==================== mem_burst_master
File: config.mk
export PLATFORM = sky130hd
export DESIGN_NAME = mem_burst_master
export DESIGN_NICKNAME = d
export VERILOG_FILES = /design/src/rtl/mem_pkg.sv /design/src/rtl/mem_burst_master.sv
export SDC_FILE = /design/constraint.sdc
export NUM_CORES = 1
export LEC_CHECK = 0
export ABC_AREA = 1
export CORE_AREA = 10 10 68 70
export CTS_CLUSTER_DIAMETER = 150
export DETAILED_ROUTE_END_ITERATION = 6
export DIE_AREA = 0 0 78 80
export PLACE_DENSITY = 0.78
export RECOVER_POWER = 100
export SYNTH_ARGS = -nofsm -noshare
export SYNTH_HDL_FRONTEND = slang
export SYNTH_SLANG_ARGS = --single-unit
File: constraint.sdc
create_clock -name clk -period 1.6 [get_ports clk]
set_input_delay 0.32 -clock clk [delete_from_list [all_inputs] [get_ports clk]]
set_output_delay 0.32 -clock clk [all_outputs]
set_load 0.03 [all_outputs]
File: src/rtl/mem_pkg.sv
// Shared MEM definitions: geometry, word/address types and burst-master FSM states.
package mem_pkg;

    localparam int AWIDTH = 5;
    localparam int DWIDTH = 8;

    typedef logic [AWIDTH-1:0] addr_t;
    typedef logic [DWIDTH-1:0] data_t;

    typedef enum logic [2:0] {
        IDLE     = 3'd0,
        WR       = 3'd1,
        RD_ISSUE = 3'd2,
        RD_CAPT  = 3'd3,
        DONE     = 3'd4
    } state_t;

endpackage

File: src/rtl/mem_burst_master.sv
// Burst initiator for a single-port synchronous MEM: turns (addr, len) commands into
// per-cycle write accesses fed from a stream, or read accesses returned on a stream.
module mem_burst_master #(
    parameter int AWIDTH = mem_pkg::AWIDTH,
    parameter int DWIDTH = mem_pkg::DWIDTH,
    parameter int LENW   = AWIDTH
) (
    input  logic              clk,
    input  logic              rst_n,
    input  logic              req_valid,
    output logic              req_ready,
    input  logic              req_write,
    input  logic [AWIDTH-1:0] req_addr,
    input  logic [LENW-1:0]   req_len,
    input  logic              wr_valid,
    output logic              wr_ready,
    input  logic [DWIDTH-1:0] wr_data,
    output logic              rd_valid,
    input  logic              rd_ready,
    output logic [DWIDTH-1:0] rd_data,
    output logic              rd_last,
    output logic              busy,
    output logic              done,
    output logic              mem_en,
    output logic              mem_we,
    output logic [AWIDTH-1:0] mem_addr,
    output logic [DWIDTH-1:0] mem_din,
    input  logic [DWIDTH-1:0] mem_dout
);
    import mem_pkg::*;

    localparam logic [AWIDTH-1:0] ADDR_ONE = AWIDTH'(1);
    localparam logic [LENW-1:0]   CNT_ONE  = LENW'(1);
    localparam logic [LENW-1:0]   CNT_ZERO = LENW'(0);

    state_t            r_state;
    state_t            w_next;
    logic [AWIDTH-1:0] r_addr;
    logic [LENW-1:0]   r_cnt;
    logic              r_rd_valid;
    logic              r_rd_last;
    logic [DWIDTH-1:0] r_rd_data;
    logic              w_mem_en;
    logic              w_mem_we;
    logic              w_req_ready;
    logic              w_wr_ready;
    logic              w_done;
    logic              w_cnt_zero;

    assign w_cnt_zero = (r_cnt == CNT_ZERO);

    // Next-state and per-cycle MEM/handshake strobes.
    always_comb begin
        w_next      = r_state;
        w_mem_en    = 1'b0;
        w_mem_we    = 1'b0;
        w_req_ready = 1'b0;
        w_wr_ready  = 1'b0;
        w_done      = 1'b0;
        case (r_state)
            IDLE: begin
                w_req_ready = 1'b1;
                if (req_valid) begin
                    w_next = req_write ? WR : RD_ISSUE;
                end else begin
                    w_next = IDLE;
                end
            end
            WR: begin
                w_wr_ready = 1'b1;
                w_mem_en   = wr_valid;
                w_mem_we   = wr_valid;
                if (wr_valid && w_cnt_zero) begin
                    w_next = DONE;
                end else begin
                    w_next = WR;
                end
            end
            RD_ISSUE: begin
                // Only issue when the single output slot will be free at capture time.
                if (!r_rd_valid || rd_ready) begin
                    w_mem_en = 1'b1;
                    w_next   = RD_CAPT;
                end else begin
                    w_next = RD_ISSUE;
                end
            end
            RD_CAPT: begin
                if (w_cnt_zero) begin
                    w_next = DONE;
                end else begin
                    w_next = RD_ISSUE;
                end
            end
            DONE: begin
                if (!r_rd_valid) begin
                    w_done = 1'b1;
                    w_next = IDLE;
                end else begin
                    w_next = DONE;
                end
            end
            default: begin
                w_next = IDLE;
            end
        endcase
    end

    // State register.
    always_ff @(posedge clk or negedge rst_n) begin
        if (!rst_n) begin
            r_state <= IDLE;
        end else begin
            r_state <= w_next;
        end
    end

    // Address and remaining-beat counters.
    always_ff @(posedge clk or negedge rst_n) begin
        if (!rst_n) begin
            r_addr <= '0;
            r_cnt  <= '0;
        end else begin
            case (r_state)
                IDLE: begin
                    if (req_valid) begin
                        r_addr <= req_addr;
                        r_cnt  <= req_len;
                    end
                end
                WR: begin
                    if (wr_valid) begin
                        r_addr <= r_addr + ADDR_ONE;
                        if (!w_cnt_zero) begin
                            r_cnt <= r_cnt - CNT_ONE;
                        end
                    end
                end
                RD_CAPT: begin
                    r_addr <= r_addr + ADDR_ONE;
                    if (!w_cnt_zero) begin
                        r_cnt <= r_cnt - CNT_ONE;
                    end
                end
                default: begin
                    r_addr <= r_addr;
                    r_cnt  <= r_cnt;
                end
            endcase
        end
    end

    // Read output slot: capture has priority over a same-cycle drain.
    always_ff @(posedge clk or negedge rst_n) begin
        if (!rst_n) begin
            r_rd_valid <= 1'b0;
            r_rd_data  <= '0;
            r_rd_last  <= 1'b0;
        end else if (r_state == RD_CAPT) begin
            r_rd_valid <= 1'b1;
            r_rd_data  <= mem_dout;
            r_rd_last  <= w_cnt_zero;
        end else if (r_rd_valid && rd_ready) begin
            r_rd_valid <= 1'b0;
            r_rd_data  <= '0;
            r_rd_last  <= 1'b0;
        end
    end

    assign req_ready = w_req_ready & rst_n;
    assign wr_ready  = w_wr_ready & rst_n;
    assign mem_en    = w_mem_en & rst_n;
    assign mem_we    = w_mem_we & rst_n;
    assign mem_addr  = r_addr;
    assign mem_din   = w_mem_we ? wr_data : '0;
    assign rd_valid  = r_rd_valid;
    assign rd_data   = r_rd_data;
    assign rd_last   = r_rd_last;
    assign busy      = (r_state != IDLE);
    assign done      = w_done;

endmodule

==================== risc_boot_ctrl
### src/rtl/risc_boot_ctrl.sv
`default_nettype none
// ============================================================================
// Module   : risc_boot_ctrl
// Brief    : Streams a program into IM/DM, releases the RISC core from reset,
//            runs it until halt or timeout. Define RISC_BOOT_CSUM_EN for csum.
// Revision : 1.0 - initial release
// ============================================================================
module risc_boot_ctrl #(
    parameter int DATA_WIDTH     = 32,
    parameter int ADDR_WIDTH     = 11,
    parameter int CNT_WIDTH      = 16,
    parameter int TIMEOUT_CYCLES = 100
) (
    input  logic                  clk,
    input  logic                  rst,
    input  logic                  start,
    input  logic                  abort,
    input  logic                  ld_valid,
    output logic                  ld_ready,
    input  logic [DATA_WIDTH-1:0] ld_data,
    input  logic                  ld_target,
    input  logic                  ld_last,
    output logic                  im_we,
    output logic                  dm_we,
    output logic [ADDR_WIDTH-1:0] mem_addr,
    output logic [DATA_WIDTH-1:0] mem_wdata,
    output logic                  core_rst,
    output logic                  core_en,
    input  logic                  halt,
    output logic                  busy,
    output logic                  done,
    output logic                  timeout,
    output logic                  ovf,
    output logic [CNT_WIDTH-1:0]  cycle_count,
    output logic [ADDR_WIDTH:0]   im_words,
    output logic [ADDR_WIDTH:0]   dm_words,
    output logic [DATA_WIDTH-1:0] csum
);

    typedef enum logic [2:0] {
        S_IDLE    = 3'd0,
        S_LOAD    = 3'd1,
        S_RELEASE = 3'd2,
        S_RUN     = 3'd3,
        S_DONE    = 3'd4,
        S_TIMEOUT = 3'd5
    } state_t;

    localparam logic [ADDR_WIDTH:0]  c_DEPTH   = {1'b1, {ADDR_WIDTH{1'b0}}};
    localparam logic [CNT_WIDTH-1:0] c_TIMEOUT = CNT_WIDTH'(TIMEOUT_CYCLES);

    state_t                r_state;
    logic                  r_im_we;
    logic                  r_dm_we;
    logic [ADDR_WIDTH-1:0] r_mem_addr;
    logic [DATA_WIDTH-1:0] r_mem_wdata;
    logic                  r_core_rst;
    logic                  r_core_en;
    logic                  r_busy;
    logic                  r_done;
    logic                  r_timeout;
    logic                  r_ovf;
    logic [CNT_WIDTH-1:0]  r_cycle_count;
    logic [ADDR_WIDTH:0]   r_im_words;
    logic [ADDR_WIDTH:0]   r_dm_words;

    logic                  w_start_ok;
    logic                  w_accept;
    logic [CNT_WIDTH-1:0]  w_cnt_inc;

    assign w_start_ok = start && ((r_state == S_IDLE) || (r_state == S_DONE) ||
                                  (r_state == S_TIMEOUT));
    assign w_accept   = ld_valid && (r_state == S_LOAD);
    assign w_cnt_inc  = r_cycle_count + 1'b1;

    always_ff @(posedge clk or posedge rst) begin
        if (rst) begin
            r_state       <= S_IDLE;
            r_im_we       <= 1'b0;
            r_dm_we       <= 1'b0;
            r_mem_addr    <= '0;
            r_mem_wdata   <= '0;
            r_core_rst    <= 1'b1;
            r_core_en     <= 1'b0;
            r_busy        <= 1'b0;
            r_done        <= 1'b0;
            r_timeout     <= 1'b0;
            r_ovf         <= 1'b0;
            r_cycle_count <= '0;
            r_im_words    <= '0;
            r_dm_words    <= '0;
        end else begin
            r_im_we <= 1'b0;
            r_dm_we <= 1'b0;
            if (abort) begin
                r_state    <= S_IDLE;
                r_core_rst <= 1'b1;
                r_core_en  <= 1'b0;
                r_busy     <= 1'b0;
                r_done     <= 1'b0;
                r_timeout  <= 1'b0;
            end else begin
                case (r_state)
                    S_IDLE, S_DONE, S_TIMEOUT: begin
                        if (w_start_ok) begin
                            r_state       <= S_LOAD;
                            r_core_rst    <= 1'b1;
                            r_core_en     <= 1'b0;
                            r_busy        <= 1'b1;
                            r_done        <= 1'b0;
                            r_timeout     <= 1'b0;
                            r_ovf         <= 1'b0;
                            r_cycle_count <= '0;
                            r_im_words    <= '0;
                            r_dm_words    <= '0;
                        end
                    end
                    S_LOAD: begin
                        if (w_accept) begin
                            // A full target still consumes the beat, it just drops the write.
                            if (!ld_target) begin
                                if (r_im_words == c_DEPTH) begin
                                    r_ovf <= 1'b1;
                                end else begin
                                    r_im_we     <= 1'b1;
                                    r_mem_addr  <= r_im_words[ADDR_WIDTH-1:0];
                                    r_mem_wdata <= ld_data;
                                    r_im_words  <= r_im_words + 1'b1;
                                end
                            end else begin
                                if (r_dm_words == c_DEPTH) begin
                                    r_ovf <= 1'b1;
                                end else begin
                                    r_dm_we     <= 1'b1;
                                    r_mem_addr  <= r_dm_words[ADDR_WIDTH-1:0];
                                    r_mem_wdata <= ld_data;
                                    r_dm_words  <= r_dm_words + 1'b1;
                                end
                            end
                            if (ld_last) begin
                                r_state    <= S_RELEASE;
                                r_core_rst <= 1'b0;
                            end
                        end
                    end
                    S_RELEASE: begin
                        r_state   <= S_RUN;
                        r_core_en <= 1'b1;
                    end
                    S_RUN: begin
                        r_cycle_count <= w_cnt_inc;
                        if (halt) begin
                            r_state   <= S_DONE;
                            r_core_en <= 1'b0;
                            r_busy    <= 1'b0;
                            r_done    <= 1'b1;
                        end else if (w_cnt_inc == c_TIMEOUT) begin
                            r_state   <= S_TIMEOUT;
                            r_core_en <= 1'b0;
                            r_busy    <= 1'b0;
                            r_timeout <= 1'b1;
                        end
                    end
                    default: begin
                        r_state    <= S_IDLE;
                        r_core_rst <= 1'b1;
                        r_core_en  <= 1'b0;
                        r_busy     <= 1'b0;
                        r_done     <= 1'b0;
                        r_timeout  <= 1'b0;
                    end
                endcase
            end
        end
    end

`ifdef RISC_BOOT_CSUM_EN
    logic [DATA_WIDTH-1:0] r_csum;

    always_ff @(posedge clk or posedge rst) begin
        if (rst) begin
            r_csum <= '0;
        end else if (!abort) begin
            if (w_start_ok) begin
                r_csum <= '0;
            end else if (w_accept) begin
                r_csum <= r_csum + ld_data;
            end
        end
    end

    assign csum = r_csum;
`else
    assign csum = '0;
`endif

    assign ld_ready    = (r_state == S_LOAD);
    assign im_we       = r_im_we;
    assign dm_we       = r_dm_we;
    assign mem_addr    = r_mem_addr;
    assign mem_wdata   = r_mem_wdata;
    assign core_rst    = r_core_rst;
    assign core_en     = r_core_en;
    assign busy        = r_busy;
    assign done        = r_done;
    assign timeout     = r_timeout;
    assign ovf         = r_ovf;
    assign cycle_count = r_cycle_count;
    assign im_words    = r_im_words;
    assign dm_words    = r_dm_words;

endmodule
`default_nettype wire

### config.mk
export PLATFORM = sky130hd
export DESIGN_NAME = risc_boot_ctrl
export DESIGN_NICKNAME = d
export VERILOG_FILES = /design/src/rtl/risc_boot_ctrl.sv
export SDC_FILE = /design/constraint.sdc
export NUM_CORES = 1
export LEC_CHECK = 0
export CAP_MARGIN = 20
export CORE_MARGIN = 4
export CORE_UTILIZATION = 46
export DETAILED_ROUTE_END_ITERATION = 8
export HOLD_SLACK_MARGIN = 0.03
export PLACE_DENSITY_LB_ADDON = 0.05
export SETUP_SLACK_MARGIN = 0.3
export SLEW_MARGIN = 15
export SYNTH_ARGS = -nofsm -noshare
export SYNTH_HDL_FRONTEND = slang
export SYNTH_SLANG_ARGS = --single-unit
### constraint.sdc
create_clock -name clk -period 3.9 [get_ports clk]
set_input_delay 0.78 -clock clk [delete_from_list [all_inputs] [get_ports clk]]
set_output_delay 0.78 -clock clk [all_outputs]
set_load 0.03 [all_outputs]
==================== gpio_input_filter
--- src/rtl/gpio_input_filter.sv ---
`default_nettype none
// ============================================================================
// Module   : gpio_input_filter
// Purpose  : Per-bit GPIO input conditioning. Each pad input is
//            synchronised into the wb_clk_i domain and then passed through a
//            programmable stability filter. The block also produces
//            one-cycle rise and fall pulses on the filtered level.
// Ports    : wb_clk_i    - bus clock; every flop in the block uses it
//            wb_rst_i    - synchronous, active-high reset
//            pin_i       - raw asynchronous pad inputs
//            filt_en_i   - per-bit filter enable (0 = bypass the counter)
//            threshold_i - number of consecutive stable cycles required
//                          (quasi-static; 0 behaves as 1)
//            data_o      - filtered, synchronised level
//            rise_o      - one-cycle pulse on a 0->1 change of data_o
//            fall_o      - one-cycle pulse on a 1->0 change of data_o
//            change_o    - OR of rise_o and fall_o over all bits
// Config   : GPIO_FILTER_EDGE_EN - when defined, the edge-pulse registers
//            are built. When undefined, rise_o, fall_o and change_o are
//            tied to 0.
//            SYNC_STAGES must lie in the range 2-4.
// Revision : 1.0 - initial release
// ============================================================================
module gpio_input_filter #(
  parameter int NUM_BITS    = 8,
  parameter int CNT_WIDTH   = 16,
  parameter int SYNC_STAGES = 2
) (
  input  logic                 wb_clk_i,
  input  logic                 wb_rst_i,
  input  logic [NUM_BITS-1:0]  pin_i,
  input  logic [NUM_BITS-1:0]  filt_en_i,
  input  logic [CNT_WIDTH-1:0] threshold_i,
  output logic [NUM_BITS-1:0]  data_o,
  output logic [NUM_BITS-1:0]  rise_o,
  output logic [NUM_BITS-1:0]  fall_o,
  output logic                 change_o
);

  // Synchroniser chain. Stage 0 samples the pads, and the last stage is the
  // synchronised level "s" that the filter works on.
  logic [SYNC_STAGES-1:0][NUM_BITS-1:0] sync_q;
  logic [SYNC_STAGES-1:0][NUM_BITS-1:0] sync_d;
  logic [NUM_BITS-1:0]                  s;

  // Filtered level, and the next-state value that the edge logic compares
  // against it.
  logic [NUM_BITS-1:0]                  data_q;
  logic [NUM_BITS-1:0]                  data_d;

  // This is the effective threshold minus one. A zero threshold is treated
  // as one, so the comparison below is always against T-1 >= 0.
  logic [CNT_WIDTH-1:0]                 thr_m1;

  always_comb begin
    sync_d = {sync_q[SYNC_STAGES-2:0], pin_i};
  end

  assign s      = sync_q[SYNC_STAGES-1];
  assign thr_m1 = (threshold_i == '0) ? '0 : threshold_i - 1'b1;

  always_ff @(posedge wb_clk_i) begin
    if (wb_rst_i) begin
      sync_q <= '0;
      data_q <= '0;
    end else begin
      sync_q <= sync_d;
      data_q <= data_d;
    end
  end

  // Per-bit stability counter. The counter tracks how long s has disagreed
  // with q. Any agreement, including a glitch returning to q, restarts the
  // count. Because the commit test is "cnt >= T-1", a threshold lowered
  // mid-count commits on the next clock. The counter never runs past T-1.
  for (genvar i = 0; i < NUM_BITS; i++) begin : g_bit
    logic [CNT_WIDTH-1:0] cnt_q;
    logic [CNT_WIDTH-1:0] cnt_d;
    logic                 q_d;

    always_comb begin
      cnt_d = '0;
      q_d   = data_q[i];
      if (!filt_en_i[i]) begin
        q_d = s[i];
      end else if (s[i] != data_q[i]) begin
        if (cnt_q >= thr_m1) begin
          q_d = s[i];
        end else begin
          cnt_d = cnt_q + 1'b1;
        end
      end
    end

    always_ff @(posedge wb_clk_i) begin
      if (wb_rst_i) begin
        cnt_q <= '0;
      end else begin
        cnt_q <= cnt_d;
      end
    end

    assign data_d[i] = q_d;
  end

  assign data_o = data_q;

`ifdef GPIO_FILTER_EDGE_EN
  // Pulses are registered from next-state versus current q, so each pulse
  // appears in the same cycle that data_o shows the new level.
  logic [NUM_BITS-1:0] rise_q;
  logic [NUM_BITS-1:0] rise_d;
  logic [NUM_BITS-1:0] fall_q;
  logic [NUM_BITS-1:0] fall_d;
  logic                change_q;
  logic                change_d;

  always_comb begin
    rise_d   = data_d & ~data_q;
    fall_d   = ~data_d & data_q;
    change_d = |(rise_d | fall_d);
  end

  always_ff @(posedge wb_clk_i) begin
    if (wb_rst_i) begin
      rise_q   <= '0;
      fall_q   <= '0;
      change_q <= 1'b0;
    end else begin
      rise_q   <= rise_d;
      fall_q   <= fall_d;
      change_q <= change_d;
    end
  end

  assign rise_o   = rise_q;
  assign fall_o   = fall_q;
  assign change_o = change_q;
`else
  assign rise_o   = '0;
  assign fall_o   = '0;
  assign change_o = 1'b0;
`endif

endmodule
`default_nettype wire

--- config.mk ---
export PLATFORM = sky130hd
export DESIGN_NAME = gpio_input_filter
export DESIGN_NICKNAME = d
export VERILOG_FILES = /design/src/rtl/gpio_input_filter.sv
export SDC_FILE = /design/constraint.sdc
export NUM_CORES = 1
export LEC_CHECK = 0
export CAP_MARGIN = 20
export CORE_UTILIZATION = 41
export DETAILED_ROUTE_END_ITERATION = 8
export MAX_ROUTING_LAYER = met4
export PLACE_DENSITY_LB_ADDON = 0.05
export RECOVER_POWER = 50
export REMOVE_ABC_BUFFERS = 1
export SKIP_CTS_REPAIR_TIMING = 1
export SLEW_MARGIN = 15
export SYNTH_ARGS = -nofsm -noshare
export SYNTH_HDL_FRONTEND = slang
export SYNTH_SLANG_ARGS = --single-unit
--- constraint.sdc ---
create_clock -name wb_clk_i -period 3.5 [get_ports wb_clk_i]
set_clock_uncertainty 0.15 [all_clocks]
set_input_delay 0.525 -clock wb_clk_i [delete_from_list [all_inputs] [get_ports wb_clk_i]]
set_output_delay 0.525 -clock wb_clk_i [all_outputs]
set_load 0.01 [all_outputs]
risc_boot_ctrl/io_placement.png
Scale: 3 px per um. Pins as bars across the die edge, other pins in gray.
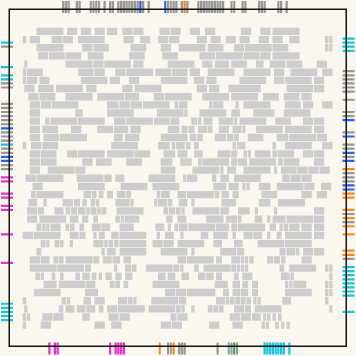
color	port	pins	direction	edge
cyan	csum	32	output	13 right, 10 left, 9 bottom
magenta	cycle_count	16	output	8 bottom, 8 left
green	abort	1	input	bottom
orange	im_words	12	output	9 right, 2 bottom, 1 top
blue	mem_addr	11	output	6 right, 3 left, 2 top
input/output buffers: 131
Die Height: 112 um
Die Span X: 112 um

==> out/results.txt, risc_boot_ctrl <==
RR Endpoint: mem_wdata[0]
Seq. pwr: 1.47 mW
Yosys Instances: 445
Routed wire per std cell: 16.3 um
Logic depth of the worst path, buffers included: 3
Worst r2r path cells: 7
CTS buffer count: 9
Clk_buf instances: 11
Clk tree area frac: 3.31%
Grt met3 use: 3.91%
Area fraction in compound gates: 8.32%
Clock share of power: 16.8%
Synth top area cells: dfrtp_1 47%, mux2_4 12%, buf_4 4.8%, xor2_1 3.9%, o21ai_0 2.9%
Setup ws final: 0.846 ns
Mapped Cells: 445
Max-Cap Viols: 0
Final total power: 4.09 mW
Die Footprint: 0.0125 mm^2
Hold Slack: 0.498 ns
Status: finished, final reports clean
R2R Setup Slk: 1.11 ns
Max reg flops: 32
CTS tree: yes
Synth logic family: multiplexers
Via count: 3687
Worst Path Buf+Inv: 1
Final Max Slew Viols: 0
Synthesized area per cell: 11.2 um^2
Clock buffer depth: 2
Clk latency late pin: 0.35 ns
Tightest Pin Transition: 0.852 ns
Flops & latches, synth: 94
Final HPWL DP: 8770 um
Pwr Density: 626 mW/mm^2
Hold Crit Start: core_rst
Most common cell in the netlist: dfrtp_1
Final hold vios: 0
Worst slack, placed: 0.514 ns
CP Class: reg2out
Finished Layout Cells: 719
GP Congestion: 0.785
DRT Wirelength: 11700 um
Largest net degree at the start of global routing: 50
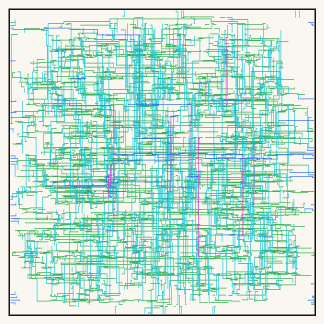
gpio_input_filter/wires.png
Scale: 2 px per um.
color	layer	wire length
magenta	metal 4	445 um
blue	metal 3	769 um
cyan	metal 2	10600 um
green	metal 1	12000 um

==> out/results.txt, gpio_input_filter <==
Status: finished, violations left
Failing checks: DRC
Num rows: 54
GRT busiest layer: met2
Global-route wire length before repair: 38500 um
Sw Share: 25.8%
Simple-Gate Area Share: 24.2%
Final total power: 3.98 mW
Logic area: 0.00632 mm^2
RSZ-0062 raised after global routing: yes
Final instance area: 0.0119 mm^2
Internal Power: 2.95 mW
Clk tree area frac: 4.65%
# fillers: 2049
Flop area: 0.00304 mm^2
Max reg flops: 128
Comb pwr share: 11.4%
Met2 wire length: 10600 um
Remaining DRCs: 5
Pleak: 5.00 nW
Clk_buf instances: 19
Initial antenna violation count: 0
Seq. pwr: 1.75 mW
Mapped Cells: 1068
RR Endpoint: g_bit[2].cnt_q[9]
Final HPWL DP: 18100 um
Mapped cell area: 0.00925 mm^2
Post-synthesis async set-or-reset flop share: 0%
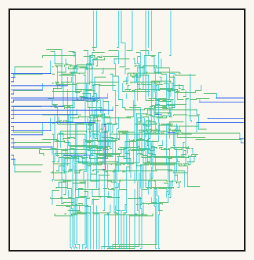
mem_burst_master/wires.png
Scale: 3 px per um.
color	layer	wire length
cyan	metal 2	2160 um
green	metal 1	1660 um
blue	metal 3	315 um
magenta	metal 4	15.0 um

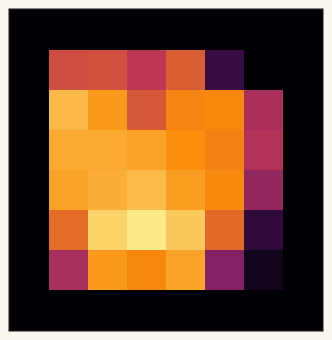
mem_burst_master/cell_density.png
Scale: 4 px per um. The die is cut into 8 by 8 equal tiles; black is low, pale yellow is high, 0 to 100% covered.
mean over tiles	35%
nearly empty tiles	45%
fullest tile	95%
densest ninth of the die	center
tiles over 75% full	23%

==> out/results.txt, mem_burst_master <==
Max IR drop VDD: 0.000940 V
Final setup fails: 14
Top cell type by total area after synthesis: dfrtp_1
Internal Power: 2.11 mW
Worst Path Buf+Inv: 3
R2R Setup Slk: 0.13 ns
Buffers, non-clock: 83
OpenROAD warnings: 29
Pleak: 1.18 nW
Status: finished, violations left
Number of enable flip-flop cells: 0
Synth logic family: simple AND/OR/NAND/NOR gates
Mapped cell area: 0.00133 mm^2
Routed wire per std cell: 13.1 um
Final Max Slew Viols: 0
Failing checks: setup timing
Flop area: 578 um^2
Setup ws final: -0.211 ns
Logic depth of the worst path, buffers included: 7
Well Taps: 46
CTS tree: yes

==================== data_ram_arb
data_ram_arb/io_placement.png
Scale: 3 px per um. Pins as bars across the die edge, other pins in gray.
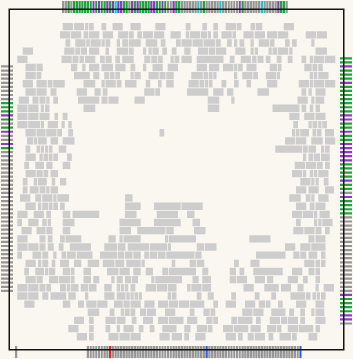

<file path="config.mk">
export PLATFORM = sky130hd
export DESIGN_NAME = data_ram_arb
export DESIGN_NICKNAME = d
export VERILOG_FILES = /design/src/rtl/data_ram_arb.sv
export SDC_FILE = /design/constraint.sdc
export NUM_CORES = 1
export LEC_CHECK = 0
export CORE_AREA = 2 2 109 111
export DETAILED_ROUTE_END_ITERATION = 16
export DIE_AREA = 0 0 111 113
export PLACE_DENSITY = 0.71
export SLEW_MARGIN = 20
export SYNTH_ARGS = -nofsm -noshare
export SYNTH_HDL_FRONTEND = slang
export SYNTH_SLANG_ARGS = --single-unit
</file>
<file path="constraint.sdc">
create_clock -name clk_i -period 1.4 [get_ports clk_i]
set_input_delay 0.14 -clock clk_i [delete_from_list [all_inputs] [get_ports clk_i]]
set_output_delay 0.14 -clock clk_i [all_outputs]
set_load 0.005 [all_outputs]
</file>
<file path="src/rtl/data_ram_arb.sv">
// -----------------------------------------------------------------------------
// data_ram_arb
// Two-host arbiter in front of a single-port data RAM with 1-cycle read latency.
// Host 0 is the core LSU, host 1 the debug/DMA port. At most one request is
// granted per cycle (round-robin on contention) and forwarded to the RAM. The
// response is routed back to the host that was granted one cycle earlier.
// Addresses outside the RAM window are granted but never forwarded; they are
// answered locally with err=1 and rdata=0.
//
// Ports
//   clk_i, rst_i               clock, asynchronous active-high reset
//   h_req_i/h_we_i             per-host request / write enable
//   h_be_i/h_addr_i/h_wdata_i  per-host byte enables, byte address, write data
//   h_gnt_o                    per-host grant, combinational in the request cycle
//   h_rvalid_o/h_err_o         per-host response valid / error (qualified by rvalid)
//   h_rdata_o                  shared read data, valid for the host with rvalid
//   ram_*_o                    request forwarded to the RAM
//   ram_rvalid_i/ram_rdata_i   RAM response
// -----------------------------------------------------------------------------
module data_ram_arb #(
    parameter logic [31:0] AddrBase = 32'h0010_0000,
    parameter logic [31:0] AddrMask = 32'h0000_01FF
) (
    input  logic             clk_i,
    input  logic             rst_i,
    input  logic [1:0]       h_req_i,
    input  logic [1:0]       h_we_i,
    input  logic [1:0][3:0]  h_be_i,
    input  logic [1:0][31:0] h_addr_i,
    input  logic [1:0][31:0] h_wdata_i,
    output logic [1:0]       h_gnt_o,
    output logic [1:0]       h_rvalid_o,
    output logic [1:0]       h_err_o,
    output logic [31:0]      h_rdata_o,
    output logic             ram_req_o,
    output logic             ram_we_o,
    output logic [3:0]       ram_be_o,
    output logic [31:0]      ram_addr_o,
    output logic [31:0]      ram_wdata_o,
    input  logic             ram_rvalid_i,
    input  logic [31:0]      ram_rdata_i
);

    logic       pending_q;  // a response is due this cycle
    logic       owner_q;    // host that owns the due response
    logic       err_q;      // due response is a locally absorbed error
    logic       last_q;     // most recently granted host

    logic [1:0] in_win;
    logic       any_gnt;
    logic       sel;        // granted host index, meaningful only with any_gnt

    assign in_win[0] = (h_addr_i[0] & ~AddrMask) == AddrBase;
    assign in_win[1] = (h_addr_i[1] & ~AddrMask) == AddrBase;

    // Round-robin: on contention the host that did not win last time is granted.
    // last_q resets to 1 so that host 0 wins the first contention.
    always_comb begin
        // NOTE: every output of a combinational block gets a default first so
        // that no path leaves it unassigned, which would infer a latch.
        h_gnt_o = 2'b00;
        unique case (h_req_i)
            2'b01:   h_gnt_o = 2'b01;
            2'b10:   h_gnt_o = 2'b10;
            2'b11:   h_gnt_o = last_q ? 2'b01 : 2'b10;
            default: h_gnt_o = 2'b00;
        endcase
    end

    assign any_gnt = |h_gnt_o;
    assign sel     = h_gnt_o[1];

    // Forward the granted host's request; out-of-window requests never reach
    // the RAM. Data outputs idle at zero when nothing is granted.
    always_comb begin
        ram_req_o   = 1'b0;
        ram_we_o    = 1'b0;
        ram_be_o    = 4'h0;
        ram_addr_o  = 32'h0;
        ram_wdata_o = 32'h0;
        if (any_gnt) begin
            ram_req_o   = in_win[sel];
            ram_we_o    = h_we_i[sel];
            ram_be_o    = h_be_i[sel];
            ram_addr_o  = h_addr_i[sel];
            ram_wdata_o = h_wdata_i[sel];
        end
    end

    // Response tracking: every grant yields exactly one response next cycle.
    // Reset drops any outstanding response.
    always_ff @(posedge clk_i or posedge rst_i) begin
        if (rst_i) begin
            pending_q <= 1'b0;
            owner_q   <= 1'b0;
            err_q     <= 1'b0;
            last_q    <= 1'b1;
        end else begin
            // NOTE: sequential state uses non-blocking assignments so every
            // register samples the pre-edge values, independent of statement order.
            pending_q <= any_gnt;
            if (any_gnt) begin
                owner_q <= sel;
                err_q   <= ~in_win[sel];
                last_q  <= sel;
            end
        end
    end

    assign h_rvalid_o[0] = pending_q & ~owner_q;
    assign h_rvalid_o[1] = pending_q &  owner_q;
    assign h_err_o       = h_rvalid_o & {2{err_q}};
    assign h_rdata_o     = err_q ? 32'h0 : ram_rdata_i;

    // The RAM must answer exactly the forwarded requests, one cycle later.
    ram_rvalid_chk: assert property (
        @(posedge clk_i) disable iff (rst_i)
        ram_rvalid_i == (pending_q && !err_q)
    ) else $fatal(1, "data_ram_arb: ram_rvalid_i disagrees with outstanding response");

endmodule

</file>
==================== result_writeback_ctrl
$ cat src/rtl/result_writeback_ctrl.sv
// Packs pairs of 32-bit ALU results into 64-bit words and writes them
// to consecutive memory addresses over a write/ack port.
module result_writeback_ctrl #(
  parameter int DATA_W        = 32,
  parameter int MEM_WORD_SIZE = 64,
  parameter int ADDR_W        = 10,
  parameter int CNT_W         = 16
) (
  input  logic                     clk_i,
  input  logic                     rst_ni,
  input  logic                     start_i,
  input  logic [ADDR_W-1:0]        wr_base_addr_i,
  input  logic [CNT_W-1:0]         num_results_i,
  input  logic                     res_valid_i,
  input  logic [DATA_W-1:0]        res_data_i,
  output logic                     res_ready_o,
  output logic                     loc_sel_o,
  output logic                     mem_we_o,
  output logic [ADDR_W-1:0]        mem_addr_o,
  output logic [MEM_WORD_SIZE-1:0] mem_wdata_o,
  input  logic                     mem_ack_i,
  output logic                     busy_o,
  output logic                     done_o
);

  typedef enum logic [2:0] {
    IDLE,
    FILL_LO,
    FILL_HI,
    WRITE,
    DONE
  } state_t;

  state_t state;
  state_t state_nxt;

  logic [MEM_WORD_SIZE-1:0] pack;
  logic [ADDR_W-1:0]        addr;
  logic [CNT_W-1:0]         remain;
  logic                     sel_q;

  always_ff @(posedge clk_i or negedge rst_ni) begin
    if (!rst_ni) begin
      state <= IDLE;
    end else begin
      state <= state_nxt;
    end
  end

  always_comb begin
    state_nxt = state;
    unique case (state)
      IDLE: begin
        if (start_i) begin
          state_nxt = (num_results_i == '0) ? DONE : FILL_LO;
        end
      end
      FILL_LO: begin
        if (res_valid_i) begin
          state_nxt = (remain == CNT_W'(1)) ? WRITE : FILL_HI;
        end
      end
      FILL_HI: begin
        if (res_valid_i) begin
          state_nxt = WRITE;
        end
      end
      WRITE: begin
        if (mem_ack_i) begin
          state_nxt = (remain == '0) ? DONE : FILL_LO;
        end
      end
      DONE:    state_nxt = IDLE;
      default: state_nxt = IDLE;
    endcase
  end

  // sel_q remembers which half was filled last so WRITE can keep showing it
  always_ff @(posedge clk_i or negedge rst_ni) begin
    if (!rst_ni) begin
      pack   <= '0;
      addr   <= '0;
      remain <= '0;
      sel_q  <= 1'b0;
    end else begin
      if (state == IDLE && start_i) begin
        addr   <= wr_base_addr_i;
        remain <= num_results_i;
      end
      if (state == FILL_LO && res_valid_i) begin
        pack   <= {{(MEM_WORD_SIZE-DATA_W){1'b0}}, res_data_i};
        remain <= remain - CNT_W'(1);
        sel_q  <= 1'b0;
      end
      if (state == FILL_HI && res_valid_i) begin
        pack[MEM_WORD_SIZE-1:DATA_W] <= res_data_i;
        remain <= remain - CNT_W'(1);
        sel_q  <= 1'b1;
      end
      if (state == WRITE && mem_ack_i) begin
        addr <= addr + ADDR_W'(1);
      end
    end
  end

  always_comb begin
    res_ready_o = 1'b0;
    loc_sel_o   = sel_q;
    mem_we_o    = 1'b0;
    done_o      = 1'b0;
    unique case (state)
      FILL_LO: begin
        res_ready_o = 1'b1;
        loc_sel_o   = 1'b0;
      end
      FILL_HI: begin
        res_ready_o = 1'b1;
        loc_sel_o   = 1'b1;
      end
      WRITE:   mem_we_o = 1'b1;
      DONE:    done_o   = 1'b1;
      default: ;
    endcase
  end

  assign busy_o      = (state != IDLE);
  assign mem_addr_o  = addr;
  assign mem_wdata_o = pack;

endmodule
$ cat config.mk
export PLATFORM = sky130hd
export DESIGN_NAME = result_writeback_ctrl
export DESIGN_NICKNAME = d
export VERILOG_FILES = /design/src/rtl/result_writeback_ctrl.sv
export SDC_FILE = /design/constraint.sdc
export NUM_CORES = 1
export LEC_CHECK = 0
export ABC_CLOCK_PERIOD_IN_PS = 5190
export CORE_UTILIZATION = 25
export DETAILED_ROUTE_END_ITERATION = 6
export PLACE_DENSITY_LB_ADDON = 0.1
export SETUP_SLACK_MARGIN = 0.2
export SLEW_MARGIN = 20
export SYNTH_ARGS = -nofsm -noshare
export SYNTH_HDL_FRONTEND = slang
export SYNTH_SLANG_ARGS = --single-unit
$ cat constraint.sdc
create_clock -name clk_i -period 5.19 [get_ports clk_i]
set_input_delay 1.038 -clock clk_i [delete_from_list [all_inputs] [get_ports clk_i]]
set_output_delay 1.038 -clock clk_i [all_outputs]
set_load 0.05 [all_outputs]
==================== sa_stream_host
## config.mk

```make
export PLATFORM = sky130hd
export DESIGN_NAME = sa_stream_host
export DESIGN_NICKNAME = d
export VERILOG_FILES = /design/src/rtl/sa_stream_host.sv
export SDC_FILE = /design/constraint.sdc
export NUM_CORES = 1
export LEC_CHECK = 0
export ABC_AREA = 1
export CAP_MARGIN = 20
export CELL_PAD_IN_SITES_DETAIL_PLACEMENT = 1
export CELL_PAD_IN_SITES_GLOBAL_PLACEMENT = 2
export CORE_ASPECT_RATIO = 1.2
export CORE_UTILIZATION = 32
export CTS_BUF_LIST = sky130_fd_sc_hd__clkbuf_16
export CTS_CLUSTER_DIAMETER = 100
export CTS_CLUSTER_SIZE = 16
export DETAILED_ROUTE_END_ITERATION = 8
export PLACE_DENSITY = 0.88
export SLEW_MARGIN = 25
export SYNTH_ARGS = -nofsm -noshare
export SYNTH_HDL_FRONTEND = slang
export SYNTH_SLANG_ARGS = --single-unit
```

## constraint.sdc

```tcl
create_clock -name clk -period 3.8 [get_ports clk]
set_input_delay 0.76 -clock clk [delete_from_list [all_inputs] [get_ports clk]]
set_output_delay 0.76 -clock clk [all_outputs]
set_load 0.01 [all_outputs]
```

## src/rtl/sa_stream_host.sv

```systemverilog
// Host-side initiator for SA_core: collects a job on an input stream, runs the core,
// then streams the captured result matrix row-major on an output stream.
module sa_stream_host #(
  parameter int unsigned N       = 3,
  parameter int unsigned WIDTH   = 8,
  parameter int unsigned ACC     = 32,
  parameter int unsigned SETTLE  = 2 * N,
  parameter int unsigned TIMEOUT = 1024
) (
  input  logic                           clk,
  input  logic                           rst_n,
  input  logic                           in_valid,
  output logic                           in_ready,
  input  logic signed [WIDTH-1:0]        in_data,
  output logic                           core_start,
  input  logic                           core_done,
  output logic [N-1:0][N-1:0][WIDTH-1:0] A_mem,
  output logic [N-1:0][N-1:0][WIDTH-1:0] B_mem,
  input  logic [N-1:0][N-1:0][ACC-1:0]   C_in,
  output logic                           out_valid,
  input  logic                           out_ready,
  output logic signed [ACC-1:0]          out_data,
  output logic                           out_last,
  output logic                           busy,
  output logic                           timeout
);

  localparam int unsigned RW   = (N > 1) ? $clog2(N) : 1;
  localparam int unsigned CMAX = (TIMEOUT > SETTLE) ? TIMEOUT : SETTLE;
  localparam int unsigned CW   = $clog2(CMAX + 1);

  typedef enum logic [2:0] {
    S_LOAD,
    S_START,
    S_WAIT,
    S_SETTLE,
    S_DRAIN
  } state_t;

  state_t                         state, state_n;
  logic [RW-1:0]                  row, row_n, col, col_n;
  logic                           half, half_n;
  logic [CW-1:0]                  cnt, cnt_n;
  logic                           timeout_n;
  logic                           done_q;
  logic                           cap, load_we;
  logic [N-1:0][N-1:0][ACC-1:0]   res, res_n;
  logic                           in_ready_d, core_start_d, busy_d, out_valid_d, out_last_d;
  logic [ACC-1:0]                 out_data_d;
  logic                           in_hs, out_hs, step, last_pos, done_rise;

  assign in_hs     = in_valid && in_ready;
  assign out_hs    = out_valid && out_ready;
  assign step      = in_hs || out_hs;
  assign last_pos  = (row == RW'(N - 1)) && (col == RW'(N - 1));
  assign done_rise = core_done && !done_q;

  // State register
  always_ff @(posedge clk or negedge rst_n) begin
    if (!rst_n) state <= S_LOAD;
    else        state <= state_n;
  end

  // Next-state and counter logic; row/col walk the matrix for both loading and draining
  always_comb begin
    state_n   = state;
    row_n     = row;
    col_n     = col;
    half_n    = half;
    cnt_n     = cnt;
    timeout_n = timeout;
    cap       = 1'b0;
    load_we   = 1'b0;

    if (step) begin
      if (col == RW'(N - 1)) begin
        col_n = '0;
        row_n = last_pos ? '0 : row + RW'(1);
      end else begin
        col_n = col + RW'(1);
      end
    end

    unique case (state)
      S_LOAD: begin
        if (in_hs) begin
          load_we = 1'b1;
          if (last_pos) begin
            half_n = ~half;
            if (half) begin
              state_n   = S_START;
              cnt_n     = '0;
              timeout_n = 1'b0;
            end
          end
        end
      end
      S_START: state_n = S_WAIT;
      S_WAIT: begin
        if (done_rise) begin
          state_n = S_SETTLE;
          cnt_n   = '0;
        end else if (cnt == CW'(TIMEOUT - 1)) begin
          timeout_n = 1'b1;
          state_n   = S_LOAD;
        end else begin
          cnt_n = cnt + CW'(1);
        end
      end
      S_SETTLE: begin
        if (cnt == CW'(SETTLE - 1)) begin
          cap     = 1'b1;
          state_n = S_DRAIN;
        end else begin
          cnt_n = cnt + CW'(1);
        end
      end
      S_DRAIN: begin
        if (out_hs && last_pos) state_n = S_LOAD;
      end
      default: state_n = S_LOAD;
    endcase
  end

  // Output decode from the next state so every port comes straight from a flop
  always_comb begin
    res_n        = cap ? C_in : res;
    in_ready_d   = (state_n == S_LOAD);
    core_start_d = (state_n == S_START);
    busy_d       = (state_n != S_LOAD);
    out_valid_d  = (state_n == S_DRAIN);
    out_last_d   = out_valid_d && (row_n == RW'(N - 1)) && (col_n == RW'(N - 1));
    out_data_d   = res_n[row_n][col_n];
  end

  // Datapath and registered outputs
  always_ff @(posedge clk or negedge rst_n) begin
    if (!rst_n) begin
      row        <= '0;
      col        <= '0;
      half       <= 1'b0;
      cnt        <= '0;
      timeout    <= 1'b0;
      done_q     <= 1'b0;
      A_mem      <= '0;
      B_mem      <= '0;
      res        <= '0;
      in_ready   <= 1'b1;
      core_start <= 1'b0;
      busy       <= 1'b0;
      out_valid  <= 1'b0;
      out_last   <= 1'b0;
      out_data   <= '0;
    end else begin
      row        <= row_n;
      col        <= col_n;
      half       <= half_n;
      cnt        <= cnt_n;
      timeout    <= timeout_n;
      done_q     <= core_done;
      res        <= res_n;
      if (load_we) begin
        if (half) B_mem[row][col] <= in_data;
        else      A_mem[row][col] <= in_data;
      end
      in_ready   <= in_ready_d;
      core_start <= core_start_d;
      busy       <= busy_d;
      out_valid  <= out_valid_d;
      out_last   <= out_last_d;
      out_data   <= out_data_d;
    end
  end

endmodule

```

==================== counter_sequencer_flat
===== src/rtl/counter_sequencer_if.sv =====
// Command/status bundle between the push-button/switch logic and the counter sequencer.
// The master issues run commands and the terminal value; the slave returns count and status.
interface counter_sequencer_if #(
  parameter int unsigned WIDTH = 4
);
  logic             start;
  logic             stop;
  logic             clear;
  logic             reload;
  logic [WIDTH-1:0] term;
  logic [WIDTH-1:0] count;
  logic             busy;
  logic             done;
  logic             wrap;

  modport master (
    output start, stop, clear, reload, term,
    input  count, busy, done, wrap
  );

  modport slave (
    input  start, stop, clear, reload, term,
    output count, busy, done, wrap
  );
endinterface


===== src/rtl/counter_sequencer.sv =====
// Start/stop/clear sequencer for a WIDTH-bit up-counter with one-shot or auto-reload runs.
// Optional count-step prescaler enabled by defining CNT_PRESCALE_EN.
module counter_sequencer #(
  parameter int unsigned WIDTH    = 4,
  parameter int unsigned PRESCALE = 4
) (
  input  logic                clk,
  input  logic                reset,
  counter_sequencer_if.slave  bus
);

  typedef enum logic [1:0] {
    IDLE  = 2'd0,
    RUN   = 2'd1,
    PAUSE = 2'd2,
    DONE  = 2'd3
  } state_t;

  state_t           state_q, state_d;
  logic [WIDTH-1:0] count_q, count_d;
  logic [WIDTH-1:0] term_q, term_d;
  logic             reload_q, reload_d;
  logic             busy_q, busy_d;
  logic             done_q, done_d;
  logic             wrap_q, wrap_d;
  logic             tick;

  if (PRESCALE == 0) begin : g_bad_prescale
    $error("counter_sequencer: PRESCALE must be >= 1");
  end

`ifdef CNT_PRESCALE_EN
  localparam int unsigned PS_W = (PRESCALE > 1) ? $clog2(PRESCALE) : 1;
  localparam logic [PS_W-1:0] PS_LAST = PS_W'(PRESCALE - 1);

  logic [PS_W-1:0] ps_q;

  assign tick = (ps_q == PS_LAST);

  // Phase advances only while staying in RUN, holds through PAUSE, and is zero outside a run.
  always_ff @(posedge clk) begin
    if (reset) begin
      ps_q <= '0;
    end else if (state_d != RUN && state_d != PAUSE) begin
      ps_q <= '0;
    end else if (state_q == RUN && state_d == RUN) begin
      ps_q <= tick ? '0 : ps_q + PS_W'(1);
    end
  end
`else
  assign tick = 1'b1;
`endif

  always_ff @(posedge clk) begin
    if (reset) begin
      state_q  <= IDLE;
      count_q  <= '0;
      term_q   <= '0;
      reload_q <= 1'b0;
      busy_q   <= 1'b0;
      done_q   <= 1'b0;
      wrap_q   <= 1'b0;
    end else begin
      state_q  <= state_d;
      count_q  <= count_d;
      term_q   <= term_d;
      reload_q <= reload_d;
      busy_q   <= busy_d;
      done_q   <= done_d;
      wrap_q   <= wrap_d;
    end
  end

  // Command priority is clear > stop > start; stop has no meaning outside RUN/PAUSE.
  always_comb begin
    state_d  = state_q;
    count_d  = count_q;
    term_d   = term_q;
    reload_d = reload_q;
    done_d   = 1'b0;
    wrap_d   = 1'b0;

    case (state_q)
      IDLE, DONE: begin
        if (bus.clear) begin
          state_d = IDLE;
          count_d = '0;
        end else if (bus.start) begin
          state_d  = RUN;
          count_d  = '0;
          term_d   = bus.term;
          reload_d = bus.reload;
        end
      end
      RUN: begin
        if (bus.clear) begin
          state_d = IDLE;
          count_d = '0;
        end else if (bus.stop) begin
          state_d = PAUSE;
        end else if (tick) begin
          if (count_q != term_q) begin
            count_d = count_q + WIDTH'(1);
          end else if (reload_q) begin
            count_d = '0;
            wrap_d  = 1'b1;
          end else begin
            state_d = DONE;
            done_d  = 1'b1;
          end
        end
      end
      PAUSE: begin
        if (bus.clear) begin
          state_d = IDLE;
          count_d = '0;
        end else if (!bus.stop && bus.start) begin
          state_d = RUN;
        end
      end
      default: begin
        state_d = IDLE;
        count_d = '0;
      end
    endcase

    busy_d = (state_d == RUN) || (state_d == PAUSE);
  end

  assign bus.count = count_q;
  assign bus.busy  = busy_q;
  assign bus.done  = done_q;
  assign bus.wrap  = wrap_q;

endmodule

===== src/flat_wrapper.sv =====
// flat-port wrapper written by rule: the top's interface ports become plain ports
module counter_sequencer_flat 
#(
  parameter int unsigned WIDTH    = 4,
  parameter int unsigned PRESCALE = 4
)
  (clk, reset, bus_start, bus_stop, bus_clear, bus_reload, bus_term, bus_count, bus_busy, bus_done, bus_wrap);
  counter_sequencer_if #(.WIDTH(WIDTH)) bus_i ();
  input  logic clk;
  input  logic reset;
  input wire logic [$bits(bus_i.start)-1:0] bus_start;
  input wire logic [$bits(bus_i.stop)-1:0] bus_stop;
  input wire logic [$bits(bus_i.clear)-1:0] bus_clear;
  input wire logic [$bits(bus_i.reload)-1:0] bus_reload;
  input wire logic [$bits(bus_i.term)-1:0] bus_term;
  output wire logic [$bits(bus_i.count)-1:0] bus_count;
  output wire logic [$bits(bus_i.busy)-1:0] bus_busy;
  output wire logic [$bits(bus_i.done)-1:0] bus_done;
  output wire logic [$bits(bus_i.wrap)-1:0] bus_wrap;
  assign bus_i.start = bus_start;
  assign bus_i.stop = bus_stop;
  assign bus_i.clear = bus_clear;
  assign bus_i.reload = bus_reload;
  assign bus_i.term = bus_term;
  assign bus_count = bus_i.count;
  assign bus_busy = bus_i.busy;
  assign bus_done = bus_i.done;
  assign bus_wrap = bus_i.wrap;
  counter_sequencer #(.WIDTH(WIDTH), .PRESCALE(PRESCALE)) u_core (.clk(clk), .reset(reset), .bus(bus_i));
endmodule

===== config.mk =====
export PLATFORM = sky130hd
export DESIGN_NAME = counter_sequencer_flat
export DESIGN_NICKNAME = d
export VERILOG_FILES = /design/src/rtl/counter_sequencer_if.sv /design/src/rtl/counter_sequencer.sv /design/src/flat_wrapper.sv
export SDC_FILE = /design/constraint.sdc
export NUM_CORES = 1
export LEC_CHECK = 0
export CORE_MARGIN = 2
export CORE_UTILIZATION = 30
export DETAILED_ROUTE_END_ITERATION = 7
export PLACE_DENSITY = 0.63
export RECOVER_POWER = 100
export SETUP_SLACK_MARGIN = 0.5
export SLEW_MARGIN = 20
export SYNTH_ARGS = -nofsm -noshare
export SYNTH_HDL_FRONTEND = slang
export SYNTH_SLANG_ARGS = --single-unit
export TNS_END_PERCENT = 50

===== constraint.sdc =====
create_clock -name clk -period 3.8 [get_ports clk]
set_clock_uncertainty 0.2 [all_clocks]
set_input_delay 0.76 -clock clk [delete_from_list [all_inputs] [get_ports clk]]
set_output_delay 0.76 -clock clk [all_outputs]
set_load 0.01 [all_outputs]


==> layout pictures side by side <==
Cell classes on the final placement.
panel A
Scale: 4 px per um.
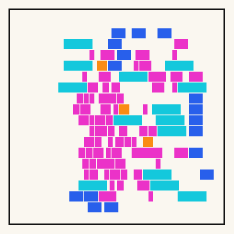
panel B
Scale: 2 px per um.
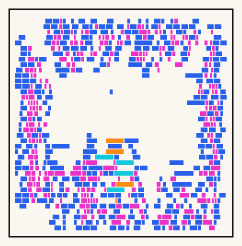
panel C
Scale: 1 px per um.
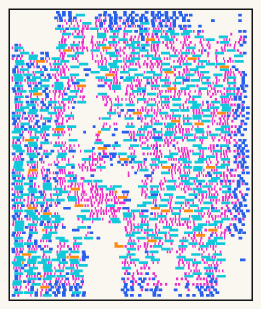
panel D
Scale: 2 px per um.
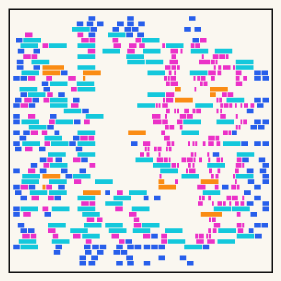
Panel A is counter_sequencer_flat.
Panel D is result_writeback_ctrl.
Panel B is data_ram_arb.
Panel C is sa_stream_host.

counter_sequencer_flat/wires.png
Scale: 4 px per um.
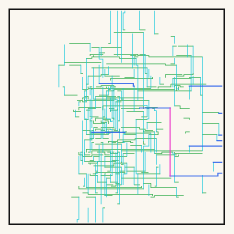
color	layer	wire length
green	metal 1	718 um
magenta	metal 4	17.0 um
blue	metal 3	59.5 um
cyan	metal 2	686 um

==> out/results.txt, counter_sequencer_flat <==
Yosys stat area: 732 um^2
Post-CTS Setup Bufs: 0
CP Class: reg2out
Final #Nets: 114
Initial antenna violation count: 0
Post-route ant nets: 0
DRT iter0 DRCs: 16
Yosys Instances: 81
Most used DFF post-synth: dfxtp_1
Routed wire per std cell: 11.6 um
Global-route wire length before repair: 2520 um
NonClk Buf Share: 17.2%
Clk latency late pin: 0.27 ns
Status: finished, final reports clean
GP Congestion: 0.753
Total grt overflow: 0
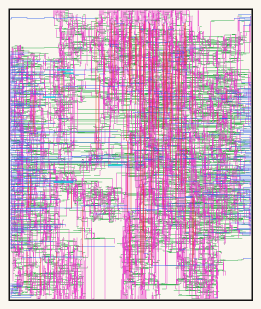
sa_stream_host/wires.png
Scale: 1 px per um.
color	layer	wire length
magenta	metal 2	44.9 mm
blue	metal 3	6880 um
cyan	metal 5	64.4 um
red	metal 4	4200 um
green	metal 1	37.4 mm

==> out/results.txt, sa_stream_host <==
Largest delay share family, worst path: simple AND/OR/NAND/NOR gates
Well Taps: 909
Status: finished, final reports clean
NonClk Buf Share: 18.8%
Met1 Wirelength: 37400 um
Setup ws final: 0.817 ns
DRT iter0 DRCs: 1500
Post-synthesis async set-or-reset flop share: 100%
Critical Path AT: 3.43 ns
Max Freq: 335 MHz
Logic area: 0.00827 mm^2
Mi-comb count: 1761
Met2 wire length: 44900 um
Via count: 20.5k
Crit path time final: 2.98 ns
Flop area: 0.0123 mm^2
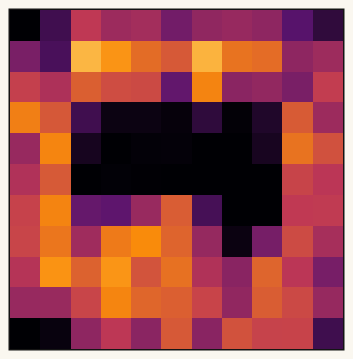
data_ram_arb/cell_density.png
Scale: 3 px per um. The die is cut into 11 by 11 equal tiles; black is low, pale yellow is high, 0 to 100% covered.
emptiest ninth of the die	center
densest ninth of the die	bottom center
mean over tiles	40%

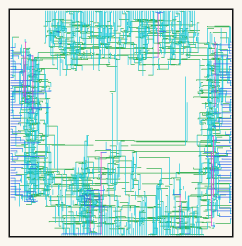
data_ram_arb/wires.png
Scale: 2 px per um.
color	layer	wire length
cyan	metal 2	6360 um
blue	metal 3	713 um
green	metal 1	4400 um
magenta	metal 4	275 um
via count: 3442
GRT Overall Usage: 15.6%
DRT Wirelength: 11700 um
Routed wire per std cell: 15.1 um

Notes on data_ram_arb/io_placement.png above:
color	port	pins	direction	edge
blue	h_err_o	2	output	bottom
green	h_wdata_i	64	input	30 right, 28 top, 6 left
red	ram_req_o	1	output	bottom
cyan	ram_be_o	4	output	top
purple	ram_wdata_o	32	output	15 right, 14 top, 3 left

==> out/results.txt, data_ram_arb <==
Status: finished, violations left
Failing checks: setup timing
Crit-path cells: a21bo_4, clkinv_8, buf_12, clkbuf_16, buf_6, nand2_2, nand2_1, buf_2
Seq cells: 4
Pleak: 2.51 nW
Non-clock inverter total of the final layout: 4
Setup ws final: -0.501 ns
Finished Layout Cells: 777
Total grt overflow: 0
Max-area cell class: non-clock buffers
Critical Path Start Type: flip-flop
Post-CTS Setup Bufs: 8
GP Congestion: 0.894
NonClk Buf Share: 62.2%
Number of enable flip-flop cells: 0
Pwr Density: 445 mW/mm^2
Worst r2r path cells: 6
CP Data Required Time: 1.26 ns
Synth cell count leaders: 136 x nand2_1, 46 x nand3_1, 33 x nor2b_1, 23 x a21oi_1, 12 x clkbuf_1
Core Area: 0.0113 mm^2
Worst Path Buf+Inv: 5
Final setup fails: 73
Logic depth of the worst path, buffers included: 8
Flops & latches, synth: 4
Final HPWL DP: 8790 um
RSZ-0062 raised after global routing: yes
Post-CTS sizing: 210
RR Endpoint: err_q
Final worst path period share: 136%
Clock skew: 0.00243 ns
R2R Setup Slk: -0.26 ns
Via density: 4.43
Largest net degree at the start of global routing: 48
Seq. pwr: 0.134 mW
Clk sinks: 4
Mux share of post-synthesis cell area: 0%
Die Footprint: 0.0125 mm^2
Synth top area cells: nand2_1 34%, nand3_1 15%, nor2b_1 14%, a21oi_1 7.7%, dfrtp_1 5.0%
Maximum fanout along the worst path: 8
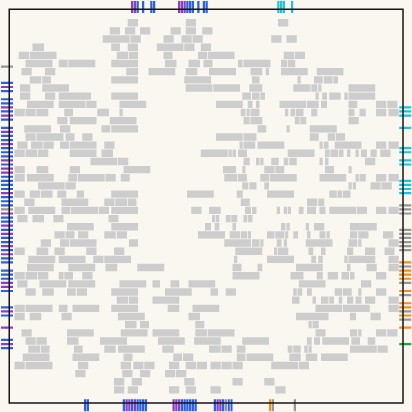
result_writeback_ctrl/io_placement.png
Scale: 3 px per um. Pins as bars across the die edge, other pins in gray.
color	port	pins	direction	edge
cyan	num_results_i	16	input	12 right, 4 top
blue	mem_wdata_o	64	output	36 left, 18 bottom, 10 top
green	rst_ni	1	input	right
purple	res_data_i	32	input	19 left, 8 bottom, 5 top
orange	mem_addr_o	10	output	9 right, 1 bottom
all pins by edge	57 left, 36 right, 30 bottom, 19 top

==> out/results.txt, result_writeback_ctrl <==
Status: finished, final reports clean
Final HPWL DP: 8070 um
RSZ-0062 raised after global routing: no
Simple-Gate Area Share: 13.3%
Logic depth of the worst path, buffers included: 3
Sw Share: 48.0%
OpenROAD warnings: 28
Most common cell in the netlist: dfrtp_1
Xor/xnor share: 0.211%
Met3 Wirelength: 1230 um
Most used DFF post-synth: dfrtp_1
Critical path capture point type: output port
Area fraction in compound gates: 16.7%
CTS buffer count: 9
Post-cts hold buffer count: 0
Fin util: 37.9%
CP endpoint: mem_we_o
Hold Path Depth: 1
Synth cell count leaders: 94 x dfrtp_1, 32 x a22o_1, 32 x mux2_2, 26 x nand2_1, 21 x nor2_1
Combinational Power: 2.71 mW
Post-CTS sizing: 0
Tightest Pin Transition: 1.03 ns
Remaining DRCs: 0
Setup ws final: 1.95 ns
Max reg flops: 64
Clk sinks: 94
Register share after synthesis: 56.8%
Post-route ant nets: 0
Largest net degree at the start of global routing: 65
NonClk Buf Share: 23.6%
Cells after DPL: 689
Vias in the first global route: 3432
Final hold vios: 0
Final #Nets: 551
Clock buffer depth: 2

==================== instr_fetch_ctrl_flat
File: config.mk
export PLATFORM = sky130hd
export DESIGN_NAME = instr_fetch_ctrl_flat
export DESIGN_NICKNAME = d
export VERILOG_FILES = /design/src/rtl/instr_fetch_ctrl_if.sv /design/src/rtl/instr_fetch_ctrl.sv /design/src/flat_wrapper.sv
export SDC_FILE = /design/constraint.sdc
export NUM_CORES = 1
export LEC_CHECK = 0
export CAP_MARGIN = 20
export CORE_AREA = 5 5 142 144
export CTS_CLUSTER_DIAMETER = 30
export CTS_CLUSTER_SIZE = 8
export DETAILED_ROUTE_END_ITERATION = 10
export DIE_AREA = 0 0 147 149
export GPL_TIMING_DRIVEN = 0
export HOLD_SLACK_MARGIN = 0.03
export PLACE_DENSITY = 0.76
export SYNTH_ARGS = -nofsm -noshare
export SYNTH_HDL_FRONTEND = slang
export SYNTH_SLANG_ARGS = --single-unit
File: constraint.sdc
create_clock -name clk -period 14.7 [get_ports clk]
set_input_delay 2.94 -clock clk [delete_from_list [all_inputs] [get_ports clk]]
set_output_delay 2.94 -clock clk [all_outputs]
set_load 0.03 [all_outputs]
File: src/rtl/instr_fetch_ctrl_if.sv
// rtl/instr_fetch_ctrl_if.sv - ROM read bus and decode-side valid/ready stream of the fetch controller
interface instr_fetch_ctrl_if;
  logic [31:0] rom_addr;
  logic [31:0] rom_dout;
  logic        out_valid;
  logic        out_ready;
  logic [31:0] out_instr;
  logic [31:0] out_pc;

  modport master (
    output rom_addr,
    input  rom_dout,
    output out_valid,
    input  out_ready,
    output out_instr,
    output out_pc
  );

  modport slave (
    input  rom_addr,
    output rom_dout,
    input  out_valid,
    output out_ready,
    input  out_instr,
    input  out_pc
  );
endinterface

File: src/rtl/instr_fetch_ctrl.sv
// rtl/instr_fetch_ctrl.sv - PC sequencer, ROM fetch and PC/word FIFO toward decode with redirect flush
// Optional performance counters are built when FETCH_PERF_EN is defined.
module instr_fetch_ctrl #(
  parameter logic [31:0] PC_RESET   = 32'h0000_0000,
  parameter int          FIFO_DEPTH = 2,
  parameter int          ROM_BYTES  = 256
) (
  input  logic              clk,
  input  logic              rst_n,
  input  logic              fetch_en,
  input  logic              redirect_valid,
  input  logic [31:0]       redirect_pc,
  instr_fetch_ctrl_if.master bus,
  output logic              fetch_err
`ifdef FETCH_PERF_EN
  ,
  output logic [31:0]       perf_fetched,
  output logic [31:0]       perf_stall,
  output logic [15:0]       perf_flush
`endif
);

  localparam int               PTR_W    = $clog2(FIFO_DEPTH);
  localparam int               CNT_W    = PTR_W + 1;
  localparam logic [CNT_W-1:0] DEPTH_C  = CNT_W'(FIFO_DEPTH);
  localparam logic [31:0]      PC_LIMIT = 32'(ROM_BYTES - 4);

  typedef enum logic [1:0] {IDLE, RUN, HALT} state_t;

  state_t           state, state_next;
  logic [31:0]      fetch_pc, fetch_pc_next;
  logic [31:0]      mem_pc    [FIFO_DEPTH];
  logic [31:0]      mem_instr [FIFO_DEPTH];
  logic [PTR_W-1:0] rd_ptr, wr_ptr;
  logic [CNT_W-1:0] count;
  logic [31:0]      last_pc, last_instr;
  logic             full, empty, pop, push, flush, err_set;
  logic             want_push, misaligned, out_of_range;

  assign empty = (count == '0);
  assign full  = (count == DEPTH_C);
  assign pop   = !empty && bus.out_ready;

  assign bus.rom_addr  = fetch_pc;
  assign bus.out_valid = !empty;
  assign bus.out_instr = empty ? last_instr : mem_instr[rd_ptr];
  assign bus.out_pc    = empty ? last_pc    : mem_pc[rd_ptr];

  always_ff @(posedge clk or negedge rst_n) begin
    if (!rst_n) begin
      state    <= IDLE;
      fetch_pc <= PC_RESET;
    end else begin
      state    <= state_next;
      fetch_pc <= fetch_pc_next;
    end
  end

  always_comb begin
    state_next    = state;
    fetch_pc_next = fetch_pc;
    push          = 1'b0;
    flush         = 1'b0;
    err_set       = 1'b0;
    want_push     = (state == RUN) && !redirect_valid && (!full || pop);
    misaligned    = redirect_valid && (redirect_pc[1:0] != 2'b00);
    out_of_range  = want_push && (fetch_pc > PC_LIMIT);

    case (state)
      IDLE:    if (fetch_en)  state_next = RUN;
      RUN:     if (!fetch_en) state_next = IDLE;
      default: state_next = HALT;
    endcase

    // Errors win over redirect, which wins over push; HALT ignores everything.
    if (state != HALT) begin
      if (misaligned || out_of_range) begin
        state_next = HALT;
        err_set    = 1'b1;
        flush      = 1'b1;
      end else if (redirect_valid) begin
        flush         = 1'b1;
        fetch_pc_next = redirect_pc;
      end else if (want_push) begin
        push          = 1'b1;
        fetch_pc_next = fetch_pc + 32'd4;
      end
    end
  end

  always_ff @(posedge clk or negedge rst_n) begin
    if (!rst_n) begin
      rd_ptr     <= '0;
      wr_ptr     <= '0;
      count      <= '0;
      last_pc    <= '0;
      last_instr <= '0;
      fetch_err  <= 1'b0;
    end else begin
      if (err_set) fetch_err <= 1'b1;
      if (pop) begin
        last_pc    <= mem_pc[rd_ptr];
        last_instr <= mem_instr[rd_ptr];
      end
      if (flush) begin
        rd_ptr <= '0;
        wr_ptr <= '0;
        count  <= '0;
      end else begin
        if (push) wr_ptr <= wr_ptr + 1'b1;
        if (pop)  rd_ptr <= rd_ptr + 1'b1;
        count <= count + CNT_W'(push) - CNT_W'(pop);
      end
    end
  end

  always_ff @(posedge clk) begin
    if (push) begin
      mem_pc[wr_ptr]    <= fetch_pc;
      mem_instr[wr_ptr] <= bus.rom_dout;
    end
  end

`ifdef FETCH_PERF_EN
  always_ff @(posedge clk or negedge rst_n) begin
    if (!rst_n) begin
      perf_fetched <= '0;
      perf_stall   <= '0;
      perf_flush   <= '0;
    end else if (state != HALT) begin
      if (push && (perf_fetched != '1)) perf_fetched <= perf_fetched + 32'd1;
      if ((state == RUN) && full && !pop && (perf_stall != '1)) perf_stall <= perf_stall + 32'd1;
      if (redirect_valid && (perf_flush != '1)) perf_flush <= perf_flush + 16'd1;
    end
  end
`endif

endmodule

File: src/flat_wrapper.sv
// flat-port wrapper written by rule: the top's interface ports become plain ports
module instr_fetch_ctrl_flat 
#(
  parameter logic [31:0] PC_RESET   = 32'h0000_0000,
  parameter int          FIFO_DEPTH = 2,
  parameter int          ROM_BYTES  = 256
)
  (clk, rst_n, fetch_en, redirect_valid, redirect_pc, fetch_err, bus_rom_addr, bus_rom_dout, bus_out_valid, bus_out_ready, bus_out_instr, bus_out_pc);
  instr_fetch_ctrl_if bus_i ();
  input  logic clk;
  input  logic rst_n;
  input  logic fetch_en;
  input  logic redirect_valid;
  input  logic [31:0] redirect_pc;
  output logic fetch_err;
  output wire logic [$bits(bus_i.rom_addr)-1:0] bus_rom_addr;
  input wire logic [$bits(bus_i.rom_dout)-1:0] bus_rom_dout;
  output wire logic [$bits(bus_i.out_valid)-1:0] bus_out_valid;
  input wire logic [$bits(bus_i.out_ready)-1:0] bus_out_ready;
  output wire logic [$bits(bus_i.out_instr)-1:0] bus_out_instr;
  output wire logic [$bits(bus_i.out_pc)-1:0] bus_out_pc;
  assign bus_rom_addr = bus_i.rom_addr;
  assign bus_i.rom_dout = bus_rom_dout;
  assign bus_out_valid = bus_i.out_valid;
  assign bus_i.out_ready = bus_out_ready;
  assign bus_out_instr = bus_i.out_instr;
  assign bus_out_pc = bus_i.out_pc;
  instr_fetch_ctrl #(.PC_RESET(PC_RESET), .FIFO_DEPTH(FIFO_DEPTH), .ROM_BYTES(ROM_BYTES)) u_core (.clk(clk), .rst_n(rst_n), .fetch_en(fetch_en), .redirect_valid(redirect_valid), .redirect_pc(redirect_pc), .bus(bus_i), .fetch_err(fetch_err));
endmodule
==================== robot_controller_flat
==> src/rtl/robot_if.sv <==
// Sensor/command bundle between the maze map and the navigation controller.
// The passos step counter is present only when ROBOT_STEP_COUNTER_EN is defined.
interface robot_if;
    logic       habilita;
    logic       head;
    logic       left;
    logic       under;
    logic       barrier;
    logic       avancar;
    logic       girar;
    logic       remover;
    logic [2:0] estado;
    logic       fim;
    logic       preso;
`ifdef ROBOT_STEP_COUNTER_EN
    logic [15:0] passos;
`endif

    // Controller side: reads sensors, drives command pulses and status.
    modport master (
        input  habilita, head, left, under, barrier,
        output avancar, girar, remover, estado, fim, preso
`ifdef ROBOT_STEP_COUNTER_EN
        , output passos
`endif
    );

    // Map side: drives sensors, consumes commands and status.
    modport slave (
        output habilita, head, left, under, barrier,
        input  avancar, girar, remover, estado, fim, preso
`ifdef ROBOT_STEP_COUNTER_EN
        , input passos
`endif
    );
endinterface

==> src/rtl/robot_controller.sv <==
// Left-hand wall-following navigation FSM for the maze robot.
// Decides once per PERIODO_PASSO cycles and emits one-cycle avancar/girar/remover pulses.
// Optional: ROBOT_STEP_COUNTER_EN adds the saturating passos advance counter.
module robot_controller #(
    parameter int unsigned PERIODO_PASSO = 25000000,
    parameter int unsigned MAX_GIROS_DIR = 4
) (
    input logic      Clock50,
    input logic      Reset,
    robot_if.master  robo
);

    localparam int unsigned GIROS_W = $clog2(MAX_GIROS_DIR + 1);

    typedef enum logic [2:0] {
        StInicio  = 3'd0,
        StSegue   = 3'd1,
        StPosGiro = 3'd2,
        StGiraDir = 3'd3,
        StRemove  = 3'd4,
        StFim     = 3'd5,
        StPreso   = 3'd6
    } state_e;

    state_e               state_q, state_d;
    logic [24:0]          cnt_q, cnt_d;
    logic [1:0]           sub_q, sub_d;
    logic [GIROS_W-1:0]   giros_q, giros_d, giros_inc;
    logic                 avancar_q, avancar_d;
    logic                 girar_q, girar_d;
    logic                 remover_q, remover_d;
    logic                 tick;
    logic                 apply_segue;

    assign tick      = (cnt_q == 25'(PERIODO_PASSO - 1));
    assign cnt_d     = tick ? '0 : cnt_q + 25'd1;
    assign giros_inc = (giros_q == '1) ? giros_q : giros_q + GIROS_W'(1);

    // State, counters and registered command pulses.
    always_ff @(posedge Clock50 or posedge Reset) begin
        if (Reset) begin
            state_q   <= StInicio;
            cnt_q     <= '0;
            sub_q     <= '0;
            giros_q   <= '0;
            avancar_q <= 1'b0;
            girar_q   <= 1'b0;
            remover_q <= 1'b0;
        end else begin
            state_q   <= state_d;
            cnt_q     <= cnt_d;
            sub_q     <= sub_d;
            giros_q   <= giros_d;
            avancar_q <= avancar_d;
            girar_q   <= girar_d;
            remover_q <= remover_d;
        end
    end

    // Next-state and next-command decision, evaluated only on tick.
    always_comb begin
        state_d     = state_q;
        sub_d       = sub_q;
        giros_d     = giros_q;
        avancar_d   = 1'b0;
        girar_d     = 1'b0;
        remover_d   = 1'b0;
        apply_segue = 1'b0;
        if (tick) begin
            if (!robo.habilita) begin
                state_d = StInicio;
                sub_d   = '0;
                giros_d = '0;
            end else begin
                case (state_q)
                    StInicio: state_d = StSegue;
                    StSegue:  apply_segue = 1'b1;
                    StPosGiro: begin
                        if (robo.under) begin
                            state_d = StFim;
                        end else if (robo.barrier) begin
                            remover_d = 1'b1;
                            state_d   = StRemove;
                        end else if (!robo.head) begin
                            avancar_d = 1'b1;
                            giros_d   = '0;
                            state_d   = StSegue;
                        end else begin
                            // Never a second left turn in a row: go right instead.
                            girar_d = 1'b1;
                            sub_d   = 2'd2;
                            state_d = StGiraDir;
                        end
                    end
                    StGiraDir: begin
                        // A right turn is three left turns; sub_q counts what remains.
                        girar_d = 1'b1;
                        sub_d   = sub_q - 2'd1;
                        if (sub_q == 2'd1) begin
                            giros_d = giros_inc;
                            state_d = (giros_inc == GIROS_W'(MAX_GIROS_DIR)) ? StPreso : StSegue;
                        end
                    end
                    StRemove: begin
                        if (robo.barrier) begin
                            remover_d = 1'b1;
                        end else begin
                            apply_segue = 1'b1;
                        end
                    end
                    StFim:   state_d = StFim;
                    StPreso: state_d = StPreso;
                    default: state_d = StInicio;
                endcase
                if (apply_segue) begin
                    if (robo.under) begin
                        state_d = StFim;
                    end else if (robo.barrier) begin
                        remover_d = 1'b1;
                        state_d   = StRemove;
                    end else if (!robo.left) begin
                        girar_d = 1'b1;
                        state_d = StPosGiro;
                    end else if (!robo.head) begin
                        avancar_d = 1'b1;
                        giros_d   = '0;
                        state_d   = StSegue;
                    end else begin
                        girar_d = 1'b1;
                        sub_d   = 2'd2;
                        state_d = StGiraDir;
                    end
                end
            end
        end
    end

    // Outputs: registered pulses plus status levels decoded from the state.
    always_comb begin
        robo.avancar = avancar_q;
        robo.girar   = girar_q;
        robo.remover = remover_q;
        robo.estado  = state_q;
        robo.fim     = (state_q == StFim);
        robo.preso   = (state_q == StPreso);
    end

`ifdef ROBOT_STEP_COUNTER_EN
    logic [15:0] passos_q;

    // Saturating count of issued advances, cleared whenever the FSM returns to INICIO.
    always_ff @(posedge Clock50 or posedge Reset) begin
        if (Reset) begin
            passos_q <= '0;
        end else if (state_d == StInicio) begin
            passos_q <= '0;
        end else if (avancar_d && (passos_q != 16'hFFFF)) begin
            passos_q <= passos_q + 16'd1;
        end
    end

    assign robo.passos = passos_q;
`endif

endmodule

==> src/flat_wrapper.sv <==
// flat-port wrapper written by rule: the top's interface ports become plain ports
module robot_controller_flat 
#(
    parameter int unsigned PERIODO_PASSO = 25000000,
    parameter int unsigned MAX_GIROS_DIR = 4
)
  (Clock50, Reset, robo_habilita, robo_head, robo_left, robo_under, robo_barrier, robo_avancar, robo_girar, robo_remover, robo_estado, robo_fim, robo_preso);
  robot_if robo_i ();
  input logic Clock50;
  input logic Reset;
  input wire logic [$bits(robo_i.habilita)-1:0] robo_habilita;
  input wire logic [$bits(robo_i.head)-1:0] robo_head;
  input wire logic [$bits(robo_i.left)-1:0] robo_left;
  input wire logic [$bits(robo_i.under)-1:0] robo_under;
  input wire logic [$bits(robo_i.barrier)-1:0] robo_barrier;
  output wire logic [$bits(robo_i.avancar)-1:0] robo_avancar;
  output wire logic [$bits(robo_i.girar)-1:0] robo_girar;
  output wire logic [$bits(robo_i.remover)-1:0] robo_remover;
  output wire logic [$bits(robo_i.estado)-1:0] robo_estado;
  output wire logic [$bits(robo_i.fim)-1:0] robo_fim;
  output wire logic [$bits(robo_i.preso)-1:0] robo_preso;
  assign robo_i.habilita = robo_habilita;
  assign robo_i.head = robo_head;
  assign robo_i.left = robo_left;
  assign robo_i.under = robo_under;
  assign robo_i.barrier = robo_barrier;
  assign robo_avancar = robo_i.avancar;
  assign robo_girar = robo_i.girar;
  assign robo_remover = robo_i.remover;
  assign robo_estado = robo_i.estado;
  assign robo_fim = robo_i.fim;
  assign robo_preso = robo_i.preso;
  robot_controller #(.PERIODO_PASSO(PERIODO_PASSO), .MAX_GIROS_DIR(MAX_GIROS_DIR)) u_core (.Clock50(Clock50), .Reset(Reset), .robo(robo_i));
endmodule
==> config.mk <==
export PLATFORM = sky130hd
export DESIGN_NAME = robot_controller_flat
export DESIGN_NICKNAME = d
export VERILOG_FILES = /design/src/rtl/robot_if.sv /design/src/rtl/robot_controller.sv /design/src/flat_wrapper.sv
export SDC_FILE = /design/constraint.sdc
export NUM_CORES = 1
export LEC_CHECK = 0
export ABC_AREA = 1
export CAP_MARGIN = 20
export CORE_MARGIN = 2
export CORE_UTILIZATION = 50
export DETAILED_ROUTE_END_ITERATION = 7
export GPL_TIMING_DRIVEN = 0
export PLACE_DENSITY = 0.71
export SYNTH_ARGS = -nofsm -noshare
export SYNTH_HDL_FRONTEND = slang
export SYNTH_SLANG_ARGS = --single-unit
==> constraint.sdc <==
create_clock -name Clock50 -period 4.06 [get_ports Clock50]
set_input_delay 0.609 -clock Clock50 [delete_from_list [all_inputs] [get_ports Clock50]]
set_output_delay 0.609 -clock Clock50 [all_outputs]
set_load 0.05 [all_outputs]
instr_fetch_ctrl_flat/wires.png
Scale: 2 px per um.
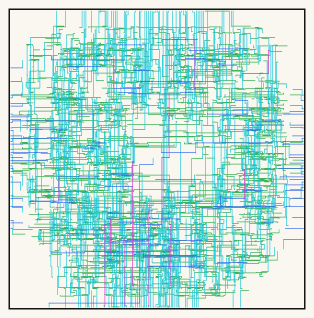
color	layer	wire length
green	metal 1	9760 um
magenta	metal 4	485 um
cyan	metal 2	12500 um
blue	metal 3	1580 um

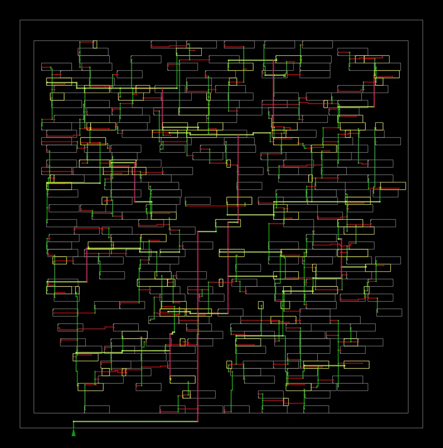
instr_fetch_ctrl_flat/clocks.png
clk latency late pin: 0.53 ns
clock skew: 0.0164 ns
clk sinks: 231

==> out/results.txt, instr_fetch_ctrl_flat <==
Max Freq: 166 MHz
Logic share of the area: 20.2%
CTS HTree Levels: 2
Register share after synthesis: 69.6%
Share of layout cells above drive strength 1: 10.7%
Logic depth of the worst path, buffers included: 7
Max-area cell class: sequential cells
Most used DFF post-synth: edfxtp_1
Worst Path Buf+Inv: 4
Psw: 1.03 mW
RR Endpoint: u_core.mem_instr[0][5]
Yosys Instances: 746
Final instance area: 0.0130 mm^2
Clk tree area frac: 12.7%
Synth top area cells: edfxtp_1 42%, dfrtp_1 28%, mux2i_1 7.1%, nand2_1 5.0%, a21oi_1 3.8%
First-pass DRT Iterations: 5
Met3 Wirelength: 1580 um
Met2 wire length: 12500 um
Critical Path AT: 3.09 ns
Synth cell count leaders: 128 x edfxtp_1, 122 x nand2_1, 103 x dfrtp_1, 78 x nor2_1, 70 x a21oi_1
Post-CTS Setup Bufs: 0
Mi-comb count: 467
Die Span X: 147 um
Well Taps: 234
Remaining DRCs: 0
Post-route ant nets: 0
Setup ws final: 8.67 ns
Top cell type by total area after synthesis: edfxtp_1
Area fraction in compound gates: 9.86%
Clk_buf instances: 60
RSZ-0062 raised after global routing: no
Part of the power in registers: 28.8%
Clk pwr: 1.07 mW
Flop area: 0.00642 mm^2
OpenROAD warnings: 26
Non-clock inverter total of the final layout: 7
Post-synthesis async set-or-reset flop share: 44.6%
Status: finished, final reports clean
Top Layout Cells: 165 x clkdlybuf4s50_1, 128 x edfxtp_1, 122 x nand2_1, 103 x dfrtp_1, 78 x nor2_1
DRT Wirelength: 24300 um
Final setup fails: 0
R2R Setup Slk: 11.33 ns
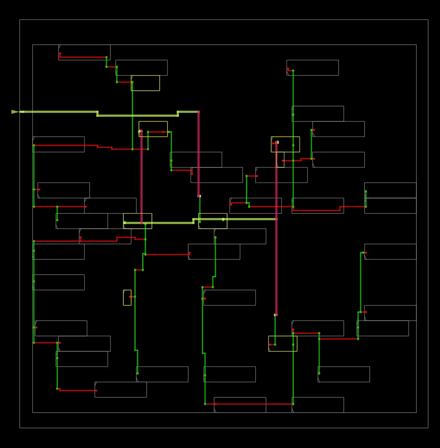
robot_controller_flat/clocks.png
CTS buffer count: 5
clk_buf instances: 8
clk latency late pin: 0.29 ns
Seq cells: 36
clk sinks: 36

==> out/results.txt, robot_controller_flat <==
Post-CTS Setup Bufs: 0
Die Height: 72.5 um
Root Driver: clkbuf_8
Worst slack, placed: 1.88 ns
Max-Cap Viols: 0
Num rows: 24
NonClk Buf Share: 6.29%
CP max stage cell: clkdlybuf4s50_1
Final #Nets: 369
Final worst path period share: 61.5%
Max IR drop VDD: 0.000226 V
Critical path capture point type: output port
Synth logic family: simple AND/OR/NAND/NOR gates
Status: finished, final reports clean
Clk pwr: 0.265 mW

==================== codpri_rr
codpri_rr/cell_density.png
Scale: 8 px per um. The die is cut into 9 by 9 equal tiles; black is low, pale yellow is high, 0 to 100% covered.
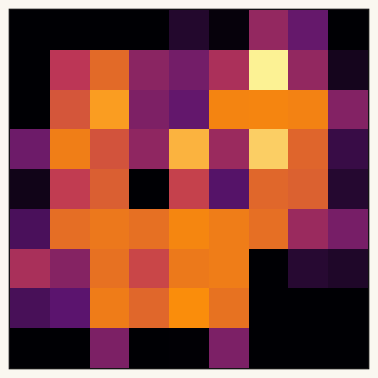

<file path="src/rtl/codpri_rr_pkg.sv">
`default_nettype none
// ============================================================================
// Module      : codpri_rr_pkg
// Description : Shared constants and helpers for the codpri_rr arbiter.
// Revision    : 1.0 - initial release
// ============================================================================
package codpri_rr_pkg;

    // Arbitration mode encodings carried on the modo input
    localparam logic MODO_FIXO = 1'b0;
    localparam logic MODO_RR   = 1'b1;

    // Single-step modulo reduction: operands never exceed 2*n-1 here
    function automatic int unsigned wrap_idx(input int unsigned a, input int unsigned n);
        return (a >= n) ? (a - n) : a;
    endfunction

endpackage
`default_nettype wire

</file>
<file path="src/rtl/codpri_n.sv">
`default_nettype none
// ============================================================================
// Module      : codpri_n
// Description : Combinational N-input fixed-priority encoder, highest index
//               wins. Outputs the winning index and an any-request flag.
// Revision    : 1.0 - initial release
// ============================================================================
module codpri_n #(
    parameter int N = 4,
    parameter int W = $clog2(N)
) (
    input  logic [N-1:0] req,
    input  logic         en,
    output logic [W-1:0] idx,
    output logic         any
);

    // Scan upward so the last (highest) set bit overwrites lower ones
    always_comb begin
        idx = '0;
        any = 1'b0;
        if (en) begin
            for (int i = 0; i < N; i++) begin
                if (req[i]) begin
                    idx = W'(i);
                    any = 1'b1;
                end
            end
        end
    end

endmodule
`default_nettype wire

</file>
<file path="src/rtl/codpri_rr.sv">
`default_nettype none
// ============================================================================
// Module      : codpri_rr
// Description : Registered N-way priority encoder / arbiter with fixed
//               (highest index wins) and round-robin modes, plus grant hold.
// Revision    : 1.0 - initial release
// ============================================================================
module codpri_rr
    import codpri_rr_pkg::*;
#(
    parameter int N = 4,
    parameter int W = $clog2(N)
) (
    input  logic         clk,
    input  logic         rst_n,
    input  logic [N-1:0] req,
    input  logic         en,
    input  logic         modo,
    input  logic         hold,
    output logic [W-1:0] y,
    output logic         v
);

    // Pointer reset value: index N-1 holds top priority after reset/fixed mode
    localparam logic [W-1:0] C_PTR_TOP = W'(N - 1);

    logic [W-1:0] r_y;
    logic         r_v;
    logic [W-1:0] r_ptr;

    logic [N-1:0] w_rot;
    logic [N-1:0] w_enc_in;
    logic [W-1:0] w_enc_idx;
    logic         w_enc_any;
    logic [W-1:0] w_rr_y;
    logic         w_lock;
    logic [W-1:0] w_y_nxt;
    logic         w_v_nxt;
    logic [W-1:0] w_ptr_nxt;

    // Rotate req so that original index ptr lands on rotated bit N-1,
    // ptr-1 on N-2, and so on with wrap-around; rotated bit j maps back
    // to original index (j + ptr + 1) mod N.
    always_comb begin
        w_rot = '0;
        for (int j = 0; j < N; j++) begin
            w_rot[j] = req[wrap_idx(32'(j) + 32'(r_ptr) + 32'd1, 32'(N))];
        end
    end

    assign w_enc_in = (modo == MODO_RR) ? w_rot : req;

    codpri_n #(
        .N (N),
        .W (W)
    ) u_enc (
        .req (w_enc_in),
        .en  (en),
        .idx (w_enc_idx),
        .any (w_enc_any)
    );

    // Undo the rotation to recover the winner's real index
    assign w_rr_y = W'(wrap_idx(32'(w_enc_idx) + 32'(r_ptr) + 32'd1, 32'(N)));

    // Lock only applies to a live grant whose requester is still asking
    assign w_lock = hold && r_v && req[r_y];

    // Next-state selection in priority order: disable, lock, idle, grant
    always_comb begin
        w_y_nxt   = r_y;
        w_v_nxt   = r_v;
        w_ptr_nxt = r_ptr;
        if (!en) begin
            w_y_nxt = '0;
            w_v_nxt = 1'b0;
        end else if (w_lock) begin
            w_y_nxt = r_y;
            w_v_nxt = r_v;
        end else if (!w_enc_any) begin
            w_y_nxt = '0;
            w_v_nxt = 1'b0;
        end else if (modo == MODO_FIXO) begin
            w_y_nxt   = w_enc_idx;
            w_v_nxt   = 1'b1;
            w_ptr_nxt = C_PTR_TOP;
        end else begin
            w_y_nxt   = w_rr_y;
            w_v_nxt   = 1'b1;
            // Winner drops to lowest priority for the next round
            w_ptr_nxt = (w_rr_y == '0) ? C_PTR_TOP : (w_rr_y - 1'b1);
        end
    end

    // State register with synchronous active-low reset
    always_ff @(posedge clk) begin
        if (!rst_n) begin
            r_y   <= '0;
            r_v   <= 1'b0;
            r_ptr <= C_PTR_TOP;
        end else begin
            r_y   <= w_y_nxt;
            r_v   <= w_v_nxt;
            r_ptr <= w_ptr_nxt;
        end
    end

    assign y = r_y;
    assign v = r_v;

endmodule
`default_nettype wire

</file>
<file path="config.mk">
export PLATFORM = sky130hd
export DESIGN_NAME = codpri_rr
export DESIGN_NICKNAME = d
export VERILOG_FILES = /design/src/rtl/codpri_rr_pkg.sv /design/src/rtl/codpri_n.sv /design/src/rtl/codpri_rr.sv
export SDC_FILE = /design/constraint.sdc
export NUM_CORES = 1
export LEC_CHECK = 0
export CORE_UTILIZATION = 30
export DETAILED_ROUTE_END_ITERATION = 7
export GPL_TIMING_DRIVEN = 0
export HOLD_SLACK_MARGIN = 0.12
export PLACE_DENSITY = 0.51
export SYNTH_ARGS = -nofsm -noshare
export SYNTH_HDL_FRONTEND = slang
export SYNTH_HIERARCHICAL = 1
export SYNTH_SLANG_ARGS = --single-unit
</file>
<file path="constraint.sdc">
create_clock -name clk -period 2.72 [get_ports clk]
set_clock_uncertainty 0.15 [all_clocks]
set_input_delay 0.68 -clock clk [delete_from_list [all_inputs] [get_ports clk]]
set_output_delay 0.68 -clock clk [all_outputs]
set_load 0.01 [all_outputs]
</file>
==================== ask_bit_slicer
[src/rtl/ask_bit_slicer.sv]
// ask_bit_slicer: hysteresis slicer on the magnitude stream plus oversampled
// recovery of 1-start/8-data/1-stop bytes.
module ask_bit_slicer #(
  parameter int          SPS    = 16,
  parameter logic [15:0] THR_HI = 16'd1000,
  parameter logic [15:0] THR_LO = 16'd500
) (
  input  logic        clk,
  input  logic        rst_n,
  input  logic [15:0] mag,
  input  logic        mag_valid,
  output logic [7:0]  data,
  output logic        data_valid,
  output logic        frame_err,
  output logic        busy,
  output logic        level
);
  localparam int CW = $clog2(SPS);
  localparam logic [CW-1:0] HALF = CW'(SPS / 2 - 1);
  localparam logic [CW-1:0] FULL = CW'(SPS - 1);
  typedef enum logic [1:0] {IDLE, START, DATA, STOP} state_t;
  state_t        r_state;
  logic [CW-1:0] r_cnt;
  logic [2:0]    r_bidx;
  logic [7:0]    r_shift;
  logic          w_lvl_next;
  logic          w_half;
  logic          w_full;
  assign w_lvl_next = (mag >= THR_HI) ? 1'b1 : (mag <= THR_LO) ? 1'b0 : level;
  assign w_half     = r_cnt == HALF;
  assign w_full     = r_cnt == FULL;
  // Every decision looks at the incoming sliced sample, not the registered level.
  always_ff @(posedge clk or negedge rst_n) begin
    if (!rst_n) begin
      r_state    <= IDLE;
      r_cnt      <= '0;
      r_bidx     <= '0;
      r_shift    <= '0;
      data       <= '0;
      data_valid <= 1'b0;
      frame_err  <= 1'b0;
      busy       <= 1'b0;
      level      <= 1'b1;
    end else begin
      data_valid <= 1'b0;
      frame_err  <= 1'b0;
      if (mag_valid) begin
        level <= w_lvl_next;
        case (r_state)
          IDLE: if (level && !w_lvl_next) begin
            r_cnt   <= '0;
            r_state <= START;
            busy    <= 1'b1;
          end
          START: if (w_half) begin
            r_cnt  <= '0;
            r_bidx <= '0;
            if (!w_lvl_next) r_state <= DATA;
            else begin
              r_state <= IDLE;
              busy    <= 1'b0;
            end
          end else r_cnt <= r_cnt + 1'b1;
          DATA: if (w_full) begin
            r_shift <= {w_lvl_next, r_shift[7:1]};
            r_cnt   <= '0;
            r_bidx  <= r_bidx + 3'd1;
            if (r_bidx == 3'd7) r_state <= STOP;
          end else r_cnt <= r_cnt + 1'b1;
          STOP: if (w_full) begin
            r_cnt   <= '0;
            r_state <= IDLE;
            busy    <= 1'b0;
            if (w_lvl_next) begin
              data       <= r_shift;
              data_valid <= 1'b1;
            end else frame_err <= 1'b1;
          end else r_cnt <= r_cnt + 1'b1;
          default: r_state <= IDLE;
        endcase
      end
    end
  end
endmodule

[config.mk]
export PLATFORM = sky130hd
export DESIGN_NAME = ask_bit_slicer
export DESIGN_NICKNAME = d
export VERILOG_FILES = /design/src/rtl/ask_bit_slicer.sv
export SDC_FILE = /design/constraint.sdc
export NUM_CORES = 1
export LEC_CHECK = 0
export CORE_MARGIN = 5
export CORE_UTILIZATION = 49
export CTS_BUF_LIST = sky130_fd_sc_hd__clkbuf_4 sky130_fd_sc_hd__clkbuf_8 sky130_fd_sc_hd__clkbuf_16
export CTS_CLUSTER_SIZE = 12
export DETAILED_ROUTE_END_ITERATION = 16
export HOLD_SLACK_MARGIN = 0.15
export PLACE_DENSITY = 0.78
export SLEW_MARGIN = 20
export SYNTH_ARGS = -nofsm -noshare
export SYNTH_HDL_FRONTEND = slang
export SYNTH_SLANG_ARGS = --single-unit
[constraint.sdc]
create_clock -name clk -period 2 [get_ports clk]
set_input_delay 0.3 -clock clk [delete_from_list [all_inputs] [get_ports clk]]
set_output_delay 0.3 -clock clk [all_outputs]
set_load 0.1 [all_outputs]
==================== seven_seg_scanner
--- src/rtl/seg_pkg.sv ---
// Shared constants for the seven-segment scanner: special digit codes,
// the dark segment pattern and the active-low hex glyph table.
package seg_pkg;

  localparam logic [4:0] CODE_BLANK  = 5'd16;
  localparam logic [4:0] CODE_DASH   = 5'd17;

  localparam logic [7:0] SEG_OFF     = 8'hFF;

  localparam logic [6:0] GLYPH_BLANK = 7'h7F;
  localparam logic [6:0] GLYPH_DASH  = 7'b0111111;

  // Active-low g..a patterns for 0-9, A, b, C, d, E, F; entry [0] is the rightmost field.
  localparam logic [15:0][6:0] HEX_GLYPHS = {
    7'h0E, 7'h06, 7'h21, 7'h46, 7'h03, 7'h08, 7'h10, 7'h00,
    7'h78, 7'h02, 7'h12, 7'h19, 7'h30, 7'h24, 7'h79, 7'h40
  };

endpackage

--- src/rtl/seg_glyph_dec.sv ---
// Combinational 5-bit digit code to active-low segment decoder.
// Codes 0..15 are hex glyphs, 17 is a dash, everything else is blank.
module seg_glyph_dec
  import seg_pkg::*;
(
  input  logic [4:0] i_code,
  output logic [6:0] o_seg
);

  always_comb begin
    o_seg = GLYPH_BLANK;
    case (i_code)
      CODE_BLANK: o_seg = GLYPH_BLANK;
      CODE_DASH:  o_seg = GLYPH_DASH;
      default:    o_seg = i_code[4] ? GLYPH_BLANK : HEX_GLYPHS[i_code[3:0]];
    endcase
  end

endmodule

--- src/rtl/seven_seg_scanner.sv ---
// Multiplexed seven-segment driver with per-digit dp/blank/blink,
// PWM brightness and a registered frame tick.
module seven_seg_scanner
  import seg_pkg::*;
#(
  parameter int unsigned N_DIGITS    = 8,
  parameter int unsigned SCAN_DIV    = 5000,
  parameter int unsigned PWM_BITS    = 4,
  parameter int unsigned BLINK_SCANS = 256
) (
  input  logic                    clk100MHZ,
  input  logic                    rst,
  input  logic                    power,
  input  logic [5*N_DIGITS-1:0]   dig,
  input  logic [N_DIGITS-1:0]     dp_mask,
  input  logic [N_DIGITS-1:0]     blank_mask,
  input  logic [N_DIGITS-1:0]     blink_mask,
  input  logic [PWM_BITS-1:0]     brightness,
  output logic [7:0]              SEG,
  output logic [N_DIGITS-1:0]     AN,
  output logic                    frame_tick
);

  localparam int unsigned PRESC_W = $clog2(SCAN_DIV);
  localparam int unsigned IDX_W   = (N_DIGITS > 1) ? $clog2(N_DIGITS) : 1;
  localparam int unsigned FRAME_W = (BLINK_SCANS > 1) ? $clog2(BLINK_SCANS) : 1;

  localparam logic [PRESC_W-1:0]  PRESC_LAST = PRESC_W'(SCAN_DIV - 1);
  localparam logic [IDX_W-1:0]    IDX_LAST   = IDX_W'(N_DIGITS - 1);
  localparam logic [FRAME_W-1:0]  FRAME_LAST = FRAME_W'(BLINK_SCANS - 1);
  localparam logic [N_DIGITS-1:0] AN_ONE     = N_DIGITS'(1);

  logic [PRESC_W-1:0]  r_presc;
  logic [IDX_W-1:0]    r_idx;
  logic [PWM_BITS-1:0] r_pwm_cnt;
  logic [FRAME_W-1:0]  r_frame_cnt;
  logic                r_blink_phase;
  logic                r_frame_tick;
  logic [N_DIGITS-1:0] r_an;
  logic [7:0]          r_seg;

  logic                w_slot_tick;
  logic                w_pwm_on;
  logic                w_visible;
  logic [4:0]          w_code;
  logic                w_dp;
  logic                w_blank;
  logic                w_blink;
  logic [6:0]          w_glyph;

  assign w_slot_tick = (r_presc == PRESC_LAST);
  assign w_pwm_on    = (brightness == '1) || (r_pwm_cnt < brightness);

  // Per-digit fields for the currently scanned index.
  always_comb begin
    w_code  = '0;
    w_dp    = 1'b0;
    w_blank = 1'b0;
    w_blink = 1'b0;
    for (int i = 0; i < int'(N_DIGITS); i++) begin
      if (r_idx == IDX_W'(i)) begin
        w_code  = dig[5*i +: 5];
        w_dp    = dp_mask[i];
        w_blank = blank_mask[i];
        w_blink = blink_mask[i];
      end
    end
  end

  assign w_visible = power && w_pwm_on && !w_blank && !(w_blink && r_blink_phase);

  seg_glyph_dec u_glyph_dec (
    .i_code (w_code),
    .o_seg  (w_glyph)
  );

  always_ff @(posedge clk100MHZ) begin
    if (rst) begin
      r_presc       <= '0;
      r_idx         <= '0;
      r_pwm_cnt     <= '0;
      r_frame_cnt   <= '0;
      r_blink_phase <= 1'b0;
      r_frame_tick  <= 1'b0;
      r_an          <= '1;
      r_seg         <= SEG_OFF;
    end else begin
      r_presc   <= w_slot_tick ? '0 : r_presc + 1'b1;
      r_pwm_cnt <= r_pwm_cnt + 1'b1;
      if (w_slot_tick) begin
        r_idx <= (r_idx == IDX_LAST) ? '0 : r_idx + 1'b1;
      end
      // Lands in the first cycle of digit 0, alongside the index wrap.
      r_frame_tick <= w_slot_tick && (r_idx == IDX_LAST);
      if (r_frame_tick) begin
        if (r_frame_cnt == FRAME_LAST) begin
          r_frame_cnt   <= '0;
          r_blink_phase <= ~r_blink_phase;
        end else begin
          r_frame_cnt <= r_frame_cnt + 1'b1;
        end
      end
      if (w_visible) begin
        r_an  <= ~(AN_ONE << r_idx);
        r_seg <= {~w_dp, w_glyph};
      end else begin
        r_an  <= '1;
        r_seg <= SEG_OFF;
      end
    end
  end

  assign AN         = r_an;
  assign SEG        = r_seg;
  assign frame_tick = r_frame_tick;

endmodule
--- config.mk ---
export PLATFORM = sky130hd
export DESIGN_NAME = seven_seg_scanner
export DESIGN_NICKNAME = d
export VERILOG_FILES = /design/src/rtl/seg_pkg.sv /design/src/rtl/seg_glyph_dec.sv /design/src/rtl/seven_seg_scanner.sv
export SDC_FILE = /design/constraint.sdc
export NUM_CORES = 1
export LEC_CHECK = 0
export ABC_AREA = 1
export CORE_ASPECT_RATIO = 1.5
export CORE_MARGIN = 2
export CORE_UTILIZATION = 45
export DETAILED_ROUTE_END_ITERATION = 6
export PLACE_DENSITY_LB_ADDON = 0.3
export REMOVE_ABC_BUFFERS = 1
export SLEW_MARGIN = 20
export SYNTH_ARGS = -nofsm -noshare
export SYNTH_HDL_FRONTEND = slang
export SYNTH_SLANG_ARGS = --single-unit
--- constraint.sdc ---
create_clock -name clk100MHZ -period 3.2 [get_ports clk100MHZ]
set_input_delay 0.32 -clock clk100MHZ [delete_from_list [all_inputs] [get_ports clk100MHZ]]
set_output_delay 0.32 -clock clk100MHZ [all_outputs]
set_load 0.03 [all_outputs]
==================== seg7_to_binary_decoder
**config.mk**
```make
export PLATFORM = sky130hd
export DESIGN_NAME = seg7_to_binary_decoder
export DESIGN_NICKNAME = d
export VERILOG_FILES = /design/src/rtl/seg7_to_binary_decoder.sv
export SDC_FILE = /design/constraint.sdc
export NUM_CORES = 1
export LEC_CHECK = 0
export ABC_AREA = 0
export CAP_MARGIN = 0
export CORE_UTILIZATION = 45
export CTS_CLUSTER_SIZE = 20
export DETAILED_ROUTE_END_ITERATION = 6
export GPL_TIMING_DRIVEN = 0
export PLACE_DENSITY = 0.68
export SYNTH_ARGS = -nofsm -noshare
export SYNTH_HDL_FRONTEND = slang
export SYNTH_SLANG_ARGS = --single-unit
```
**constraint.sdc**
```tcl
create_clock -name i_CLK -period 1.85 [get_ports i_CLK]
set_clock_uncertainty 0.05 [all_clocks]
set_input_delay 0.555 -clock i_CLK [delete_from_list [all_inputs] [get_ports i_CLK]]
set_output_delay 0.555 -clock i_CLK [all_outputs]
set_load 0.02 [all_outputs]
```
**src/rtl/seg7_to_binary_decoder.sv**
```systemverilog
// Seven-segment receiver: waits for a stable segment pattern, then decodes
// it to a hex value (o_VALID strobe), flags illegal codes, or reports blank.
//
// Ports:
//   i_CLK, i_RST_N      clock, async active-low reset
//   i_SEG_0..i_SEG_6    segment lines a..g
//   o_BINARY            last decoded value, held between strobes
//   o_VALID / o_ERROR   one-cycle strobes: decoded / illegal pattern
//   o_BLANK / o_LOCKED  levels: locked on all-off / pattern locked
module seg7_to_binary_decoder #(
  parameter int STABLE_CYCLES = 4,
  parameter bit ACTIVE_LOW    = 1'b0
) (
  input  logic       i_CLK,
  input  logic       i_RST_N,
  input  logic       i_SEG_0,
  input  logic       i_SEG_1,
  input  logic       i_SEG_2,
  input  logic       i_SEG_3,
  input  logic       i_SEG_4,
  input  logic       i_SEG_5,
  input  logic       i_SEG_6,
  output logic [3:0] o_BINARY,
  output logic       o_VALID,
  output logic       o_ERROR,
  output logic       o_BLANK,
  output logic       o_LOCKED
);

  localparam int CW = $clog2(STABLE_CYCLES + 1);
  localparam logic [CW-1:0] LAST = CW'(STABLE_CYCLES - 1);

  typedef enum logic {
    SETTLING = 1'b0,
    LOCKED   = 1'b1
  } state_t;

  state_t      state, state_d;
  logic [CW-1:0] count, count_d;
  logic [6:0]  seg_raw;
  logic [6:0]  seg_cur;
  logic [6:0]  r_sample;
  logic        same;
  logic        lock_now;
  logic        dec_legal;
  logic [3:0]  dec_val;
  logic [3:0]  bin_d;
  logic        valid_d;
  logic        error_d;
  logic        blank_d;

  assign seg_raw = {i_SEG_6, i_SEG_5, i_SEG_4, i_SEG_3,
                    i_SEG_2, i_SEG_1, i_SEG_0};
  assign seg_cur = seg_raw ^ {7{ACTIVE_LOW}};

  assign same     = (seg_cur == r_sample);
  assign lock_now = (state == SETTLING) && same
                    && (count == LAST);

  always_comb begin
    dec_legal = 1'b1;
    dec_val   = 4'h0;
    unique case (seg_cur)
      7'h3F: dec_val = 4'h0;
      7'h06: dec_val = 4'h1;
      7'h5B: dec_val = 4'h2;
      7'h4F: dec_val = 4'h3;
      7'h66: dec_val = 4'h4;
      7'h6D: dec_val = 4'h5;
      7'h7D: dec_val = 4'h6;
      7'h07: dec_val = 4'h7;
      7'h7F: dec_val = 4'h8;
      7'h6F: dec_val = 4'h9;
      7'h77: dec_val = 4'hA;
      7'h7C: dec_val = 4'hB;
      7'h39: dec_val = 4'hC;
      7'h5E: dec_val = 4'hD;
      7'h79: dec_val = 4'hE;
      7'h71: dec_val = 4'hF;
      default: dec_legal = 1'b0;
    endcase
  end

  always_ff @(posedge i_CLK or negedge i_RST_N) begin
    if (!i_RST_N) begin
      state    <= SETTLING;
      count    <= '0;
      r_sample <= 7'h00;
    end else begin
      state    <= state_d;
      count    <= count_d;
      r_sample <= seg_cur;
    end
  end

  // Count is frozen once locked, so it tops out at STABLE_CYCLES.
  always_comb begin
    state_d = state;
    count_d = count;
    if (!same) begin
      state_d = SETTLING;
      count_d = '0;
    end else if (state == SETTLING) begin
      count_d = count + CW'(1);
      if (count == LAST) state_d = LOCKED;
    end
  end

  // All-off is checked first: it is not a legal hex code.
  always_comb begin
    bin_d   = o_BINARY;
    valid_d = 1'b0;
    error_d = 1'b0;
    blank_d = o_BLANK;
    if (!same) begin
      blank_d = 1'b0;
    end else if (lock_now) begin
      if (seg_cur == 7'h00) begin
        blank_d = 1'b1;
      end else if (dec_legal) begin
        bin_d   = dec_val;
        valid_d = 1'b1;
      end else begin
        error_d = 1'b1;
      end
    end
  end

  always_ff @(posedge i_CLK or negedge i_RST_N) begin
    if (!i_RST_N) begin
      o_BINARY <= 4'h0;
      o_VALID  <= 1'b0;
      o_ERROR  <= 1'b0;
      o_BLANK  <= 1'b0;
    end else begin
      o_BINARY <= bin_d;
      o_VALID  <= valid_d;
      o_ERROR  <= error_d;
      o_BLANK  <= blank_d;
    end
  end

  assign o_LOCKED = (state == LOCKED);

endmodule
```
seven_seg_scanner/clocks.png
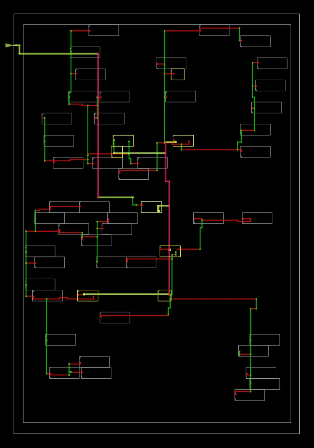
clk sinks: 46
CTS buffer count: 5

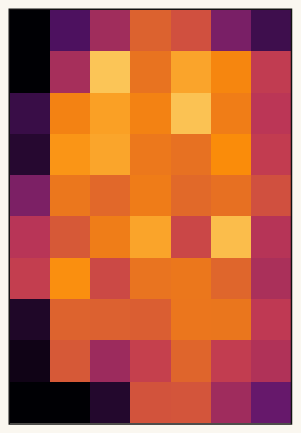
seven_seg_scanner/cell_density.png
Scale: 4 px per um. The die is cut into 7 by 10 equal tiles; black is low, pale yellow is high, 0 to 100% covered.
tiles over 75% full	13%
emptiest ninth of the die	lower left
nearly empty tiles	5.7%
mean over tiles	53%
fullest tile	87%
FP Core Util: 45.9%
fin util: 61.2%
Core Area: 0.00644 mm^2

==> out/results.txt, seven_seg_scanner <==
Pleak: 1.79 nW
CP Class: reg2reg
Psw: 0.318 mW
Routed wire per std cell: 12.3 um
Initial antenna violation count: 0
Largest delay share family, worst path: simple AND/OR/NAND/NOR gates
CP endpoint: SEG[6]
Total grt overflow: 0
Met1 Use GR: 22.1%
Finished Layout Cells: 614
Synth cell count leaders: 124 x nand2_1, 63 x nor2_1, 56 x inv_1, 46 x dfxtp_1, 33 x nand3_1
# fillers: 626
Post-synthesis async set-or-reset flop share: 0%
Synth logic family: simple AND/OR/NAND/NOR gates
GRT busiest layer: met2
Max-area cell class: multi-input combinational cells
Clk_buf instances: 5
Worst Path Buf+Inv: 3
Most common cell in the netlist: nand2_1
Status: finished, final reports clean
Worst slack, placed: 0.624 ns
Internal Power: 0.852 mW
Flop area: 921 um^2
Root Driver: clkbuf_8
Part of the power in registers: 50.2%
Num rows: 36
OpenROAD warnings: 35
CP max stage cell: dfxtp_1
Post-CTS sizing: 0
Grt met3 use: 4.46%
Final #Nets: 627
Top Layout Cells: 124 x nand2_1, 87 x clkdlybuf4s50_1, 63 x nor2_1, 56 x inv_1, 46 x dfxtp_1
Vias in the first global route: 2905
Seq. pwr: 0.587 mW
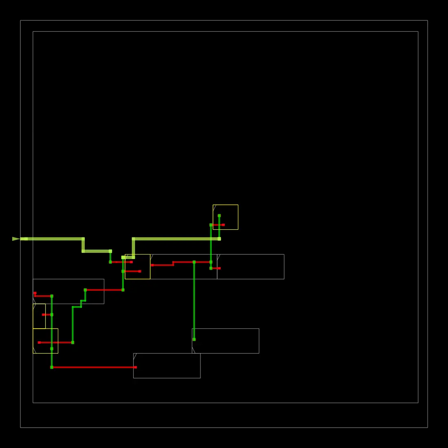
codpri_rr/clocks.png
clk latency late pin: 0.24 ns
clk_buf instances: 4
CTS buffer count: 3
clk pwr: 0.0865 mW

## Picture notes: codpri_rr/cell_density.png
tiles over 75% full	6.2%
mean over tiles	37%
nearly empty tiles	25%
emptiest ninth of the die	lower right

==> out/results.txt, codpri_rr <==
Status: finished, violations left
Failing checks: setup timing
Hold EP: y[0]
Vias in the first global route: 446
Area after DPL: 702 um^2
Largest delay share family, worst path: multiplexers
Max-area cell class: multi-input combinational cells
Mapped cell area: 548 um^2
Die Height: 44.7 um
Final setup fails: 1
Remaining DRCs: 0
Total grt overflow: 0
CP Class: in2reg
RR Endpoint: r_ptr[1]
Worst Path Buf+Inv: 2
Clk tree area frac: 3.43%
Hold Crit Start: y[0]
Die Span X: 44.7 um
CP endpoint: r_ptr[1]
Clock buffer depth: 2
Final worst path period share: 100%
Tightest Pin Transition: 0.500 ns
Final HPWL DP: 872 um
Top Layout Cells: 6 x mux2i_1, 6 x clkdlybuf4s50_1, 5 x nand2_1, 4 x dfxtp_1
Synth logic family: multiplexers
# fillers: 185
GRT busiest layer: met2
Via density: 5.02
Worst Setup SP: req[1]
Worst r2r path cells: 10
Routed wire per std cell: 11.1 um
Met3 Wirelength: 31 um
Pwr Density: 342 mW/mm^2
Post-Syn Nets: 66
Final hold vios: 0
Most Frequent Cell on Critical Path: mux2_4
Register share after synthesis: 18.3%
Top cell type by total area after synthesis: dfxtp_1
Critical path capture point type: flip-flop
Setup ws final: -0.00816 ns
Logic share of the area: 57.4%
Grt met3 use: 4.80%
Hold Crit Class: reg2reg
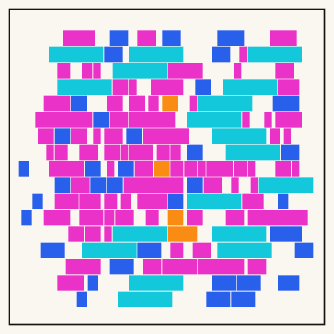
seg7_to_binary_decoder/placement_by_type.png
Scale: 6 px per um.
color	class	cells	share of their area
cyan	flops	18	29%
magenta	combinational and other logic	81	48%
orange	clock drivers and dummy loads	4	2.4%
blue	other buffers and delay cells	36	20%

==> out/results.txt, seg7_to_binary_decoder <==
Mux share of post-synthesis cell area: 3.52%
Input/output buffers: 16
Buffers, non-clock: 36
CP Data Required Time: 1.98 ns
Via density: 5.75
Area fraction in compound gates: 18.6%
Flops & latches, synth: 18
Cells after DPL: 150
Most Frequent Cell on Critical Path: buf_6
Status: finished, violations left
Hold Crit Start: i_SEG_5
Final setup fails: 2
Hold Crit Class: in2reg
Final total power: 0.814 mW
Met3 Wirelength: 57 um
Synth cell count leaders: 18 x dfrtp_1, 9 x nor2_1, 9 x xor2_1, 6 x nand2_1, 4 x a31oi_1
Combinational Power: 0.172 mW
Hold Slack: 0.315 ns
Worst Path Buf+Inv: 3
Final instance area: 0.00157 mm^2
Setup ws final: -0.156 ns
Root Driver: clkbuf_4
OpenROAD warnings: 29
# fillers: 182
Post-CTS Setup Bufs: 13
Final #Nets: 151
NonClk Buf Share: 19.7%
Failing checks: setup timing
Worst r2r src: r_sample[2]
Remaining DRCs: 0
Clk latency late pin: 0.29 ns
Synth top area cells: dfrtp_1 40%, xor2_1 6.9%, nor2_1 3.0%, mux2_4 2.6%, a311oi_4 2.3%
Hold Path Depth: 1
Most common cell in the netlist: dfrtp_1
Register share after synthesis: 39.6%
Final Max Slew Viols: 0
Met2 wire length: 1360 um
Pwr Density: 520 mW/mm^2
Core Area: 0.00230 mm^2
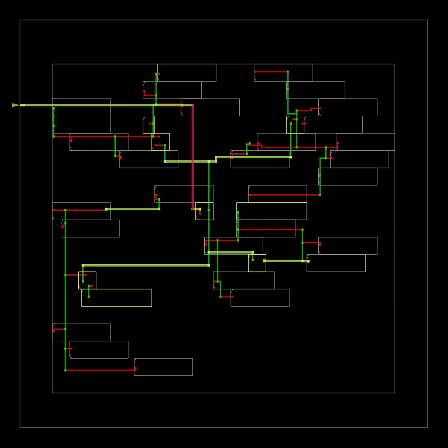
ask_bit_slicer/clocks.png
Seq cells: 29
clock skew: 0.00511 ns
clk sinks: 29
clk_buf instances: 5
clk pwr: 0.591 mW

==> out/results.txt, ask_bit_slicer <==
Status: finished, final reports clean
Final #Nets: 197
Met3 Wirelength: 148 um
NonClk Buf Share: 19.1%
Hold Slack: 0.347 ns
Slowest stage delay, CP: 0.48 ns
Logic depth of the worst path, buffers included: 6
Critical Path AT: 2.00 ns
Die Height: 64.0 um
Share of layout cells above drive strength 1: 27.8%
Top Registers: data (8), r_shift (8), r_cnt (4)
Core Area: 0.00278 mm^2
Post-route ant nets: 0
Yosys stat area: 0.00143 mm^2
Mi-comb count: 94
CP Data Required Time: 2.21 ns
GRT met2 Usage: 26.0%
Non-clock inverter total of the final layout: 4
Xor/xnor share: 1.22%
Pleak: 0.954 nW
Buffers, non-clock: 41
Worst Setup SP: mag[7]
Well Taps: 31
Uppermost layer routed: met4
Max Freq: 559 MHz
Final Max Slew Viols: 0
Final instance area: 0.00191 mm^2
Mapped Cells: 132
First-pass DRT Iterations: 4
RSZ-0062 raised after global routing: no
CTS buffer count: 5
Most used DFF post-synth: dfrtp_1
Final HPWL DP: 2230 um
FP Core Util: 51.5%
Final worst path period share: 89.4%
Area after DPL: 0.00181 mm^2
Synth cell count leaders: 28 x dfrtp_1, 28 x nand2_1, 8 x mux2_4, 7 x nor2_1, 6 x o21ai_0

==================== writeback_unit
writeback_unit/placement_by_type.png
Scale: 2 px per um.
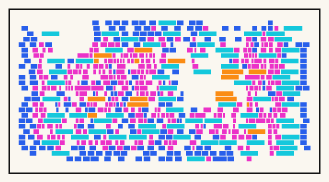
**src/rtl/wb_pkg.sv**
```systemverilog
// Shared encodings for the writeback stage: register-file write source and
// load access size.
package wb_pkg;

    typedef enum logic [1:0] {
        WBSEL_ALU    = 2'b00,
        WBSEL_MEM    = 2'b01,
        WBSEL_RETURN = 2'b10,
        WBSEL_RSVD   = 2'b11
    } wbsel_e;

    typedef enum logic [1:0] {
        LOAD_BYTE     = 2'b00,
        LOAD_HALF     = 2'b01,
        LOAD_WORD     = 2'b10,
        LOAD_WORD_ALT = 2'b11
    } loadsize_e;

    localparam int unsigned MIN_DATA_WIDTH = 32;

endpackage

```
**src/rtl/writeback_unit_load_extend.sv**
```systemverilog
// Sub-word load extraction: picks a little-endian byte/half/word lane out of
// the low 32 bits of the read word and sign- or zero-extends it.
module load_extend
    import wb_pkg::*;
#(
    parameter int unsigned DATA_WIDTH = 32
) (
    input  logic [DATA_WIDTH-1:0] i_dataread,
    input  logic [1:0]            i_offset,
    input  logic [1:0]            i_loadsize,
    input  logic                  i_loadsigned,
    output logic [DATA_WIDTH-1:0] o_data
);

    logic [31:0] word;
    logic [7:0]  byte_lane;
    logic [15:0] half_lane;

    always_comb begin
        word = i_dataread[31:0];
        byte_lane = word[7:0];
        case (i_offset)
            2'd0: byte_lane = word[7:0];
            2'd1: byte_lane = word[15:8];
            2'd2: byte_lane = word[23:16];
            2'd3: byte_lane = word[31:24];
            default: byte_lane = word[7:0];
        endcase
        // Half lane ignores offset bit 0: misaligned halves read the aligned lane.
        half_lane = i_offset[1] ? word[31:16] : word[15:0];
    end

    always_comb begin
        o_data = '0;
        case (loadsize_e'(i_loadsize))
            LOAD_BYTE: begin
                o_data = {DATA_WIDTH{i_loadsigned & byte_lane[7]}};
                o_data[7:0] = byte_lane;
            end
            LOAD_HALF: begin
                o_data = {DATA_WIDTH{i_loadsigned & half_lane[15]}};
                o_data[15:0] = half_lane;
            end
            default: begin
                o_data = {DATA_WIDTH{i_loadsigned & word[31]}};
                o_data[31:0] = word;
            end
        endcase
    end

endmodule

```
**src/rtl/writeback_unit.sv**
```systemverilog
// MEM/WB pipeline register plus write-value selection, stall/flush handling,
// sticky halt and a saturating retired-instruction counter.
module writeback_unit
    import wb_pkg::*;
#(
    parameter int unsigned DATA_WIDTH     = 32,
    parameter int unsigned REG_ADDR_WIDTH = 5,
    parameter int unsigned COUNT_WIDTH    = 32
) (
    input  logic                      i_clock,
    input  logic                      i_reset,
    input  logic                      i_valid,
    input  logic                      i_stall,
    input  logic                      i_flush,
    input  logic [DATA_WIDTH-1:0]     i_dataread,
    input  logic [DATA_WIDTH-1:0]     i_address,
    input  logic [DATA_WIDTH-1:0]     i_return_address,
    input  logic [1:0]                i_wbsel,
    input  logic [1:0]                i_loadsize,
    input  logic                      i_loadsigned,
    input  logic                      i_regwrite,
    input  logic [REG_ADDR_WIDTH-1:0] i_rd,
    input  logic                      i_halt,
    output logic                      o_regwrite,
    output logic [REG_ADDR_WIDTH-1:0] o_rd,
    output logic [DATA_WIDTH-1:0]     o_wbdata,
    output logic [COUNT_WIDTH-1:0]    o_retired,
    output logic                      o_halted
);

    logic [DATA_WIDTH-1:0]     load_data;
    logic [DATA_WIDTH-1:0]     sel_data;

    logic                      regwrite_q, regwrite_d;
    logic [REG_ADDR_WIDTH-1:0] rd_q, rd_d;
    logic [DATA_WIDTH-1:0]     wbdata_q, wbdata_d;
    logic [COUNT_WIDTH-1:0]    retired_q, retired_d;
    logic                      halted_q, halted_d;

    load_extend #(
        .DATA_WIDTH (DATA_WIDTH)
    ) u_load_extend (
        .i_dataread   (i_dataread),
        .i_offset     (i_address[1:0]),
        .i_loadsize   (i_loadsize),
        .i_loadsigned (i_loadsigned),
        .o_data       (load_data)
    );

    always_comb begin
        sel_data = i_address;
        case (wbsel_e'(i_wbsel))
            WBSEL_MEM:    sel_data = load_data;
            WBSEL_RETURN: sel_data = i_return_address;
            default:      sel_data = i_address;
        endcase
    end

    // Priority: halted > stall > flush > load; reset is handled in the flop.
    always_comb begin
        regwrite_d = regwrite_q;
        rd_d       = rd_q;
        wbdata_d   = wbdata_q;
        retired_d  = retired_q;
        halted_d   = halted_q;

        if (halted_q || (!i_stall && i_flush)) begin
            regwrite_d = 1'b0;
            rd_d       = '0;
            wbdata_d   = '0;
        end else if (!i_stall) begin
            regwrite_d = i_valid & i_regwrite & ~i_halt & (i_rd != '0);
            rd_d       = i_rd;
            wbdata_d   = sel_data;
            if (i_valid && (retired_q != '1)) begin
                retired_d = retired_q + COUNT_WIDTH'(1);
            end
            if (i_valid && i_halt) begin
                halted_d = 1'b1;
            end
        end
    end

    always_ff @(posedge i_clock or posedge i_reset) begin
        if (i_reset) begin
            regwrite_q <= 1'b0;
            rd_q       <= '0;
            wbdata_q   <= '0;
            retired_q  <= '0;
            halted_q   <= 1'b0;
        end else begin
            regwrite_q <= regwrite_d;
            rd_q       <= rd_d;
            wbdata_q   <= wbdata_d;
            retired_q  <= retired_d;
            halted_q   <= halted_d;
        end
    end

    assign o_regwrite = regwrite_q;
    assign o_rd       = rd_q;
    assign o_wbdata   = wbdata_q;
    assign o_retired  = retired_q;
    assign o_halted   = halted_q;

endmodule
```
**config.mk**
```make
export PLATFORM = sky130hd
export DESIGN_NAME = writeback_unit
export DESIGN_NICKNAME = d
export VERILOG_FILES = /design/src/rtl/wb_pkg.sv /design/src/rtl/writeback_unit_load_extend.sv /design/src/rtl/writeback_unit.sv
export SDC_FILE = /design/constraint.sdc
export NUM_CORES = 1
export LEC_CHECK = 0
export CORE_ASPECT_RATIO = 0.5
export CORE_MARGIN = 4
export CORE_UTILIZATION = 39
export DETAILED_ROUTE_END_ITERATION = 7
export GPL_TIMING_DRIVEN = 0
export PLACE_DENSITY = 0.8
export SKIP_CTS_REPAIR_TIMING = 1
export SYNTH_ARGS = -nofsm -noshare
export SYNTH_HDL_FRONTEND = slang
export SYNTH_SLANG_ARGS = --single-unit
export TNS_END_PERCENT = 5
```
**constraint.sdc**
```tcl
create_clock -name i_clock -period 2.15 [get_ports i_clock]
set_clock_uncertainty 0.1 [all_clocks]
set_input_delay 0.43 -clock i_clock [delete_from_list [all_inputs] [get_ports i_clock]]
set_output_delay 0.43 -clock i_clock [all_outputs]
set_load 0.005 [all_outputs]
```
==> out/results.txt <==
Seq cells: 71
Synth logic family: AND-OR/OR-AND gates
CTS buffer count: 9
Flops & latches, synth: 71
Global-route wire length before repair: 24200 um
Post-route ant nets: 0
Failing checks: setup timing
Setup ws final: -0.0990 ns
CP Class: reg2reg
DRT Wirelength: 15700 um
GP Congestion: 0.902
Crit-path cells: nand4_1, or4_4, nor4_4, buf_6, a21oi_1, mux2_2
GRT Overall Usage: 24.3%
Well Taps: 140
Final setup fails: 7
Maximum fanout along the worst path: 7
Die Height: 81.2 um
Area share of fa/ha/maj cells after synthesis: 0.897%
Status: finished, violations left
Syn-to-layout area delta: 60.7%
Met1 Use GR: 28.6%
Seq area share: 26.5%
Most common cell after layout, fill and taps aside: clkdlybuf4s50_1
Root Driver: clkbuf_16
Clk sinks: 71
Total grt overflow: 0
Logic share of the area: 33.9%
CTS tree: yes
Clk latency late pin: 0.34 ns
About writeback_unit/placement_by_type.png:
color	class	cells	share of their area
orange	clock drivers and dummy loads	16	5.3%
blue	other buffers and delay cells	227	32%
magenta	combinational and other logic	340	36%
cyan	flops	71	27%



==> notes/layouts.md <==
Pictures saved along the way, in no particular order.

Placement density heat map.
image #1
Scale: 3 px per um. The die is cut into 15 by 8 equal tiles; black is low, pale yellow is high, 0 to 100% covered.
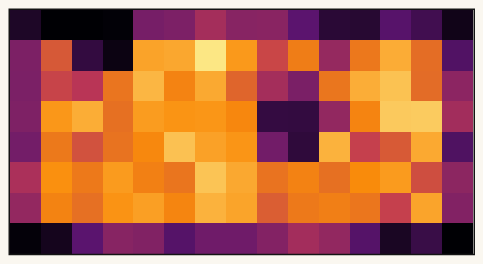
image #2
Scale: 8 px per um. The die is cut into 10 by 10 equal tiles; black is low, pale yellow is high, 0 to 100% covered.
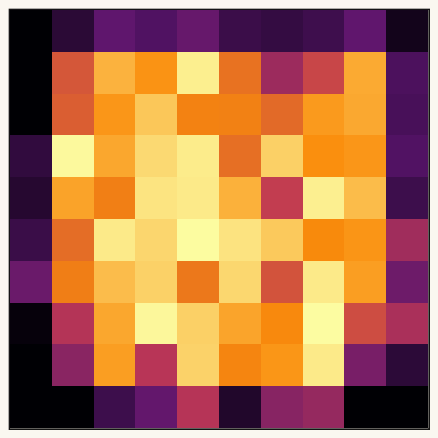
image #3
Scale: 3 px per um. The die is cut into 11 by 11 equal tiles; black is low, pale yellow is high, 0 to 100% covered.
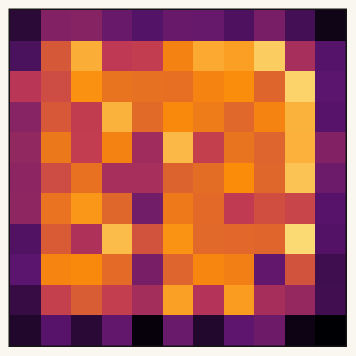
image #4
Scale: 4 px per um. The die is cut into 7 by 7 equal tiles; black is low, pale yellow is high, 0 to 100% covered.
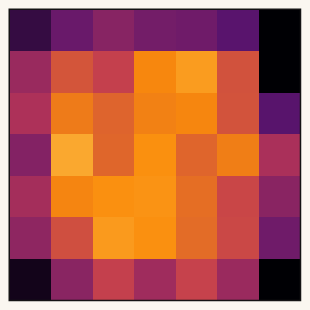
image #5
Scale: 6 px per um. The die is cut into 6 by 6 equal tiles; black is low, pale yellow is high, 0 to 100% covered.
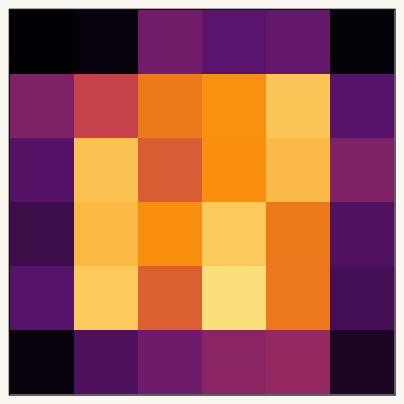
image #6
Scale: 2 px per um. The die is cut into 15 by 15 equal tiles; black is low, pale yellow is high, 0 to 100% covered.
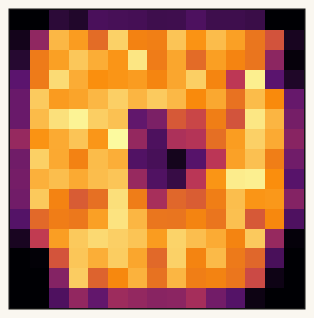
- image #6 = instr_fetch_ctrl_flat
- image #1 = writeback_unit
- image #5 = ask_bit_slicer
- image #4 = robot_controller_flat
- image #2 = seg7_to_binary_decoder
- image #3 = risc_boot_ctrl
- largest die: image #6
- smallest die: image #2

Key to image #1:
nearly empty tiles	4.2%
fullest tile	95%
mean over tiles	52%
emptiest ninth of the die	upper left
tiles over 75% full	26%


## Gallery

Pin map.
(a)
Scale: 4 px per um. Pins as bars across the die edge, other pins in gray.
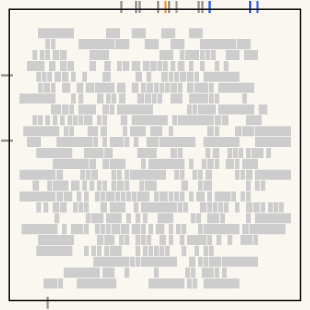
(b)
Scale: 1 px per um. Pins as bars across the die edge, other pins in gray.
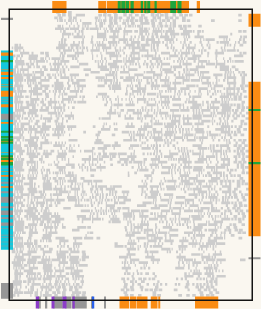
(c)
Scale: 8 px per um. Pins as bars across the die edge, other pins in gray.
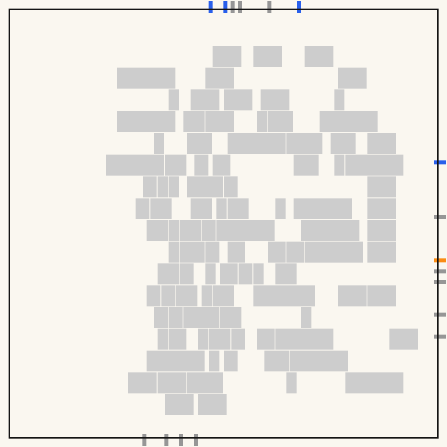
(d)
Scale: 8 px per um. Pins as bars across the die edge, other pins in gray.
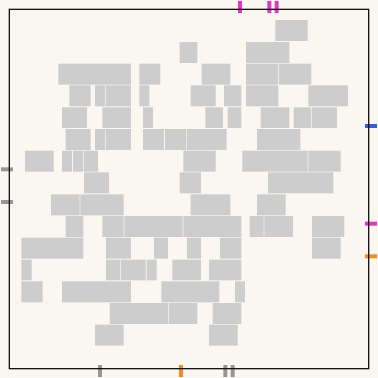
(e)
Scale: 3 px per um. Pins as bars across the die edge, other pins in gray.
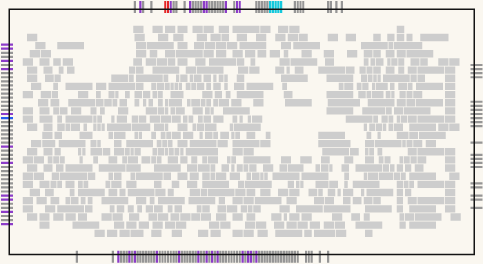
(f)
Scale: 2 px per um. Pins as bars across the die edge, other pins in gray.
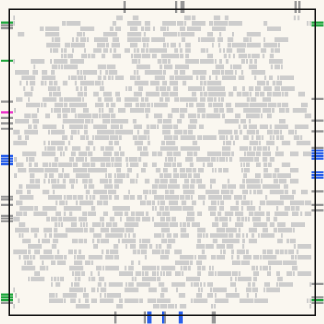
| from | picture |
|---|---|
| gpio_input_filter | (f) |
| sa_stream_host | (b) |
| writeback_unit | (e) |
| codpri_rr | (d) |
| counter_sequencer_flat | (c) |
| robot_controller_flat | (a) |
- largest die: (b)
- most pins: (b)

Key to (f):
color	port	pins	direction	edge
blue	threshold_i	16	input	7 right, 5 bottom, 4 left
green	rise_o	8	output	5 left, 3 right
magenta	wb_rst_i	1	input	left
all pins by edge	23 left, 20 right, 10 bottom, 6 top

Power is estimated from default activity; no workload was simulated.
